######## block 1 ########
## src/rtl/uart_tx_fifo.sv

```systemverilog
// Word FIFO feeding uart_tx. A word is popped when the transmitter's ready falls.
// Optional sticky write-overflow flag: define UART_TX_FIFO_OVERFLOW_EN.
module uart_tx_fifo #(
   parameter int WIDTH = 8,
   parameter int DEPTH = 16
) (
   input  logic                     clock,
   input  logic                     reset,
   input  logic [WIDTH-1:0]         wr_data,
   input  logic                     wr_valid,
   output logic                     wr_ready,
   output logic [WIDTH-1:0]         tx_data,
   output logic                     tx_can_send_next_word,
   input  logic                     tx_ready,
   output logic [$clog2(DEPTH):0]   count
`ifdef UART_TX_FIFO_OVERFLOW_EN
   ,
   output logic                     overflow
`endif
);

   localparam int AW = $clog2(DEPTH);
   localparam int CW = AW + 1;

   logic [WIDTH-1:0] mem_q [DEPTH];
   logic [AW-1:0]    wr_ptr_q, wr_ptr_d;
   logic [AW-1:0]    rd_ptr_q, rd_ptr_d;
   logic [CW-1:0]    count_q, count_d;
   logic             ready_q, ready_d;
   logic             push, pop;

   assign wr_ready              = (count_q != CW'(DEPTH));
   assign tx_can_send_next_word = (count_q != '0);
   assign tx_data               = (count_q != '0) ? mem_q[rd_ptr_q] : '0;
   assign count                 = count_q;

   // Only a falling ready means the transmitter latched the head; ready high
   // during the stop bit is not consumption.
   always_comb begin
      push     = wr_valid && wr_ready;
      pop      = ready_q && !tx_ready && (count_q != '0);
      wr_ptr_d = wr_ptr_q;
      rd_ptr_d = rd_ptr_q;
      count_d  = count_q;
      ready_d  = tx_ready;
      if (push) begin
         wr_ptr_d = wr_ptr_q + AW'(1);
      end
      if (pop) begin
         rd_ptr_d = rd_ptr_q + AW'(1);
      end
      if (push && !pop) begin
         count_d = count_q + CW'(1);
      end else if (pop && !push) begin
         count_d = count_q - CW'(1);
      end
   end

   always_ff @(posedge clock or posedge reset) begin
      if (reset) begin
         wr_ptr_q <= '0;
         rd_ptr_q <= '0;
         count_q  <= '0;
         ready_q  <= 1'b1;
      end else begin
         wr_ptr_q <= wr_ptr_d;
         rd_ptr_q <= rd_ptr_d;
         count_q  <= count_d;
         ready_q  <= ready_d;
      end
   end

   // Storage is deliberately left out of reset.
   always_ff @(posedge clock) begin
      if (push) begin
         mem_q[wr_ptr_q] <= wr_data;
      end
   end

`ifdef UART_TX_FIFO_OVERFLOW_EN
   logic overflow_q, overflow_d;

   always_comb begin
      overflow_d = overflow_q | (wr_valid && !wr_ready);
   end

   always_ff @(posedge clock or posedge reset) begin
      if (reset) begin
         overflow_q <= 1'b0;
      end else begin
         overflow_q <= overflow_d;
      end
   end

   assign overflow = overflow_q;
`endif

endmodule

```

## config.mk

```make
export PLATFORM = sky130hd
export DESIGN_NAME = uart_tx_fifo
export DESIGN_NICKNAME = d
export VERILOG_FILES = /design/src/rtl/uart_tx_fifo.sv
export SDC_FILE = /design/constraint.sdc
export NUM_CORES = 1
export LEC_CHECK = 0
export CAP_MARGIN = 20
export CORE_UTILIZATION = 50
export CTS_BUF_LIST = sky130_fd_sc_hd__clkbuf_16
export DETAILED_ROUTE_END_ITERATION = 6
export GPL_TIMING_DRIVEN = 0
export MAX_ROUTING_LAYER = met4
export PLACE_DENSITY_LB_ADDON = 0.1
export SYNTH_ARGS = -nofsm -noshare
export SYNTH_HDL_FRONTEND = slang
export SYNTH_SLANG_ARGS = --single-unit
```

## constraint.sdc

```tcl
create_clock -name clock -period 3.85 [get_ports clock]
set_clock_uncertainty 0.2 [all_clocks]
set_input_delay 0.385 -clock clock [delete_from_list [all_inputs] [get_ports clock]]
set_output_delay 0.385 -clock clock [all_outputs]
set_load 0.05 [all_outputs]
```

######## block 2 ########
<file path="src/rtl/chiptune_synth_pkg.sv">
// Shared types and constants for the multi-voice chiptune synthesiser.
package chiptune_synth_pkg;

    typedef enum logic [1:0] {
        SQUARE  = 2'd0,
        PULSE25 = 2'd1,
        NOISE   = 2'd2,
        OFF     = 2'd3
    } wave_t;

    typedef enum logic [1:0] {
        IDLE  = 2'd0,
        SWEEP = 2'd1,
        MIX   = 2'd2
    } state_t;

    localparam int LFSR_W = 15;
    localparam logic [LFSR_W-1:0] LFSR_SEED = 15'h0001;
    localparam int LFSR_TAP_HI = 14;
    localparam int LFSR_TAP_LO = 13;

    // Fibonacci form of x^15 + x^14 + 1, feedback enters at bit 0.
    function automatic logic [LFSR_W-1:0] lfsr_next(input logic [LFSR_W-1:0] s);
        return {s[LFSR_W-2:0], s[LFSR_TAP_HI] ^ s[LFSR_TAP_LO]};
    endfunction

endpackage

</file>
<file path="src/rtl/chiptune_synth_dac.sv">
// First-order sigma-delta: carry of a W-bit accumulator is the output bit, one cycle behind in.
// Free-running every clock, no flow control; mean duty = in / 2^W.
module sigma_delta_dac #(
    parameter int W = 8
) (
    input  logic         clk,
    input  logic         reset,
    input  logic [W-1:0] in,
    output logic         out
);
    logic [W-1:0] acc;
    logic [W:0]   total;

    assign total = {1'b0, acc} + {1'b0, in};

    always_ff @(posedge clk) begin
        if (reset) begin
            acc <= '0;
            out <= 1'b0;
        end else begin
            acc <= total[W-1:0];
            out <= total[W];
        end
    end
endmodule

</file>
<file path="src/rtl/chiptune_synth.sv">
// NCH time-multiplexed voices swept once per sample_tick through one shared datapath; mix_out updates NCH+2 cycles after the tick.
// cmd_ready drops from tick until the sweep's MIX cycle completes; a tick while one is pending sets sticky overrun.
module chiptune_synth
    import chiptune_synth_pkg::*;
#(
    parameter  int NCH     = 4,
    parameter  int PHASE_W = 16,
    parameter  int INC_W   = 8,
    parameter  int VOL_W   = 6,
    localparam int MIX_W   = VOL_W + $clog2(NCH + 1),
    localparam int CH_W    = (NCH > 1) ? $clog2(NCH) : 1
) (
    input  logic             clk,
    input  logic             reset,
    input  logic             sample_tick,
    input  logic             frame_tick,
    input  logic             cmd_valid,
    output logic             cmd_ready,
    input  logic [CH_W-1:0]  cmd_chan,
    input  logic [INC_W-1:0] cmd_inc,
    input  logic [1:0]       cmd_oct,
    input  logic [1:0]       cmd_wave,
    input  logic [2:0]       cmd_decay,
    input  logic             cmd_trig,
    output logic [MIX_W-1:0] mix_out,
    output logic             pwm_out,
    output logic             busy,
    output logic             overrun
);
    localparam int PIDX_W = $clog2(PHASE_W);
    localparam logic [CH_W-1:0] CH_LAST = CH_W'(NCH - 1);

    state_t state, state_nxt;
    logic [CH_W-1:0]   ch;
    logic [MIX_W-1:0]  sum;
    logic              sample_pending, frame_pending;
    logic [LFSR_W-1:0] lfsr;

    logic [PHASE_W-1:0] phase_q [NCH];
    logic [INC_W-1:0]   inc_q   [NCH];
    logic [1:0]         oct_q   [NCH];
    wave_t              wave_q  [NCH];
    logic [2:0]         decay_q [NCH];
    logic [VOL_W-1:0]   vol_q   [NCH];
    logic               noise_q [NCH];
    logic               prev_q  [NCH];

    logic [PHASE_W-1:0] phase_nxt;
    logic [PIDX_W-1:0]  bit_idx, pulse_idx;
    logic               sel_bit, pulse_bit, noise_nxt, voice_on;
    logic [VOL_W-1:0]   vol_nxt;
    logic               cmd_accept, chan_ok;

    assign cmd_accept = cmd_valid & cmd_ready;
    assign chan_ok    = 32'(cmd_chan) < NCH;

    always_ff @(posedge clk) begin
        if (reset) state <= IDLE;
        else       state <= state_nxt;
    end

    always_comb begin
        state_nxt = state;
        case (state)
            IDLE:    if (sample_pending) state_nxt = SWEEP;
            SWEEP:   if (ch == CH_LAST) state_nxt = MIX;
            MIX:     state_nxt = IDLE;
            default: state_nxt = IDLE;
        endcase
    end

    always_comb begin
        busy      = (state != IDLE);
        cmd_ready = (state == IDLE) & ~sample_pending;
    end

    // The one voice datapath, fed by whichever voice ch selects.
    always_comb begin
        phase_nxt = phase_q[ch] + PHASE_W'(inc_q[ch]);
        bit_idx   = PIDX_W'(PHASE_W - 1) - PIDX_W'(oct_q[ch]);
        pulse_idx = bit_idx - PIDX_W'(1);
        sel_bit   = phase_nxt[bit_idx];
        pulse_bit = phase_nxt[pulse_idx];
        noise_nxt = (sel_bit & ~prev_q[ch]) ? lfsr[0] : noise_q[ch];
        case (wave_q[ch])
            SQUARE:  voice_on = sel_bit;
            PULSE25: voice_on = sel_bit & pulse_bit;
            NOISE:   voice_on = noise_nxt;
            default: voice_on = 1'b0;
        endcase
        vol_nxt = vol_q[ch];
        if (frame_pending && decay_q[ch] != 3'd0)
            vol_nxt = vol_q[ch] - (vol_q[ch] >> decay_q[ch]);
    end

    always_ff @(posedge clk) begin
        if (reset) begin
            ch             <= '0;
            sum            <= '0;
            mix_out        <= '0;
            sample_pending <= 1'b0;
            frame_pending  <= 1'b0;
            overrun        <= 1'b0;
            lfsr           <= LFSR_SEED;
            for (int i = 0; i < NCH; i++) begin
                phase_q[i] <= '0;
                inc_q[i]   <= '0;
                oct_q[i]   <= '0;
                wave_q[i]  <= SQUARE;
                decay_q[i] <= '0;
                vol_q[i]   <= '0;
                noise_q[i] <= 1'b0;
                prev_q[i]  <= 1'b0;
            end
        end else begin
            lfsr <= lfsr_next(lfsr);

            if (state == IDLE && sample_pending) begin
                ch  <= '0;
                sum <= '0;
            end

            // Sample is taken with the pre-decay volume.
            if (state == SWEEP) begin
                phase_q[ch] <= phase_nxt;
                prev_q[ch]  <= sel_bit;
                noise_q[ch] <= noise_nxt;
                vol_q[ch]   <= vol_nxt;
                sum         <= sum + (voice_on ? MIX_W'(vol_q[ch]) : '0);
                if (ch != CH_LAST) ch <= ch + CH_W'(1);
            end

            if (state == MIX) mix_out <= sum;

            if (cmd_accept && chan_ok) begin
                inc_q[cmd_chan]   <= cmd_inc;
                oct_q[cmd_chan]   <= cmd_oct;
                wave_q[cmd_chan]  <= wave_t'(cmd_wave);
                decay_q[cmd_chan] <= cmd_decay;
                if (cmd_trig) begin
                    vol_q[cmd_chan]   <= '1;
                    phase_q[cmd_chan] <= '0;
                    prev_q[cmd_chan]  <= 1'b0;
                end
            end

            // A new tick arriving on the MIX cycle must not be lost, so set beats clear.
            if (sample_tick)       sample_pending <= 1'b1;
            else if (state == MIX) sample_pending <= 1'b0;

            if (frame_tick)        frame_pending <= 1'b1;
            else if (state == MIX) frame_pending <= 1'b0;

            if (sample_tick && sample_pending) overrun <= 1'b1;
        end
    end

    sigma_delta_dac #(.W(MIX_W)) u_dac (
        .clk   (clk),
        .reset (reset),
        .in    (mix_out),
        .out   (pwm_out)
    );
endmodule
</file>
<file path="config.mk">
export PLATFORM = sky130hd
export DESIGN_NAME = chiptune_synth
export DESIGN_NICKNAME = d
export VERILOG_FILES = /design/src/rtl/chiptune_synth_pkg.sv /design/src/rtl/chiptune_synth_dac.sv /design/src/rtl/chiptune_synth.sv
export SDC_FILE = /design/constraint.sdc
export NUM_CORES = 1
export LEC_CHECK = 0
export CAP_MARGIN = 15
export CORE_ASPECT_RATIO = 1.75
export CORE_MARGIN = 10
export CORE_UTILIZATION = 45
export CTS_BUF_LIST = sky130_fd_sc_hd__clkbuf_8
export CTS_CLUSTER_DIAMETER = 150
export CTS_CLUSTER_SIZE = 25
export DETAILED_ROUTE_END_ITERATION = 16
export GPL_ROUTABILITY_DRIVEN = 1
export SLEW_MARGIN = 20
export SYNTH_ARGS = -nofsm -noshare
export SYNTH_HDL_FRONTEND = slang
export SYNTH_SLANG_ARGS = --single-unit
export TNS_END_PERCENT = 5
</file>
<file path="constraint.sdc">
create_clock -name clk -period 11.6 [get_ports clk]
set_input_delay 2.32 -clock clk [delete_from_list [all_inputs] [get_ports clk]]
set_output_delay 2.32 -clock clk [all_outputs]
set_load 0.02 [all_outputs]
</file>
######## block 3 ########
<file path="src/rtl/lift_floor_controller.sv">
`default_nettype none
// =============================================================================
// Module   : lift_floor_controller
// Brief    : Lift car model with collective up/down scheduling, travel/door
//            timers and a 7-segment floor indicator. Optional LIFT_MOVE_BLINK_EN
//            blanks the digit for the second half of every floor's travel.
// Revision : 1.0 - initial release
// =============================================================================
module lift_floor_controller #(
    parameter int NUM_FLOORS    = 8,
    parameter int FLOOR_W       = 4,
    parameter int TRAVEL_CYCLES = 16,
    parameter int DOOR_CYCLES   = 32
) (
    input  logic                  clk,
    input  logic                  rst,
    input  logic [NUM_FLOORS-1:0] req,
    output logic [FLOOR_W-1:0]    floor,
    output logic [6:0]            seg,
    output logic                  dir_up,
    output logic                  dir_down,
    output logic                  door_open,
    output logic [NUM_FLOORS-1:0] pending
);

    localparam int c_TRAVEL_W = $clog2(TRAVEL_CYCLES);
    localparam int c_DOOR_W   = $clog2(DOOR_CYCLES);

    typedef enum logic [1:0] {
        ST_IDLE = 2'd0,
        ST_MOVE = 2'd1,
        ST_DOOR = 2'd2
    } state_t;

    state_t                  r_state,   w_state_nxt;
    logic                    r_dir_up,  w_dir_nxt;
    logic [FLOOR_W-1:0]      r_floor,   w_floor_nxt;
    logic [NUM_FLOORS-1:0]   r_pending, w_pending_nxt;
    logic [c_TRAVEL_W-1:0]   r_travel,  w_travel_nxt;
    logic [c_DOOR_W-1:0]     r_door,    w_door_nxt;

    logic [FLOOR_W-1:0]      w_new_floor;
    logic [NUM_FLOORS-1:0]   w_cur_oh, w_new_oh, w_above_mask, w_below_mask, w_hold_mask;
    logic                    w_pend_above, w_pend_below, w_ahead, w_behind;
    logic                    w_here, w_req_here, w_new_hit;
    logic                    w_travel_done, w_door_done;
    logic [6:0]              w_seg_digit;
    logic                    w_blank;

    assign w_new_floor = r_dir_up ? (r_floor + FLOOR_W'(1)) : (r_floor - FLOOR_W'(1));

    always_comb begin
        w_cur_oh     = '0;
        w_new_oh     = '0;
        w_above_mask = '0;
        w_below_mask = '0;
        for (int i = 0; i < NUM_FLOORS; i++) begin
            w_cur_oh[i]     = (r_floor == FLOOR_W'(i));
            w_new_oh[i]     = (w_new_floor == FLOOR_W'(i));
            w_above_mask[i] = (FLOOR_W'(i) > r_floor);
            w_below_mask[i] = (FLOOR_W'(i) < r_floor);
        end
    end

    assign w_pend_above  = |(r_pending & w_above_mask);
    assign w_pend_below  = |(r_pending & w_below_mask);
    assign w_ahead       = r_dir_up ? w_pend_above : w_pend_below;
    assign w_behind      = r_dir_up ? w_pend_below : w_pend_above;
    assign w_here        = |((r_pending | req) & w_cur_oh);
    assign w_req_here    = |(req & w_cur_oh);
    assign w_new_hit     = |((r_pending | req) & w_new_oh);
    assign w_travel_done = (r_travel == c_TRAVEL_W'(TRAVEL_CYCLES - 1));
    assign w_door_done   = (r_door == c_DOOR_W'(DOOR_CYCLES - 1));

    // A call at the car's own floor is served directly unless the car is travelling away.
    assign w_hold_mask = (r_state == ST_MOVE) ? {NUM_FLOORS{1'b0}} : w_cur_oh;

    always_comb begin
        w_state_nxt   = r_state;
        w_dir_nxt     = r_dir_up;
        w_floor_nxt   = r_floor;
        w_travel_nxt  = r_travel;
        w_door_nxt    = r_door;
        w_pending_nxt = r_pending | (req & ~w_hold_mask);
        case (r_state)
            ST_IDLE: begin
                if (w_here) begin
                    w_state_nxt   = ST_DOOR;
                    w_door_nxt    = '0;
                    w_pending_nxt = w_pending_nxt & ~w_cur_oh;
                end else if (w_ahead) begin
                    w_state_nxt  = ST_MOVE;
                    w_travel_nxt = '0;
                end else if (w_behind) begin
                    w_state_nxt  = ST_MOVE;
                    w_dir_nxt    = ~r_dir_up;
                    w_travel_nxt = '0;
                end
            end
            ST_MOVE: begin
                if (w_travel_done) begin
                    w_travel_nxt = '0;
                    w_floor_nxt  = w_new_floor;
                    if (w_new_hit) begin
                        w_state_nxt   = ST_DOOR;
                        w_door_nxt    = '0;
                        w_pending_nxt = w_pending_nxt & ~w_new_oh;
                    end
                end else begin
                    w_travel_nxt = r_travel + c_TRAVEL_W'(1);
                end
            end
            ST_DOOR: begin
                if (w_req_here) begin
                    w_door_nxt = '0;
                end else if (w_door_done) begin
                    w_door_nxt = '0;
                    if (w_ahead) begin
                        w_state_nxt  = ST_MOVE;
                        w_travel_nxt = '0;
                    end else if (w_behind) begin
                        w_state_nxt  = ST_MOVE;
                        w_dir_nxt    = ~r_dir_up;
                        w_travel_nxt = '0;
                    end else begin
                        w_state_nxt = ST_IDLE;
                    end
                end else begin
                    w_door_nxt = r_door + c_DOOR_W'(1);
                end
            end
            default: w_state_nxt = ST_IDLE;
        endcase
    end

    always_ff @(posedge clk) begin
        if (rst) begin
            r_state   <= ST_IDLE;
            r_dir_up  <= 1'b1;
            r_floor   <= '0;
            r_pending <= '0;
            r_travel  <= '0;
            r_door    <= '0;
        end else begin
            r_state   <= w_state_nxt;
            r_dir_up  <= w_dir_nxt;
            r_floor   <= w_floor_nxt;
            r_pending <= w_pending_nxt;
            r_travel  <= w_travel_nxt;
            r_door    <= w_door_nxt;
        end
    end

    always_comb begin
        w_seg_digit = 7'b0000000;
        case (int'(r_floor))
            0:       w_seg_digit = 7'b1111110;
            1:       w_seg_digit = 7'b0110000;
            2:       w_seg_digit = 7'b1101101;
            3:       w_seg_digit = 7'b1111001;
            4:       w_seg_digit = 7'b0110011;
            5:       w_seg_digit = 7'b1011011;
            6:       w_seg_digit = 7'b1011111;
            7:       w_seg_digit = 7'b1110000;
            8:       w_seg_digit = 7'b1111111;
            9:       w_seg_digit = 7'b1111011;
            default: w_seg_digit = 7'b0000000;
        endcase
    end

`ifdef LIFT_MOVE_BLINK_EN
    assign w_blank = (r_state == ST_MOVE) && (r_travel >= c_TRAVEL_W'(TRAVEL_CYCLES / 2));
`else
    assign w_blank = 1'b0;
`endif

    assign seg       = w_blank ? 7'b0000000 : w_seg_digit;
    assign floor     = r_floor;
    assign pending   = r_pending;
    assign door_open = (r_state == ST_DOOR);
    assign dir_up    = (r_state == ST_MOVE) &&  r_dir_up;
    assign dir_down  = (r_state == ST_MOVE) && !r_dir_up;

endmodule
`default_nettype wire

</file>
<file path="config.mk">
export PLATFORM = sky130hd
export DESIGN_NAME = lift_floor_controller
export DESIGN_NICKNAME = d
export VERILOG_FILES = /design/src/rtl/lift_floor_controller.sv
export SDC_FILE = /design/constraint.sdc
export NUM_CORES = 1
export LEC_CHECK = 0
export ABC_AREA = 1
export CORE_UTILIZATION = 35
export DETAILED_ROUTE_END_ITERATION = 7
export HOLD_SLACK_MARGIN = 0.12
export SLEW_MARGIN = 20
export SYNTH_ARGS = -nofsm -noshare
export SYNTH_HDL_FRONTEND = slang
export SYNTH_SLANG_ARGS = --single-unit
</file>
<file path="constraint.sdc">
create_clock -name clk -period 2.9 [get_ports clk]
set_clock_uncertainty 0.1 [all_clocks]
set_input_delay 0.58 -clock clk [delete_from_list [all_inputs] [get_ports clk]]
set_output_delay 0.58 -clock clk [all_outputs]
set_load 0.02 [all_outputs]
</file>
block_2/met3.png
Scale: 2 px per um.
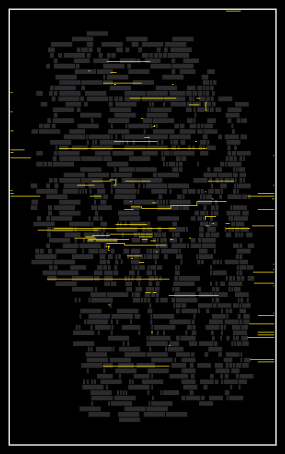
wire length on this layer: 854 um
share of all routed wire: 3.6%
main direction: horizontal
longest straight run: 73.6 um
nets with wire on the layer: 62

==> qor.txt, block 2 <==
fin crit period: 6120 ps
Worst Hold Endpoint: lfsr[7]
Flops after synth: 206
Cell area leaders: edfxtp_1, dfxtp_1, mux4_2
WS Path Type: flip-flop to flip-flop
Crit Path Max Fanout: 36
Synth Area in Simple Gates: 15.9%
Tot Pwr: 1.40 mW
hold slack: 455 ps
Post-synth ARST share: 0%
Slew headroom: 22.7%
Avg Synthesized Cell Area: 12.1 sq um
crit path launch: ch[0]
final setup vio count: 0
Critical Path Sink: sum[7]
status: finished, final reports clean
Area Overhead vs Synth: 9.26%
buffer share of cell area: 3.82%
Die Y: 217 um
Max-area cell share: 46.9%
crit share post-route: 52.8%
synthesized area: 9990 sq um
Worst-Skew Late Latency: 520 ps
CP max stage cell: buf_4
Worst Skew: 46.6 ps
wire length per cell: 20.6 um
post-synthesis xor/xnor area fraction: 2.10%
Leak: 4.09 nW
Logic area: 4060 sq um
GRT Total Usage: 16.2%
CTS tree: built
grt peak-use layer: met2
# Post-CTS Setup Buffers: 0
Seq area share: 52.1%
cells along the critical path: buf_4 -> mux4_2 -> ha_1 -> fa_1 -> nand3_1 -> a211oi_1 -> nor2_1 -> o32ai_1 -> nor4_2 -> nand3_2 -> mux2_4 -> a21boi_1 -> ha_1 -> a21o_1 -> a21oi_1 -> o21bai_1 -> a21oi_1 -> nor2b_1 -> o211ai_1 -> and3_1 -> o21a_1
Met1 Wirelength: 8650 um
share of cells above drive strength 1: 10.7%
fmax: 163 MHz
most frequent cell after synthesis: edfxtp_1
Synth area leader: edfxtp_1
largest registers: phase_q x64, inc_q x32, vol_q x24
global-route wire length before repair: 36700 um
GR Util met3: 2.35%
endpoints failing hold: 0
CTS Buf Count: 12
largest net degree at the start of global routing: 58
RSZ-0062 raised after global routing: false
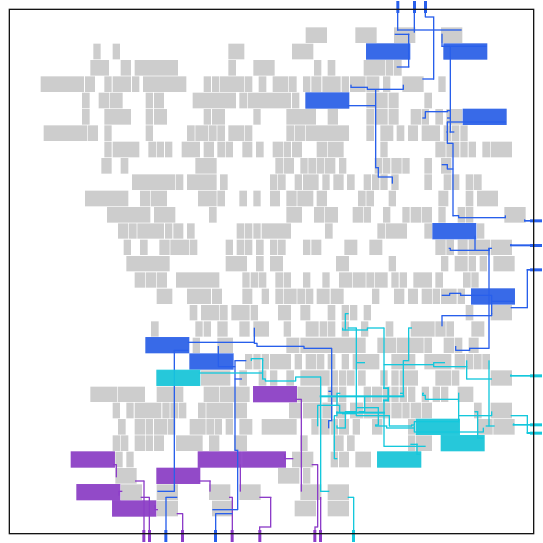
block_3/port_nets.png
Scale: 6 px per um.
legend:
  cyan:
    port: floor
    bits: 4
    direction: output
    edge: 3 right, 1 bottom
    end_cells: 4
    buffers: 6
    wire: 299 um
  blue:
    port: pending
    bits: 8
    direction: output
    edge: 3 top, 3 right, 2 bottom
    end_cells: 8
    buffers: 8
    wire: 338 um
  purple:
    port: seg
    bits: 7
    direction: output
    edge: bottom
    end_cells: 7
    buffers: 7
    wire: 84.9 um
port buffer count: 31
Ports: 32

==> qor.txt, block 3 <==
Crit. End Element: output port
Clk. pwr: 460 uW
Logic area: 1610 sq um
Tot Pwr: 2.12 mW
drt first pass iters: 6
worst reg2reg path depth: 10
crit share post-route: 90.4%
Leak: 1.51 nW
cts hold-fix bufs: 0
post-synthesis xor/xnor area fraction: 1.72%
Synth Area in Simple Gates: 39.5%
Seq pwr share: 27.4%
setup TNS: 0 ps
wire length per cell: 13.2 um
Die X: 87.2 um
gr ovfl total: 0
DR WL met3: 322 um
Iteration-0 DRC Markers: 200
Pint: 1.17 mW
initial antenna violation count: 0
Worst Hold Endpoint: r_door[4]
clk slew on worst S/H paths: 70 ps
Area Overhead vs Synth: 21.9%
WP depth: 3
worst-margin pin slew: 555 ps
delay-heaviest family, CP: buffers and inverters
top cells by count, synth: nand2_1, inv_1, nor2_1
sw frac: 45.0%
Synth area leader: dfxtp_1
Met1 Wirelength: 3390 um
Logic family by area: simple AND/OR/NAND/NOR gates
n_taps: 96
Design Area, Final: 3100 sq um
fin cells: 544
Antenna diodes: 0
Critical Path Sink: door_open
dpl cells: 536
WS Path Type: flip-flop to output port
RSZ-0062 raised after global routing: false
status: finished, final reports clean
largest net degree at the start of global routing: 18
block_1/met3.png
Scale: 3 px per um.
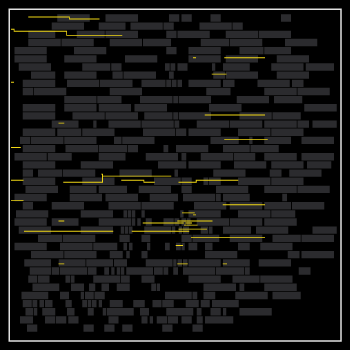
wire length on this layer: 340 um
share of all routed wire: 3.1%
main direction: horizontal
longest straight run: 29.4 um
nets with wire on the layer: 18

==> qor.txt, block 1 <==
Yosys warnings: 0
Most common reg cell: edfxtp_1
synth unique cells: 37
r2r startpoint: count[0]
Avg Synthesized Cell Area: 19.7 sq um
VDD IR-drop max: 0.512 mV
setup TNS: 0 ps
Clock Network Area Fraction: 9.64%
dpl hpwl: 7080 um
WL met2: 5430 um
worst reg2reg path depth: 9
comb_multi_in: 136
final setup vio count: 0
initial antenna violation count: 0
Slew headroom: 35.7%
Adder Area Share: 2.27%
Post-synth ARST share: 9.86%
Area Overhead vs Synth: 19.5%
CP dominant cell by count: buf_6
Min-Delay Path Class: input port to asynchronous set/reset pin
CTS tree: built
fmax: 277 MHz
# clk buffers: 17
Iteration-0 DRC Markers: 148
clk slew on worst S/H paths: 60 ps
Pint: 4.04 mW
Flops after synth: 142
Seq pwr share: 33.3%
flip-flops with a built-in enable: 128
Leak: 2.41 nW
crit path launch: rd_ptr_q[0]
fin crit period: 3600 ps
sequential share of the synthesized area: 71.8%
Synth Area in Simple Gates: 2.95%
fp util: 51.2%
Critical Path Sink: tx_data[2]
fin cells: 499
delay-heaviest family, CP: buffers and inverters
CTS Buffer Depth: 2
Worst-Skew Late Latency: 410 ps
status: finished, final reports clean
Post-CTS Resized: 0
post-synthesis xor/xnor area fraction: 1.35%
Comb power: 2.13 mW
Cell area leaders: edfxtp_1, mux4_1, dfrtp_1
Layout Nets: 366
grt peak-use layer: met2
CP max stage cell: clkdlybuf4s50_1
yosys synthesis chip area: 5840 sq um
CTS Buf Count: 17
Antenna diodes: 0
Seq cells: 142
Die X: 110 um
met2 GRT Util: 32.9%

######## block 4 ########
**config.mk**
```make
export PLATFORM = sky130hd
export DESIGN_NAME = ex_buf
export DESIGN_NICKNAME = d
export VERILOG_FILES = /design/src/rtl/ex_buf_pkg.sv /design/src/rtl/ex_buf_pipe_reg.sv /design/src/rtl/ex_buf.sv
export SDC_FILE = /design/constraint.sdc
export NUM_CORES = 1
export LEC_CHECK = 0
export CAP_MARGIN = 10
export CELL_PAD_IN_SITES_DETAIL_PLACEMENT = 1
export CELL_PAD_IN_SITES_GLOBAL_PLACEMENT = 2
export CORE_MARGIN = 2
export CORE_UTILIZATION = 23
export CTS_CLUSTER_SIZE = 10
export DETAILED_ROUTE_END_ITERATION = 7
export GPL_ROUTABILITY_DRIVEN = 0
export PLACE_DENSITY_LB_ADDON = 0.2
export SYNTH_ARGS = -nofsm -noshare
export SYNTH_HDL_FRONTEND = slang
export SYNTH_SLANG_ARGS = --single-unit
```
**constraint.sdc**
```tcl
create_clock -name clk -period 1.1 [get_ports clk]
set_clock_uncertainty 0.15 [all_clocks]
set_input_delay 0.275 -clock clk [delete_from_list [all_inputs] [get_ports clk]]
set_output_delay 0.275 -clock clk [all_outputs]
set_load 0.01 [all_outputs]
```
**src/rtl/ex_buf_pkg.sv**
```systemverilog
// Shared definitions for the ID/EX pipeline buffer: control-word field
// indices, the word width and the stage bundle type.
package ex_buf_pkg;

    localparam int unsigned WORD_W = 16;

    localparam int unsigned CTL_ALU_LSB  = 0;
    localparam int unsigned CTL_ALU_MSB  = 3;
    localparam int unsigned CTL_IMM_SEL  = 4;
    localparam int unsigned CTL_MEM_RD   = 5;
    localparam int unsigned CTL_MEM_WR   = 6;
    localparam int unsigned CTL_REG_WR   = 7;
    localparam int unsigned CTL_MEM2REG  = 8;
    localparam int unsigned CTL_DEST_LSB = 12;
    localparam int unsigned CTL_DEST_MSB = 15;

    // Lowest control bit that survives into MEM/WB; everything below is EX-only.
    localparam int unsigned CTL_WB_LSB   = CTL_MEM_RD;

    typedef struct packed {
        logic [WORD_W-1:0] ctl;
        logic [WORD_W-1:0] op2;
        logic [WORD_W-1:0] op1;
        logic [WORD_W-1:0] imm;
    } ex_stage_t;

endpackage : ex_buf_pkg

```
**src/rtl/ex_buf_pipe_reg.sv**
```systemverilog
// Width-parameterised pipeline register with asynchronous active-low reset,
// hold and synchronous clear (clear wins over hold).
module pipe_reg #(
    parameter int unsigned W = 16
) (
    input  logic         clk,
    input  logic         rst_n,
    input  logic         hold_i,
    input  logic         clr_i,
    input  logic [W-1:0] d_i,
    output logic [W-1:0] q_o
);

    logic [W-1:0] data_d;
    logic [W-1:0] data_q;

    always_comb begin
        data_d = data_q;
        if (clr_i) begin
            data_d = '0;
        end else if (!hold_i) begin
            data_d = d_i;
        end
    end

    always_ff @(posedge clk or negedge rst_n) begin
        if (!rst_n) begin
            data_q <= '0;
        end else begin
            data_q <= data_d;
        end
    end

    assign q_o = data_q;

endmodule : pipe_reg

```
**src/rtl/ex_buf.sv**
```systemverilog
// ID/EX pipeline buffer: registers immediate, operands and the execute control
// word, supports stall (hold) and flush (bubble), and decodes the stored word.
module ex_buf
    import ex_buf_pkg::*;
(
    input  logic              clk,
    input  logic              rst_n,
    input  logic              stall,
    input  logic              flush,
    input  logic [WORD_W-1:0] in_se2,
    input  logic [WORD_W-1:0] in_op1_data,
    input  logic [WORD_W-1:0] in_op2_data,
    input  logic [WORD_W-1:0] in_cntrl_ex,
    output logic [WORD_W-1:0] out_cntrl_wb,
    output logic [WORD_W-1:0] out_op1_m2,
    output logic [WORD_W-1:0] out_op2_m3,
    output logic [WORD_W-1:0] out_imm_m7,
    output logic [WORD_W-1:0] out_ex_haz,
    output logic [3:0]        out_alu_cntrl,
    output logic              out_cntrl_m7
);

    ex_stage_t stage_d;
    ex_stage_t stage_q;

    assign stage_d.imm = in_se2;
    assign stage_d.op1 = in_op1_data;
    assign stage_d.op2 = in_op2_data;
    assign stage_d.ctl = in_cntrl_ex;

    // Flush takes priority over stall inside pipe_reg, so stall+flush is a bubble.
    pipe_reg #(.W(WORD_W)) u_imm_reg (
        .clk    (clk),
        .rst_n  (rst_n),
        .hold_i (stall),
        .clr_i  (flush),
        .d_i    (stage_d.imm),
        .q_o    (stage_q.imm)
    );

    pipe_reg #(.W(WORD_W)) u_op1_reg (
        .clk    (clk),
        .rst_n  (rst_n),
        .hold_i (stall),
        .clr_i  (flush),
        .d_i    (stage_d.op1),
        .q_o    (stage_q.op1)
    );

    pipe_reg #(.W(WORD_W)) u_op2_reg (
        .clk    (clk),
        .rst_n  (rst_n),
        .hold_i (stall),
        .clr_i  (flush),
        .d_i    (stage_d.op2),
        .q_o    (stage_q.op2)
    );

    pipe_reg #(.W(WORD_W)) u_ctl_reg (
        .clk    (clk),
        .rst_n  (rst_n),
        .hold_i (stall),
        .clr_i  (flush),
        .d_i    (stage_d.ctl),
        .q_o    (stage_q.ctl)
    );

    assign out_imm_m7    = stage_q.imm;
    assign out_op1_m2    = stage_q.op1;
    assign out_op2_m3    = stage_q.op2;
    assign out_alu_cntrl = stage_q.ctl[CTL_ALU_MSB:CTL_ALU_LSB];
    assign out_cntrl_m7  = stage_q.ctl[CTL_IMM_SEL];
    assign out_cntrl_wb  = {stage_q.ctl[WORD_W-1:CTL_WB_LSB], {CTL_WB_LSB{1'b0}}};
    assign out_ex_haz    = {stage_q.ctl[CTL_REG_WR], stage_q.ctl[CTL_MEM_RD], 10'b0,
                            stage_q.ctl[CTL_DEST_MSB:CTL_DEST_LSB]};

endmodule : ex_buf

```
######## block 5 ########
**src/rtl/io_port_bank_if.sv**
```systemverilog
// CPU data-bus connection for io_port_bank: address/write-data/strobe from the CPU,
// and registered read data plus a hit flag going back to it.
interface io_port_bank_if #(
  parameter int ADDR_W = 8,
  parameter int DATA_W = 8
);
  // There is no valid/ready pair. The block accepts write as a one-cycle strobe on every
  // rising edge. The address presented at edge N produces data_out and hit after edge N.
  logic [ADDR_W-1:0] address;
  logic [DATA_W-1:0] data_in;
  logic              write;
  logic [DATA_W-1:0] data_out;
  logic              hit;

  modport master (output address, data_in, write, input data_out, hit);
  modport slave  (input address, data_in, write, output data_out, hit);
endinterface

```
**src/rtl/io_port_bank.sv**
```systemverilog
// Memory-mapped I/O port bank: output registers, synchronised inputs with change-detect
// sticky flags, an interrupt mask and a registered interrupt request.
module io_port_bank #(
  parameter int              DATA_W    = 8,
  parameter int              ADDR_W    = 8,
  parameter int              N_OUT     = 16,
  parameter int              N_IN      = 16,
  parameter logic [ADDR_W-1:0] OUT_BASE  = 8'hE0,
  parameter logic [ADDR_W-1:0] IN_BASE   = 8'hF0,
  parameter logic [ADDR_W-1:0] FLAG_BASE = 8'hD0,
  parameter logic [ADDR_W-1:0] MASK_BASE = 8'hD8
) (
  input  logic                     clk,
  input  logic                     reset,
  io_port_bank_if.slave            bus,
  input  logic [N_IN*DATA_W-1:0]   port_in,
  output logic [N_OUT*DATA_W-1:0]  port_out,
  output logic                     irq
);

  localparam int NW     = (N_IN + DATA_W - 1) / DATA_W;
  localparam int FW     = NW * DATA_W;
  localparam int OUT_IW = (N_OUT > 1) ? $clog2(N_OUT) : 1;
  localparam int IN_IW  = (N_IN > 1) ? $clog2(N_IN) : 1;
  localparam int WI_W   = (NW > 1) ? $clog2(NW) : 1;

  localparam logic [ADDR_W:0] N_OUT_L = (ADDR_W+1)'(N_OUT);
  localparam logic [ADDR_W:0] N_IN_L  = (ADDR_W+1)'(N_IN);
  localparam logic [ADDR_W:0] NW_L    = (ADDR_W+1)'(NW);

  // One extra bit makes an address below the base wrap above every legal region size.
  logic [ADDR_W:0] out_off, in_off, flag_off, mask_off;
  assign out_off  = {1'b0, bus.address} - {1'b0, OUT_BASE};
  assign in_off   = {1'b0, bus.address} - {1'b0, IN_BASE};
  assign flag_off = {1'b0, bus.address} - {1'b0, FLAG_BASE};
  assign mask_off = {1'b0, bus.address} - {1'b0, MASK_BASE};

  logic hit_out, hit_in, hit_flag, hit_mask;
  assign hit_out  = out_off  < N_OUT_L;
  assign hit_in   = in_off   < N_IN_L;
  assign hit_flag = flag_off < NW_L;
  assign hit_mask = mask_off < NW_L;

  logic sel_out, sel_flag, sel_mask;
  assign sel_out  = hit_out;
  assign sel_flag = hit_flag & ~hit_out & ~hit_in;
  assign sel_mask = hit_mask & ~hit_out & ~hit_in & ~hit_flag;

  logic [OUT_IW-1:0] out_idx;
  logic [IN_IW-1:0]  in_idx;
  logic [WI_W-1:0]   flag_idx, mask_idx;
  assign out_idx  = out_off[OUT_IW-1:0];
  assign in_idx   = in_off[IN_IW-1:0];
  assign flag_idx = flag_off[WI_W-1:0];
  assign mask_idx = mask_off[WI_W-1:0];

  logic [DATA_W-1:0] out_r [N_OUT];

  for (genvar g = 0; g < N_OUT; g++) begin : g_out
    assign port_out[g*DATA_W +: DATA_W] = out_r[g];
  end

  always_ff @(posedge clk or negedge reset) begin
    if (!reset) begin
      for (int i = 0; i < N_OUT; i++) out_r[i] <= '0;
    end else if (bus.write && sel_out) begin
      out_r[out_idx] <= bus.data_in;
    end
  end

  logic [N_IN*DATA_W-1:0] s1, s2, p;

  always_ff @(posedge clk or negedge reset) begin
    if (!reset) begin
      s1 <= '0;
      s2 <= '0;
      p  <= '0;
    end else begin
      s1 <= port_in;
      s2 <= s1;
      p  <= s2;
    end
  end

  // Flag/mask bits at or above N_IN are held at zero through the valid vector.
  logic [FW-1:0] chg, valid;
  for (genvar g = 0; g < FW; g++) begin : g_bits
    if (g < N_IN) begin : g_live
      assign chg[g]   = s2[g*DATA_W +: DATA_W] != p[g*DATA_W +: DATA_W];
      assign valid[g] = 1'b1;
    end else begin : g_pad
      assign chg[g]   = 1'b0;
      assign valid[g] = 1'b0;
    end
  end

  logic [FW-1:0] flags, mask, clr;

  always_comb begin
    clr = '0;
    if (bus.write && sel_flag) clr[flag_idx*DATA_W +: DATA_W] = bus.data_in;
  end

  // A change event on the same edge as its write-1-to-clear keeps the flag set.
  always_ff @(posedge clk or negedge reset) begin
    if (!reset) begin
      flags <= '0;
    end else begin
      flags <= (chg | (flags & ~clr)) & valid;
    end
  end

  always_ff @(posedge clk or negedge reset) begin
    if (!reset) begin
      mask <= '0;
    end else if (bus.write && sel_mask) begin
      mask[mask_idx*DATA_W +: DATA_W] <= bus.data_in & valid[mask_idx*DATA_W +: DATA_W];
    end
  end

  logic [DATA_W-1:0] rd_data;
  logic              rd_hit;

  always_comb begin
    rd_data = '0;
    rd_hit  = 1'b0;
    if (hit_out) begin
      rd_hit  = 1'b1;
      rd_data = out_r[out_idx];
    end else if (hit_in) begin
      rd_hit  = 1'b1;
      rd_data = s2[in_idx*DATA_W +: DATA_W];
    end else if (hit_flag) begin
      rd_hit  = 1'b1;
      rd_data = flags[flag_idx*DATA_W +: DATA_W];
    end else if (hit_mask) begin
      rd_hit  = 1'b1;
      rd_data = mask[mask_idx*DATA_W +: DATA_W];
    end
  end

  always_ff @(posedge clk or negedge reset) begin
    if (!reset) begin
      bus.data_out <= '0;
      bus.hit      <= 1'b0;
      irq          <= 1'b0;
    end else begin
      bus.data_out <= rd_data;
      bus.hit      <= rd_hit;
      irq          <= |(flags & mask);
    end
  end

endmodule

```
**src/flat_wrapper.sv**
```systemverilog
// flat-port wrapper written by rule: the top's interface ports become plain ports
module io_port_bank_flat 
#(
  parameter int              DATA_W    = 8,
  parameter int              ADDR_W    = 8,
  parameter int              N_OUT     = 16,
  parameter int              N_IN      = 16,
  parameter logic [ADDR_W-1:0] OUT_BASE  = 8'hE0,
  parameter logic [ADDR_W-1:0] IN_BASE   = 8'hF0,
  parameter logic [ADDR_W-1:0] FLAG_BASE = 8'hD0,
  parameter logic [ADDR_W-1:0] MASK_BASE = 8'hD8
)
  (clk, reset, port_in, port_out, irq, bus_address, bus_data_in, bus_write, bus_data_out, bus_hit);
  io_port_bank_if #(.ADDR_W(ADDR_W), .DATA_W(DATA_W)) bus_i ();
  input  logic clk;
  input  logic reset;
  input  logic [N_IN*DATA_W-1:0] port_in;
  output logic [N_OUT*DATA_W-1:0] port_out;
  output logic irq;
  input wire logic [$bits(bus_i.address)-1:0] bus_address;
  input wire logic [$bits(bus_i.data_in)-1:0] bus_data_in;
  input wire logic [$bits(bus_i.write)-1:0] bus_write;
  output wire logic [$bits(bus_i.data_out)-1:0] bus_data_out;
  output wire logic [$bits(bus_i.hit)-1:0] bus_hit;
  assign bus_i.address = bus_address;
  assign bus_i.data_in = bus_data_in;
  assign bus_i.write = bus_write;
  assign bus_data_out = bus_i.data_out;
  assign bus_hit = bus_i.hit;
  io_port_bank #(.DATA_W(DATA_W), .ADDR_W(ADDR_W), .N_OUT(N_OUT), .N_IN(N_IN), .OUT_BASE(OUT_BASE), .IN_BASE(IN_BASE), .FLAG_BASE(FLAG_BASE), .MASK_BASE(MASK_BASE)) u_core (.clk(clk), .reset(reset), .bus(bus_i), .port_in(port_in), .port_out(port_out), .irq(irq));
endmodule
```
**config.mk**
```make
export PLATFORM = sky130hd
export DESIGN_NAME = io_port_bank_flat
export DESIGN_NICKNAME = d
export VERILOG_FILES = /design/src/rtl/io_port_bank_if.sv /design/src/rtl/io_port_bank.sv /design/src/flat_wrapper.sv
export SDC_FILE = /design/constraint.sdc
export NUM_CORES = 1
export LEC_CHECK = 0
export ABC_AREA = 1
export CAP_MARGIN = 20
export CORE_UTILIZATION = 50
export DETAILED_ROUTE_END_ITERATION = 8
export GPL_TIMING_DRIVEN = 0
export HOLD_SLACK_MARGIN = 0.12
export MAX_ROUTING_LAYER = met4
export PLACE_DENSITY = 0.84
export SYNTH_ARGS = -nofsm -noshare
export SYNTH_HDL_FRONTEND = slang
export SYNTH_SLANG_ARGS = --single-unit
```
**constraint.sdc**
```tcl
create_clock -name clk -period 1.8 [get_ports clk]
set_clock_uncertainty 0.15 [all_clocks]
set_input_delay 0.36 -clock clk [delete_from_list [all_inputs] [get_ports clk]]
set_output_delay 0.36 -clock clk [all_outputs]
set_load 0.02 [all_outputs]
```
######## block 6 ########
`src/rtl/cpu_pkg.sv`:
```
// Shared CPU definitions used by the fetch stage: the canonical NOP,
// fetch exception cause codes, the default address width and fetch states.
package cpu_pkg;

    localparam int XLEN_DEFAULT = 64;

    // addi x0, x0, 0
    localparam logic [31:0] NOP_INSTR = 32'h0000_0013;

    localparam logic [3:0] EXC_INSTR_MISALIGNED = 4'd0;
    localparam logic [3:0] EXC_INSTR_ACCESS     = 4'd1;

    typedef enum logic {
        FETCH_RUN  = 1'b0,
        FETCH_HOLD = 1'b1
    } fetch_state_e;

endpackage

```
`src/rtl/ifetch_stage_if.sv`:
```
// Bundle of the instruction-memory bus and the IF/ID output slot handshake.
// master = the fetch stage, slave = memory plus decode.
interface ifetch_stage_if #(
    parameter int XLEN = cpu_pkg::XLEN_DEFAULT
);
    // Instruction memory side
    logic [XLEN-1:0] imem_addr;
    logic [31:0]     imem_instr;
    logic            imem_exc_en;
    logic [3:0]      imem_exc_code;
    logic [XLEN-1:0] imem_exc_val;

    // IF/ID slot toward decode
    logic            out_valid;
    logic            out_ready;
    logic [XLEN-1:0] out_pc;
    logic [31:0]     out_instr;
    logic            out_exc_en;
    logic [3:0]      out_exc_code;
    logic [XLEN-1:0] out_exc_val;

    modport master (
        output imem_addr,
        input  imem_instr,
        input  imem_exc_en,
        input  imem_exc_code,
        input  imem_exc_val,
        output out_valid,
        input  out_ready,
        output out_pc,
        output out_instr,
        output out_exc_en,
        output out_exc_code,
        output out_exc_val
    );

    modport slave (
        input  imem_addr,
        output imem_instr,
        output imem_exc_en,
        output imem_exc_code,
        output imem_exc_val,
        input  out_valid,
        output out_ready,
        input  out_pc,
        input  out_instr,
        input  out_exc_en,
        input  out_exc_code,
        input  out_exc_val
    );

endinterface

```
`src/rtl/ifetch_stage.sv`:
```
// Instruction fetch stage: owns the PC, addresses the combinational
// instruction memory and registers the fetched entry (or fetch fault) into
// the IF/ID slot. After issuing a faulting entry it stops fetching until a
// redirect arrives.
module ifetch_stage
    import cpu_pkg::*;
#(
    parameter int              XLEN     = XLEN_DEFAULT,
    parameter logic [XLEN-1:0] RESET_PC = '0
) (
    input  logic            clk,
    input  logic            rst,
    input  logic            redirect_en,
    input  logic [XLEN-1:0] redirect_pc,
    ifetch_stage_if.master  bus
);

    // Sequential PC increment; wraps modulo 2^XLEN by plain truncation.
    function automatic logic [XLEN-1:0] pc_plus4(input logic [XLEN-1:0] pc);
        return pc + XLEN'(4);
    endfunction

    // Instructions are 4-byte aligned; any low bit set is a misaligned fetch.
    function automatic logic pc_misaligned(input logic [XLEN-1:0] pc);
        return |pc[1:0];
    endfunction

    fetch_state_e    state_q;
    logic [XLEN-1:0] pc_q;

    logic            vld_p1;
    logic [XLEN-1:0] pc_p1;
    logic [31:0]     instr_p1;
    logic            exc_en_p1;
    logic [3:0]      exc_code_p1;
    logic [XLEN-1:0] exc_val_p1;

    logic            advance;

    // The slot can take a new entry when empty or being drained this cycle.
    assign advance = !vld_p1 || bus.out_ready;

    // ---- fetch / IF-ID slot boundary ----
    // PC, fetch state and slot update; reset beats redirect beats fetch.
    always_ff @(posedge clk) begin
        if (rst) begin
            pc_q        <= RESET_PC;
            state_q     <= FETCH_RUN;
            vld_p1      <= 1'b0;
            pc_p1       <= '0;
            instr_p1    <= NOP_INSTR;
            exc_en_p1   <= 1'b0;
            exc_code_p1 <= '0;
            exc_val_p1  <= '0;
        end else if (redirect_en) begin
            // The current slot entry is dropped even if decode is accepting it.
            pc_q        <= redirect_pc;
            state_q     <= FETCH_RUN;
            vld_p1      <= 1'b0;
            instr_p1    <= NOP_INSTR;
            exc_en_p1   <= 1'b0;
            exc_code_p1 <= '0;
            exc_val_p1  <= '0;
        end else if (advance) begin
            if (state_q == FETCH_HOLD) begin
                // Fault already issued: drain the slot and stay parked.
                vld_p1      <= 1'b0;
                instr_p1    <= NOP_INSTR;
                exc_en_p1   <= 1'b0;
                exc_code_p1 <= '0;
                exc_val_p1  <= '0;
            end else if (pc_misaligned(pc_q)) begin
                // Memory response is meaningless for a misaligned address.
                vld_p1      <= 1'b1;
                pc_p1       <= pc_q;
                instr_p1    <= NOP_INSTR;
                exc_en_p1   <= 1'b1;
                exc_code_p1 <= EXC_INSTR_MISALIGNED;
                exc_val_p1  <= pc_q;
                state_q     <= FETCH_HOLD;
            end else if (bus.imem_exc_en) begin
                vld_p1      <= 1'b1;
                pc_p1       <= pc_q;
                instr_p1    <= NOP_INSTR;
                exc_en_p1   <= 1'b1;
                exc_code_p1 <= bus.imem_exc_code;
                exc_val_p1  <= bus.imem_exc_val;
                state_q     <= FETCH_HOLD;
            end else begin
                vld_p1      <= 1'b1;
                pc_p1       <= pc_q;
                instr_p1    <= bus.imem_instr;
                exc_en_p1   <= 1'b0;
                exc_code_p1 <= '0;
                exc_val_p1  <= '0;
                pc_q        <= pc_plus4(pc_q);
            end
        end
    end

    assign bus.imem_addr    = pc_q;
    assign bus.out_valid    = vld_p1;
    assign bus.out_pc       = pc_p1;
    assign bus.out_instr    = instr_p1;
    assign bus.out_exc_en   = exc_en_p1;
    assign bus.out_exc_code = exc_code_p1;
    assign bus.out_exc_val  = exc_val_p1;

endmodule

```
`src/flat_wrapper.sv`:
```
// flat-port wrapper written by rule: the top's interface ports become plain ports
module ifetch_stage_flat import cpu_pkg::*;
#(
    parameter int              XLEN     = XLEN_DEFAULT,
    parameter logic [XLEN-1:0] RESET_PC = '0
)
  (clk, rst, redirect_en, redirect_pc, bus_imem_addr, bus_imem_instr, bus_imem_exc_en, bus_imem_exc_code, bus_imem_exc_val, bus_out_valid, bus_out_ready, bus_out_pc, bus_out_instr, bus_out_exc_en, bus_out_exc_code, bus_out_exc_val);
  ifetch_stage_if #(.XLEN(XLEN)) bus_i ();
  input  logic clk;
  input  logic rst;
  input  logic redirect_en;
  input  logic [XLEN-1:0] redirect_pc;
  output wire logic [$bits(bus_i.imem_addr)-1:0] bus_imem_addr;
  input wire logic [$bits(bus_i.imem_instr)-1:0] bus_imem_instr;
  input wire logic [$bits(bus_i.imem_exc_en)-1:0] bus_imem_exc_en;
  input wire logic [$bits(bus_i.imem_exc_code)-1:0] bus_imem_exc_code;
  input wire logic [$bits(bus_i.imem_exc_val)-1:0] bus_imem_exc_val;
  output wire logic [$bits(bus_i.out_valid)-1:0] bus_out_valid;
  input wire logic [$bits(bus_i.out_ready)-1:0] bus_out_ready;
  output wire logic [$bits(bus_i.out_pc)-1:0] bus_out_pc;
  output wire logic [$bits(bus_i.out_instr)-1:0] bus_out_instr;
  output wire logic [$bits(bus_i.out_exc_en)-1:0] bus_out_exc_en;
  output wire logic [$bits(bus_i.out_exc_code)-1:0] bus_out_exc_code;
  output wire logic [$bits(bus_i.out_exc_val)-1:0] bus_out_exc_val;
  assign bus_imem_addr = bus_i.imem_addr;
  assign bus_i.imem_instr = bus_imem_instr;
  assign bus_i.imem_exc_en = bus_imem_exc_en;
  assign bus_i.imem_exc_code = bus_imem_exc_code;
  assign bus_i.imem_exc_val = bus_imem_exc_val;
  assign bus_out_valid = bus_i.out_valid;
  assign bus_i.out_ready = bus_out_ready;
  assign bus_out_pc = bus_i.out_pc;
  assign bus_out_instr = bus_i.out_instr;
  assign bus_out_exc_en = bus_i.out_exc_en;
  assign bus_out_exc_code = bus_i.out_exc_code;
  assign bus_out_exc_val = bus_i.out_exc_val;
  ifetch_stage #(.XLEN(XLEN), .RESET_PC(RESET_PC)) u_core (.clk(clk), .rst(rst), .redirect_en(redirect_en), .redirect_pc(redirect_pc), .bus(bus_i));
endmodule
```
`config.mk`:
```
export PLATFORM = sky130hd
export DESIGN_NAME = ifetch_stage_flat
export DESIGN_NICKNAME = d
export VERILOG_FILES = /design/src/rtl/cpu_pkg.sv /design/src/rtl/ifetch_stage_if.sv /design/src/rtl/ifetch_stage.sv /design/src/flat_wrapper.sv
export SDC_FILE = /design/constraint.sdc
export NUM_CORES = 1
export LEC_CHECK = 0
export CAP_MARGIN = 20
export CORE_AREA = 4 4 154 156
export CTS_BUF_LIST = sky130_fd_sc_hd__clkbuf_4
export DETAILED_ROUTE_END_ITERATION = 10
export DIE_AREA = 0 0 158 160
export GPL_TIMING_DRIVEN = 1
export PLACE_DENSITY = 0.91
export SLEW_MARGIN = 10
export SYNTH_ARGS = -nofsm -noshare
export SYNTH_HDL_FRONTEND = slang
export SYNTH_SLANG_ARGS = --single-unit
```
`constraint.sdc`:
```
create_clock -name clk -period 7.5 [get_ports clk]
set_input_delay 1.125 -clock clk [delete_from_list [all_inputs] [get_ports clk]]
set_output_delay 1.125 -clock clk [all_outputs]
set_load 0.005 [all_outputs]
```
######## block 7 ########
File: src/rtl/pong_pkg.sv
//==============================================================================
// Module : pong_pkg
// Brief  : Shared screen geometry, speeds, colours and FSM states for pong_anim.
// Rev    : 1.0  initial release
//==============================================================================
`default_nettype none

package pong_pkg;

  localparam logic [10:0] c_SCREEN_W  = 11'd640;
  localparam logic [10:0] c_SCREEN_H  = 11'd480;
  localparam logic [9:0]  c_REFRESH_Y = 10'd481;

  localparam logic [10:0] c_WALL_XL   = 11'd32;
  localparam logic [10:0] c_WALL_XR   = 11'd35;
  localparam logic [10:0] c_PAD_XL    = 11'd600;
  localparam logic [10:0] c_PAD_XR    = 11'd603;
  localparam logic [10:0] c_PAD_H     = 11'd72;
  localparam logic [10:0] c_PAD_TOP0  = 11'd204;
  localparam logic [10:0] c_PAD_STEP  = 11'd4;
  localparam logic [10:0] c_PAD_Y_MAX = 11'd475;

  localparam logic [10:0] c_BALL_SIZE = 11'd8;
  localparam logic [10:0] c_BALL_X0   = 11'd320;
  localparam logic [10:0] c_BALL_Y0   = 11'd240;
  localparam logic [10:0] c_Y_TOP_LIM = 11'd1;
  localparam logic [10:0] c_Y_BOT_LIM = 11'd478;

  localparam logic signed [9:0] c_BALL_V = 10'sd2;
  localparam logic signed [9:0] c_V_NEG  = -c_BALL_V;

  localparam logic [5:0]  c_MISS_FRAMES = 6'd60;

  localparam logic [11:0] c_RGB_BLACK = 12'h000;
  localparam logic [11:0] c_RGB_RED   = 12'hF00;
  localparam logic [11:0] c_RGB_GREEN = 12'h0F0;
  localparam logic [11:0] c_RGB_BLUE  = 12'h00F;

  typedef enum logic [1:0] {
    ST_PLAY  = 2'd0,
    ST_MISS  = 2'd1,
    ST_SERVE = 2'd2
  } state_t;

  function automatic logic in_span(input logic [10:0] v,
                                   input logic [10:0] lo,
                                   input logic [10:0] hi);
    return (v >= lo) && (v <= hi);
  endfunction

endpackage

`default_nettype wire

File: src/rtl/pong_frame_tick.sv
//==============================================================================
// Module : pong_frame_tick
// Brief  : One-clk refresh strobe at the first pixel of line 481.
// Rev    : 1.0  initial release
//==============================================================================
`default_nettype none

module pong_frame_tick (
  input  logic       reset,
  input  logic       pixel_tick,
  input  logic [9:0] pixel_x,
  input  logic [9:0] pixel_y,
  output logic       refresh_tick
);
  import pong_pkg::*;

  // Gated by reset so a reset cycle can never also advance the animation.
  assign refresh_tick = !reset && pixel_tick &&
                        (pixel_x == 10'd0) && (pixel_y == c_REFRESH_Y);

endmodule

`default_nettype wire

File: src/rtl/pong_anim.sv
//==============================================================================
// Module : pong_anim
// Brief  : Pong wall/paddle/ball animation with registered VGA colour output.
//          Optional paddle-hit score counter enabled by macro PONG_SCORE_EN.
// Rev    : 1.0  initial release
//==============================================================================
`default_nettype none

module pong_anim (
  input  logic       clk,
  input  logic       reset,
  input  logic       pixel_tick,
  input  logic       video_on,
  input  logic [9:0] pixel_x,
  input  logic [9:0] pixel_y,
  input  logic       btn_up,
  input  logic       btn_down,
  output logic [3:0] r,
  output logic [3:0] g,
  output logic [3:0] b,
  output logic       miss
`ifdef PONG_SCORE_EN
  ,
  output logic [7:0] score
`endif
);
  import pong_pkg::*;

  logic              w_refresh_tick;
  state_t            r_state, w_state_nxt;
  logic [10:0]       r_ball_x, r_ball_y, w_ball_x_nxt, w_ball_y_nxt;
  logic signed [9:0] r_vx, r_vy, w_vx_nxt, w_vy_nxt;
  logic [10:0]       r_pad_top, w_pad_top_nxt;
  logic [5:0]        r_frame_cnt, w_frame_cnt_nxt;
  logic              r_miss, w_miss_nxt;
  logic [11:0]       r_rgb, w_rgb;
  logic [10:0]       w_px, w_py, w_ball_r, w_ball_b, w_pad_b;
  logic              w_hit, w_on_wall, w_on_pad, w_on_ball;
`ifdef PONG_SCORE_EN
  logic [7:0]        r_score, w_score_nxt;
`endif

  pong_frame_tick u_frame_tick (
    .reset        (reset),
    .pixel_tick   (pixel_tick),
    .pixel_x      (pixel_x),
    .pixel_y      (pixel_y),
    .refresh_tick (w_refresh_tick)
  );

  assign w_px     = {1'b0, pixel_x};
  assign w_py     = {1'b0, pixel_y};
  assign w_ball_r = r_ball_x + c_BALL_SIZE - 11'd1;
  assign w_ball_b = r_ball_y + c_BALL_SIZE - 11'd1;
  assign w_pad_b  = r_pad_top + c_PAD_H - 11'd1;

  assign w_hit = in_span(w_ball_r, c_PAD_XL, c_PAD_XR) &&
                 (w_ball_b >= r_pad_top) && (r_ball_y <= w_pad_b);

  always_comb begin
    w_state_nxt     = r_state;
    w_ball_x_nxt    = r_ball_x;
    w_ball_y_nxt    = r_ball_y;
    w_vx_nxt        = r_vx;
    w_vy_nxt        = r_vy;
    w_pad_top_nxt   = r_pad_top;
    w_frame_cnt_nxt = r_frame_cnt;
    w_miss_nxt      = 1'b0;
`ifdef PONG_SCORE_EN
    w_score_nxt     = r_score;
`endif
    if (w_refresh_tick) begin
      if (btn_up && !btn_down && (r_pad_top >= c_PAD_STEP))
        w_pad_top_nxt = r_pad_top - c_PAD_STEP;
      else if (btn_down && !btn_up && (w_pad_b <= c_PAD_Y_MAX))
        w_pad_top_nxt = r_pad_top + c_PAD_STEP;

      case (r_state)
        ST_PLAY: begin
          if (w_ball_r > c_SCREEN_W - 11'd1) begin
            w_state_nxt     = ST_MISS;
            w_frame_cnt_nxt = 6'd0;
            w_miss_nxt      = 1'b1;
`ifdef PONG_SCORE_EN
            w_score_nxt     = 8'd0;
`endif
          end else begin
            // Vertical and horizontal decisions are independent so corner hits apply both.
            if (r_ball_y <= c_Y_TOP_LIM)
              w_vy_nxt = c_BALL_V;
            else if (w_ball_b >= c_Y_BOT_LIM)
              w_vy_nxt = c_V_NEG;
            if (r_ball_x <= c_WALL_XR)
              w_vx_nxt = c_BALL_V;
            else if (w_hit) begin
              w_vx_nxt = c_V_NEG;
`ifdef PONG_SCORE_EN
              if (r_score != 8'hFF)
                w_score_nxt = r_score + 8'd1;
`endif
            end
            w_ball_x_nxt = r_ball_x + {w_vx_nxt[9], w_vx_nxt};
            w_ball_y_nxt = r_ball_y + {w_vy_nxt[9], w_vy_nxt};
          end
        end
        ST_MISS: begin
          if (r_frame_cnt == c_MISS_FRAMES - 6'd1) begin
            w_state_nxt     = ST_SERVE;
            w_frame_cnt_nxt = 6'd0;
            w_ball_x_nxt    = c_BALL_X0;
            w_ball_y_nxt    = c_BALL_Y0;
            w_vx_nxt        = c_V_NEG;
            w_vy_nxt        = c_BALL_V;
          end else begin
            w_frame_cnt_nxt = r_frame_cnt + 6'd1;
          end
        end
        ST_SERVE: w_state_nxt = ST_PLAY;
        default:  w_state_nxt = ST_PLAY;
      endcase
    end
  end

  always_ff @(posedge clk) begin
    if (reset)
      r_state <= ST_PLAY;
    else
      r_state <= w_state_nxt;
  end

  always_ff @(posedge clk) begin
    if (reset) begin
      r_ball_x    <= c_BALL_X0;
      r_ball_y    <= c_BALL_Y0;
      r_vx        <= c_BALL_V;
      r_vy        <= c_BALL_V;
      r_pad_top   <= c_PAD_TOP0;
      r_frame_cnt <= 6'd0;
      r_miss      <= 1'b0;
`ifdef PONG_SCORE_EN
      r_score     <= 8'd0;
`endif
    end else begin
      r_ball_x    <= w_ball_x_nxt;
      r_ball_y    <= w_ball_y_nxt;
      r_vx        <= w_vx_nxt;
      r_vy        <= w_vy_nxt;
      r_pad_top   <= w_pad_top_nxt;
      r_frame_cnt <= w_frame_cnt_nxt;
      r_miss      <= w_miss_nxt;
`ifdef PONG_SCORE_EN
      r_score     <= w_score_nxt;
`endif
    end
  end

  assign w_on_wall = in_span(w_px, c_WALL_XL, c_WALL_XR) && (w_py <= c_SCREEN_H - 11'd1);
  assign w_on_pad  = in_span(w_px, c_PAD_XL, c_PAD_XR) && in_span(w_py, r_pad_top, w_pad_b);
  assign w_on_ball = (r_state == ST_PLAY) &&
                     in_span(w_px, r_ball_x, w_ball_r) && in_span(w_py, r_ball_y, w_ball_b);

  always_comb begin
    w_rgb = c_RGB_BLACK;
    if (video_on) begin
      if (w_on_wall)
        w_rgb = c_RGB_RED;
      else if (w_on_pad)
        w_rgb = c_RGB_GREEN;
      else if (w_on_ball)
        w_rgb = c_RGB_BLUE;
    end
  end

  always_ff @(posedge clk) begin
    if (reset)
      r_rgb <= c_RGB_BLACK;
    else if (pixel_tick)
      r_rgb <= w_rgb;
  end

  assign r    = r_rgb[11:8];
  assign g    = r_rgb[7:4];
  assign b    = r_rgb[3:0];
  assign miss = r_miss;
`ifdef PONG_SCORE_EN
  assign score = r_score;
`endif

endmodule

`default_nettype wire

File: config.mk
export PLATFORM = sky130hd
export DESIGN_NAME = pong_anim
export DESIGN_NICKNAME = d
export VERILOG_FILES = /design/src/rtl/pong_pkg.sv /design/src/rtl/pong_frame_tick.sv /design/src/rtl/pong_anim.sv
export SDC_FILE = /design/constraint.sdc
export NUM_CORES = 1
export LEC_CHECK = 0
export ABC_AREA = 1
export CORE_ASPECT_RATIO = 1.25
export CORE_MARGIN = 8
export CORE_UTILIZATION = 45
export CTS_CLUSTER_SIZE = 12
export DETAILED_ROUTE_END_ITERATION = 12
export HOLD_SLACK_MARGIN = 0.1
export SYNTH_ARGS = -nofsm -noshare
export SYNTH_HDL_FRONTEND = slang
export SYNTH_SLANG_ARGS = --single-unit
export TNS_END_PERCENT = 100
File: constraint.sdc
create_clock -name clk -period 7.06 [get_ports clk]
set_input_delay 1.412 -clock clk [delete_from_list [all_inputs] [get_ports clk]]
set_output_delay 1.412 -clock clk [all_outputs]
set_load 0.01 [all_outputs]
block_7/final_clocks.png
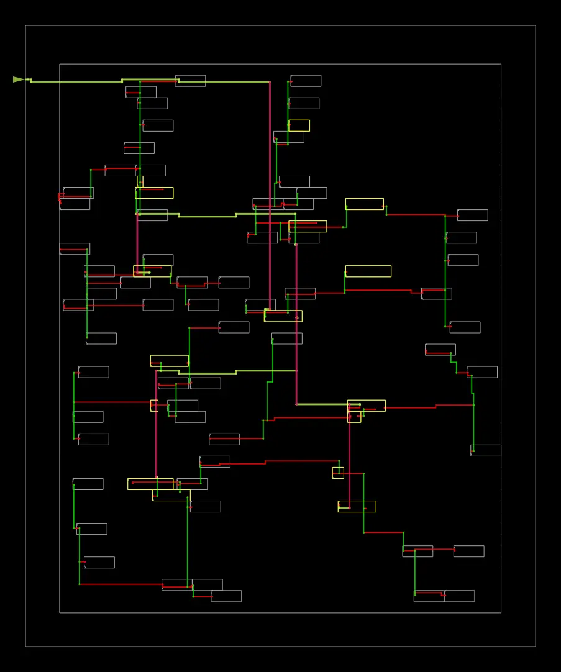
Worst Skew: 7.61 ps
Worst-Skew Late Latency: 350 ps
Clk. pwr: 497 uW
Seq cells: 63

==> qor.txt, block 7 <==
Worst Slack Setup Final: 2470 ps
# Post-CTS Setup Buffers: 0
hold_sp: r_vy[0]
RePlAce Congestion: 0.928
Area-dominant class: logic gates
worst path required time: 7270 ps
Slew headroom: 25.5%
drt first pass iters: 6
endpoints failing hold: 0
pre-CTS setup slack: 2470 ps
Layout Nets: 1148
Post-CTS Resized: 0
Avg Synthesized Cell Area: 6.60 sq um
Max-area cell share: 19.9%
initial antenna violation count: 0
worst reg2reg path depth: 26
flip-flops with a built-in enable: 0
Root Buffer Master: clkbuf_16
antenna-violating nets left: 0
clock sinks: 63
dpl cells: 1183
fmax: 218 MHz
fin crit period: 4590 ps
crit path launch: r_ball_y[0]
Seq pwr share: 38.2%
via count: 6438
grt peak-use layer: met2
CP arrival: 4800 ps
CTS Buf Count: 9
VDD IR-drop max: 0.124 mV
global-route wire length before repair: 30000 um
Layout fillers: 1482
Pwr Density: 127 nW/um^2
Clock Power Share: 53.4%
comb_multi_in: 771
most frequent cell after synthesis: nand2_1
leading power group: clock
r2r startpoint: r_ball_y[0]
WS Path Type: flip-flop to flip-flop
Logic family by area: simple AND/OR/NAND/NOR gates
Finished Core Util: 51.3%
Most common reg cell: dfxtp_1
clk slew on worst S/H paths: 60 ps
Die X: 124 um
Yosys warnings: 0
sw frac: 24.0%
Die Area: 18700 sq um
dpl hpwl: 14800 um
Die Y: 151 um
Worst Hold Endpoint: r_vy[0]
WP depth: 26
CP max stage cell: dfxtp_1
buffer share of cell area: 5.50%
largest net degree at the start of global routing: 35
gr ovfl total: 0
FF+latch area: 1260 sq um
Top Layout Cells: nand2_1, inv_1, nor2_1
status: finished, final reports clean
combinational power share: 8.4%
top cells by count, synth: nand2_1, inv_1, nor2_1
Max Used Layer: met4
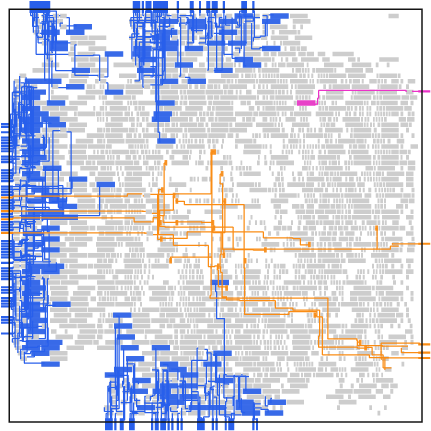
block_5/port_nets.png
Scale: 2 px per um.
legend:
  blue:
    port: port_in
    bits: 128
    direction: input
    edge: 55 left, 41 top, 32 bottom
    end_cells: 128
    buffers: 253
    wire: 5510 um
  magenta:
    port: bus_hit
    bits: 1
    direction: output
    edge: right
    end_cells: 1
    buffers: 1
    wire: 57.5 um
  orange:
    port: bus_data_in
    bits: 8
    direction: input
    edge: 4 left, 4 right
    end_cells: 24
    buffers: 8
    wire: 1490 um
Ports: 285
port buffer count: 281

==> qor.txt, block 5 <==
FF+latch area: 13900 sq um
Post-synth ARST share: 100%
top logic cell by instance count in the layout: nand2_1
worst-margin pin slew: 825 ps
final setup vio count: 1
synthesized area: 20700 sq um
Die X: 206 um
Finished Core Util: 67.5%
Comb power: 2.65 mW
DR WL met3: 6830 um
worst r2r dst: u_core.bus.data_out[5]
Design Area, Final: 27600 sq um
Met1 Wirelength: 24800 um
Cell area leaders: dfrtp_1, nand2_1, xnor2_1
Worst Slack Setup Final: -28.6 ps
Root Buffer Master: clkbuf_16
Crit. End Element: flip-flop
Top Layout Cells: nand2_1, dfrtp_1, clkdlybuf4s50_1
failing checks: negative hold slack, negative setup slack
flip-flops with a built-in enable: 0
antenna-violating nets left: 0
most frequent cell after synthesis: nand2_1
cts hold-fix bufs: 126
worst path required time: 2080 ps
GR Util met3: 6.94%
Post-CTS Resized: 574
Via density: 5.46
dpl cells: 2838
endpoints failing hold: 140
drt first pass iters: 6
Seq area share: 50.3%
delay of the slowest cell on the worst path: 590 ps
delay-heaviest family, CP: buffers and inverters
Comb/total area: 22.7%
clock sinks: 554
grt peak-use layer: met2
status: complete, but fails checks
met1 Use GR: 40.7%
hold slack: -468 ps
count of tool warnings: 34
Area-dominant class: registers
Synth Area in Simple Gates: 19.8%
Final Max Tran Viols: 0
Min-Delay Path Class: input port to asynchronous set/reset pin
Max-area cell share: 66.9%
block_4/met3.png
Scale: 3 px per um.
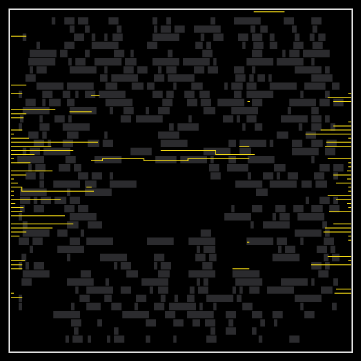
share of all routed wire: 7.0%
longest straight run: 28.8 um
wire length on this layer: 554 um
main direction: horizontal
nets with wire on the layer: 72
via count: 2192
WL final: 7910 um
GR Util met3: 4.20%

==> qor.txt, block 4 <==
status: complete, but fails checks
failing checks: negative setup slack
CTS Buffer Depth: 2
Yosys warnings: 0
met2 GRT Util: 20.8%
net load switching power: 1.49 mW
Area Overhead vs Synth: 61.4%
final setup vio count: 70
Avg Synthesized Cell Area: 12.2 sq um
Clock Power Share: 42.0%
Worst Slack Setup Final: -185 ps
Ports: 153
Logic area: 937 sq um
hold slack: 245 ps
WHS Path Cells: 3
crit share post-route: 117%
port buffer count: 137
FF+latch area: 1600 sq um
Seq. pwr: 2.57 mW
Synth mux share: 23.1%
grt peak-use layer: met2
Inverters: 0
leading power group: clock
synthesized area: 2770 sq um
H-tree lvl count: 3
flip-flops with a built-in enable: 0
setup TNS: -11440 ps
largest net degree at the start of global routing: 35
CTS Buf Count: 9
met1 Use GR: 14.8%
global-route wire length before repair: 12400 um
fp util: 23.3%
fmax: 778 MHz
fin crit period: 1290 ps
cells along the critical path: buf_2
dpl hpwl: 5490 um
worst path required time: 670 ps
Max-area cell share: 57.8%
RSZ-0062 raised after global routing: true
antenna-violating nets left: 0
Flops after synth: 64
block_6/met3.png
Scale: 2 px per um.
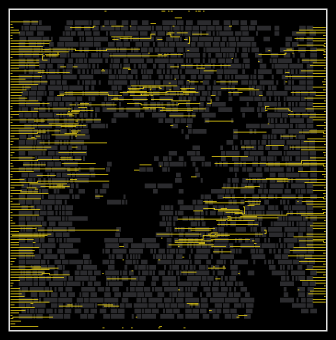
main direction: horizontal
longest straight run: 50.4 um
nets with wire on the layer: 351
share of all routed wire: 10%
wire length on this layer: 3870 um
WL final: 38400 um
GR Util met3: 8.89%
via count: 11100

==> qor.txt, block 6 <==
status: finished, final reports clean
grt peak-use layer: met2
Via density: 5.83
VDD IR-drop max: 0.117 mV
setup TNS: 0 ps
Top Layout Cells: clkdlybuf4s50_1, dfxtp_1, nand2_1
met1 Use GR: 33.4%
number of global-route vias before repair: 11000
gr ovfl total: 0
Pint: 2.06 mW
Iteration-0 DRC Markers: 884
Avg Synthesized Cell Area: 8.47 sq um
crit path launch: bus_imem_exc_en
Critical Path Sink: u_core.bus.imem_addr[34]
core area: 22400 sq um
Post-synth ARST share: 0%
met2 GRT Util: 48.7%
Area-dominant class: logic gates
comb_multi_in: 849
Logic family by area: simple AND/OR/NAND/NOR gates
global-route wire length before repair: 58900 um
Die Y: 160 um
Non-clk bufs: 412
net load switching power: 808 uW
Slew headroom: 26.1%
Crit Path Max Fanout: 14
dpl hpwl: 27000 um
WP depth: 6
antenna-violating nets left: 0
# Post-CTS Setup Buffers: 0
Clk. pwr: 1.03 mW
delay of the slowest cell on the worst path: 1040 ps


==> screenshots <==
Placed cells, one color a class.
panel A
Scale: 2 px per um.
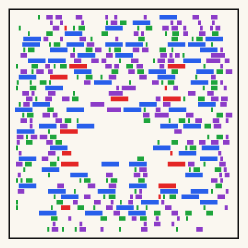
panel B
Scale: 1.5 px per um.
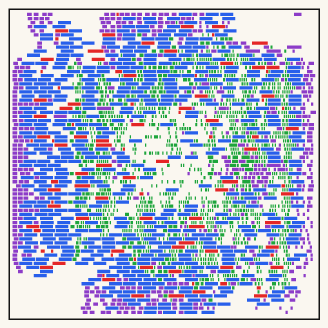
panel C
Scale: 1.5 px per um.
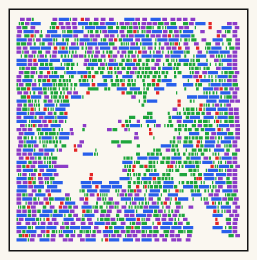
panel D
Scale: 2 px per um.
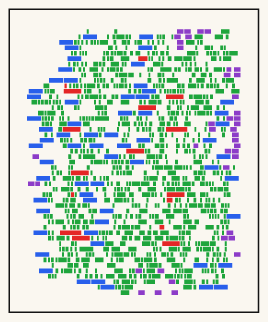
panel E
Scale: 3 px per um.
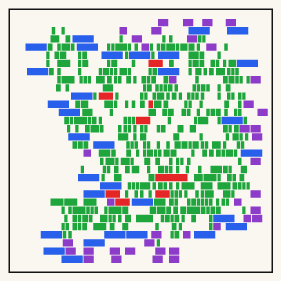
panel F
Scale: 2 px per um.
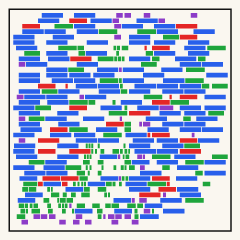
The one with the fewest sequential cells is panel E.
The one with the most cells is panel B.
block 4 -> panel A
block 7 -> panel D
block 5 -> panel B
block 6 -> panel C
block 3 -> panel E
block 1 -> panel F

Key to panel D:
legend:
  blue:
    class: flops
    cells: 63
    share_of_their_area: 18%
  red:
    class: clock drivers and dummy loads
    cells: 16
    share_of_their_area: 4.6%
  green:
    class: all other logic
    cells: 901
    share_of_their_area: 72%
  purple:
    class: other buffers and delay cells
    cells: 41
    share_of_their_area: 5.7%


==> screenshots <==
Clock wires, drivers and flops.
Plate I
Scale: 3 px per um.
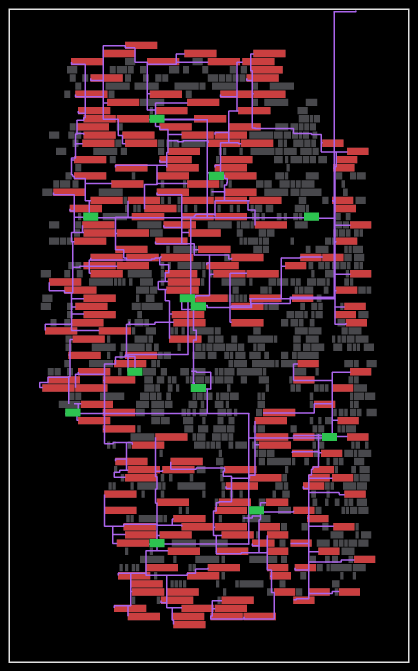
Plate II
Scale: 3 px per um.
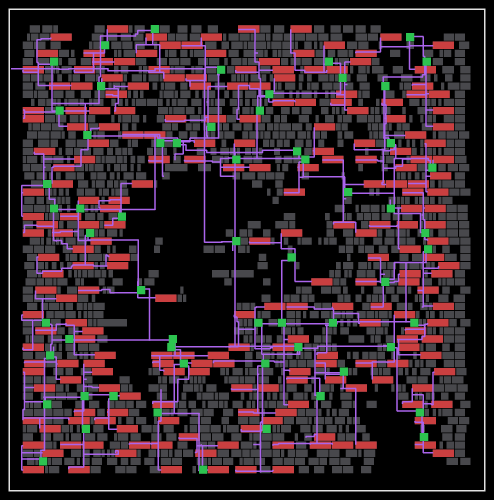
Plate III
Scale: 6 px per um.
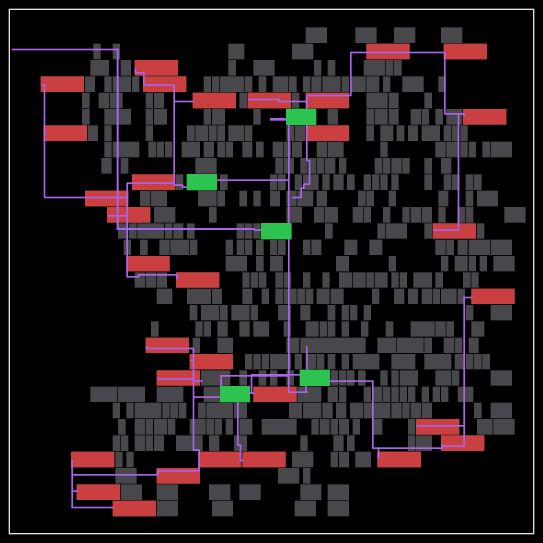
Plate IV
Scale: 2 px per um.
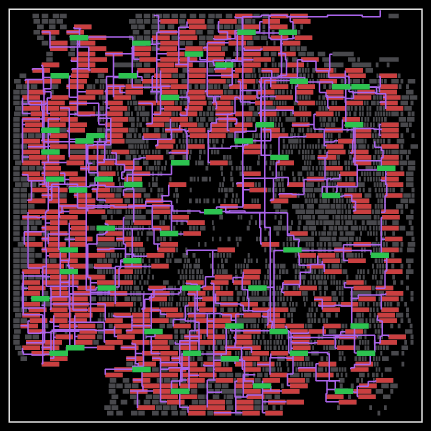
Plate V
Scale: 4 px per um.
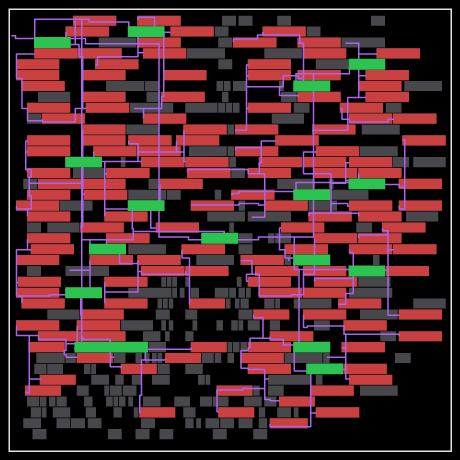
Plate VI
Scale: 3 px per um.
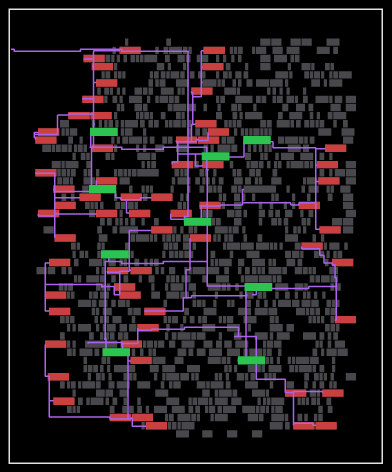
- largest die: Plate IV
- most sequential cells: Plate IV
- block 5 = Plate IV
- block 6 = Plate II
- block 2 = Plate I
- block 7 = Plate VI
- block 1 = Plate V
- block 3 = Plate III

Key to Plate V:
legend:
  red:
    item: flip-flops
    count: 142
  purple:
    item: clock wires
    length: 1570 um
  green:
    item: cells driving clock nets
    count: 17
flops lie: spread over the die

Power and IR drop assume default switching activity.
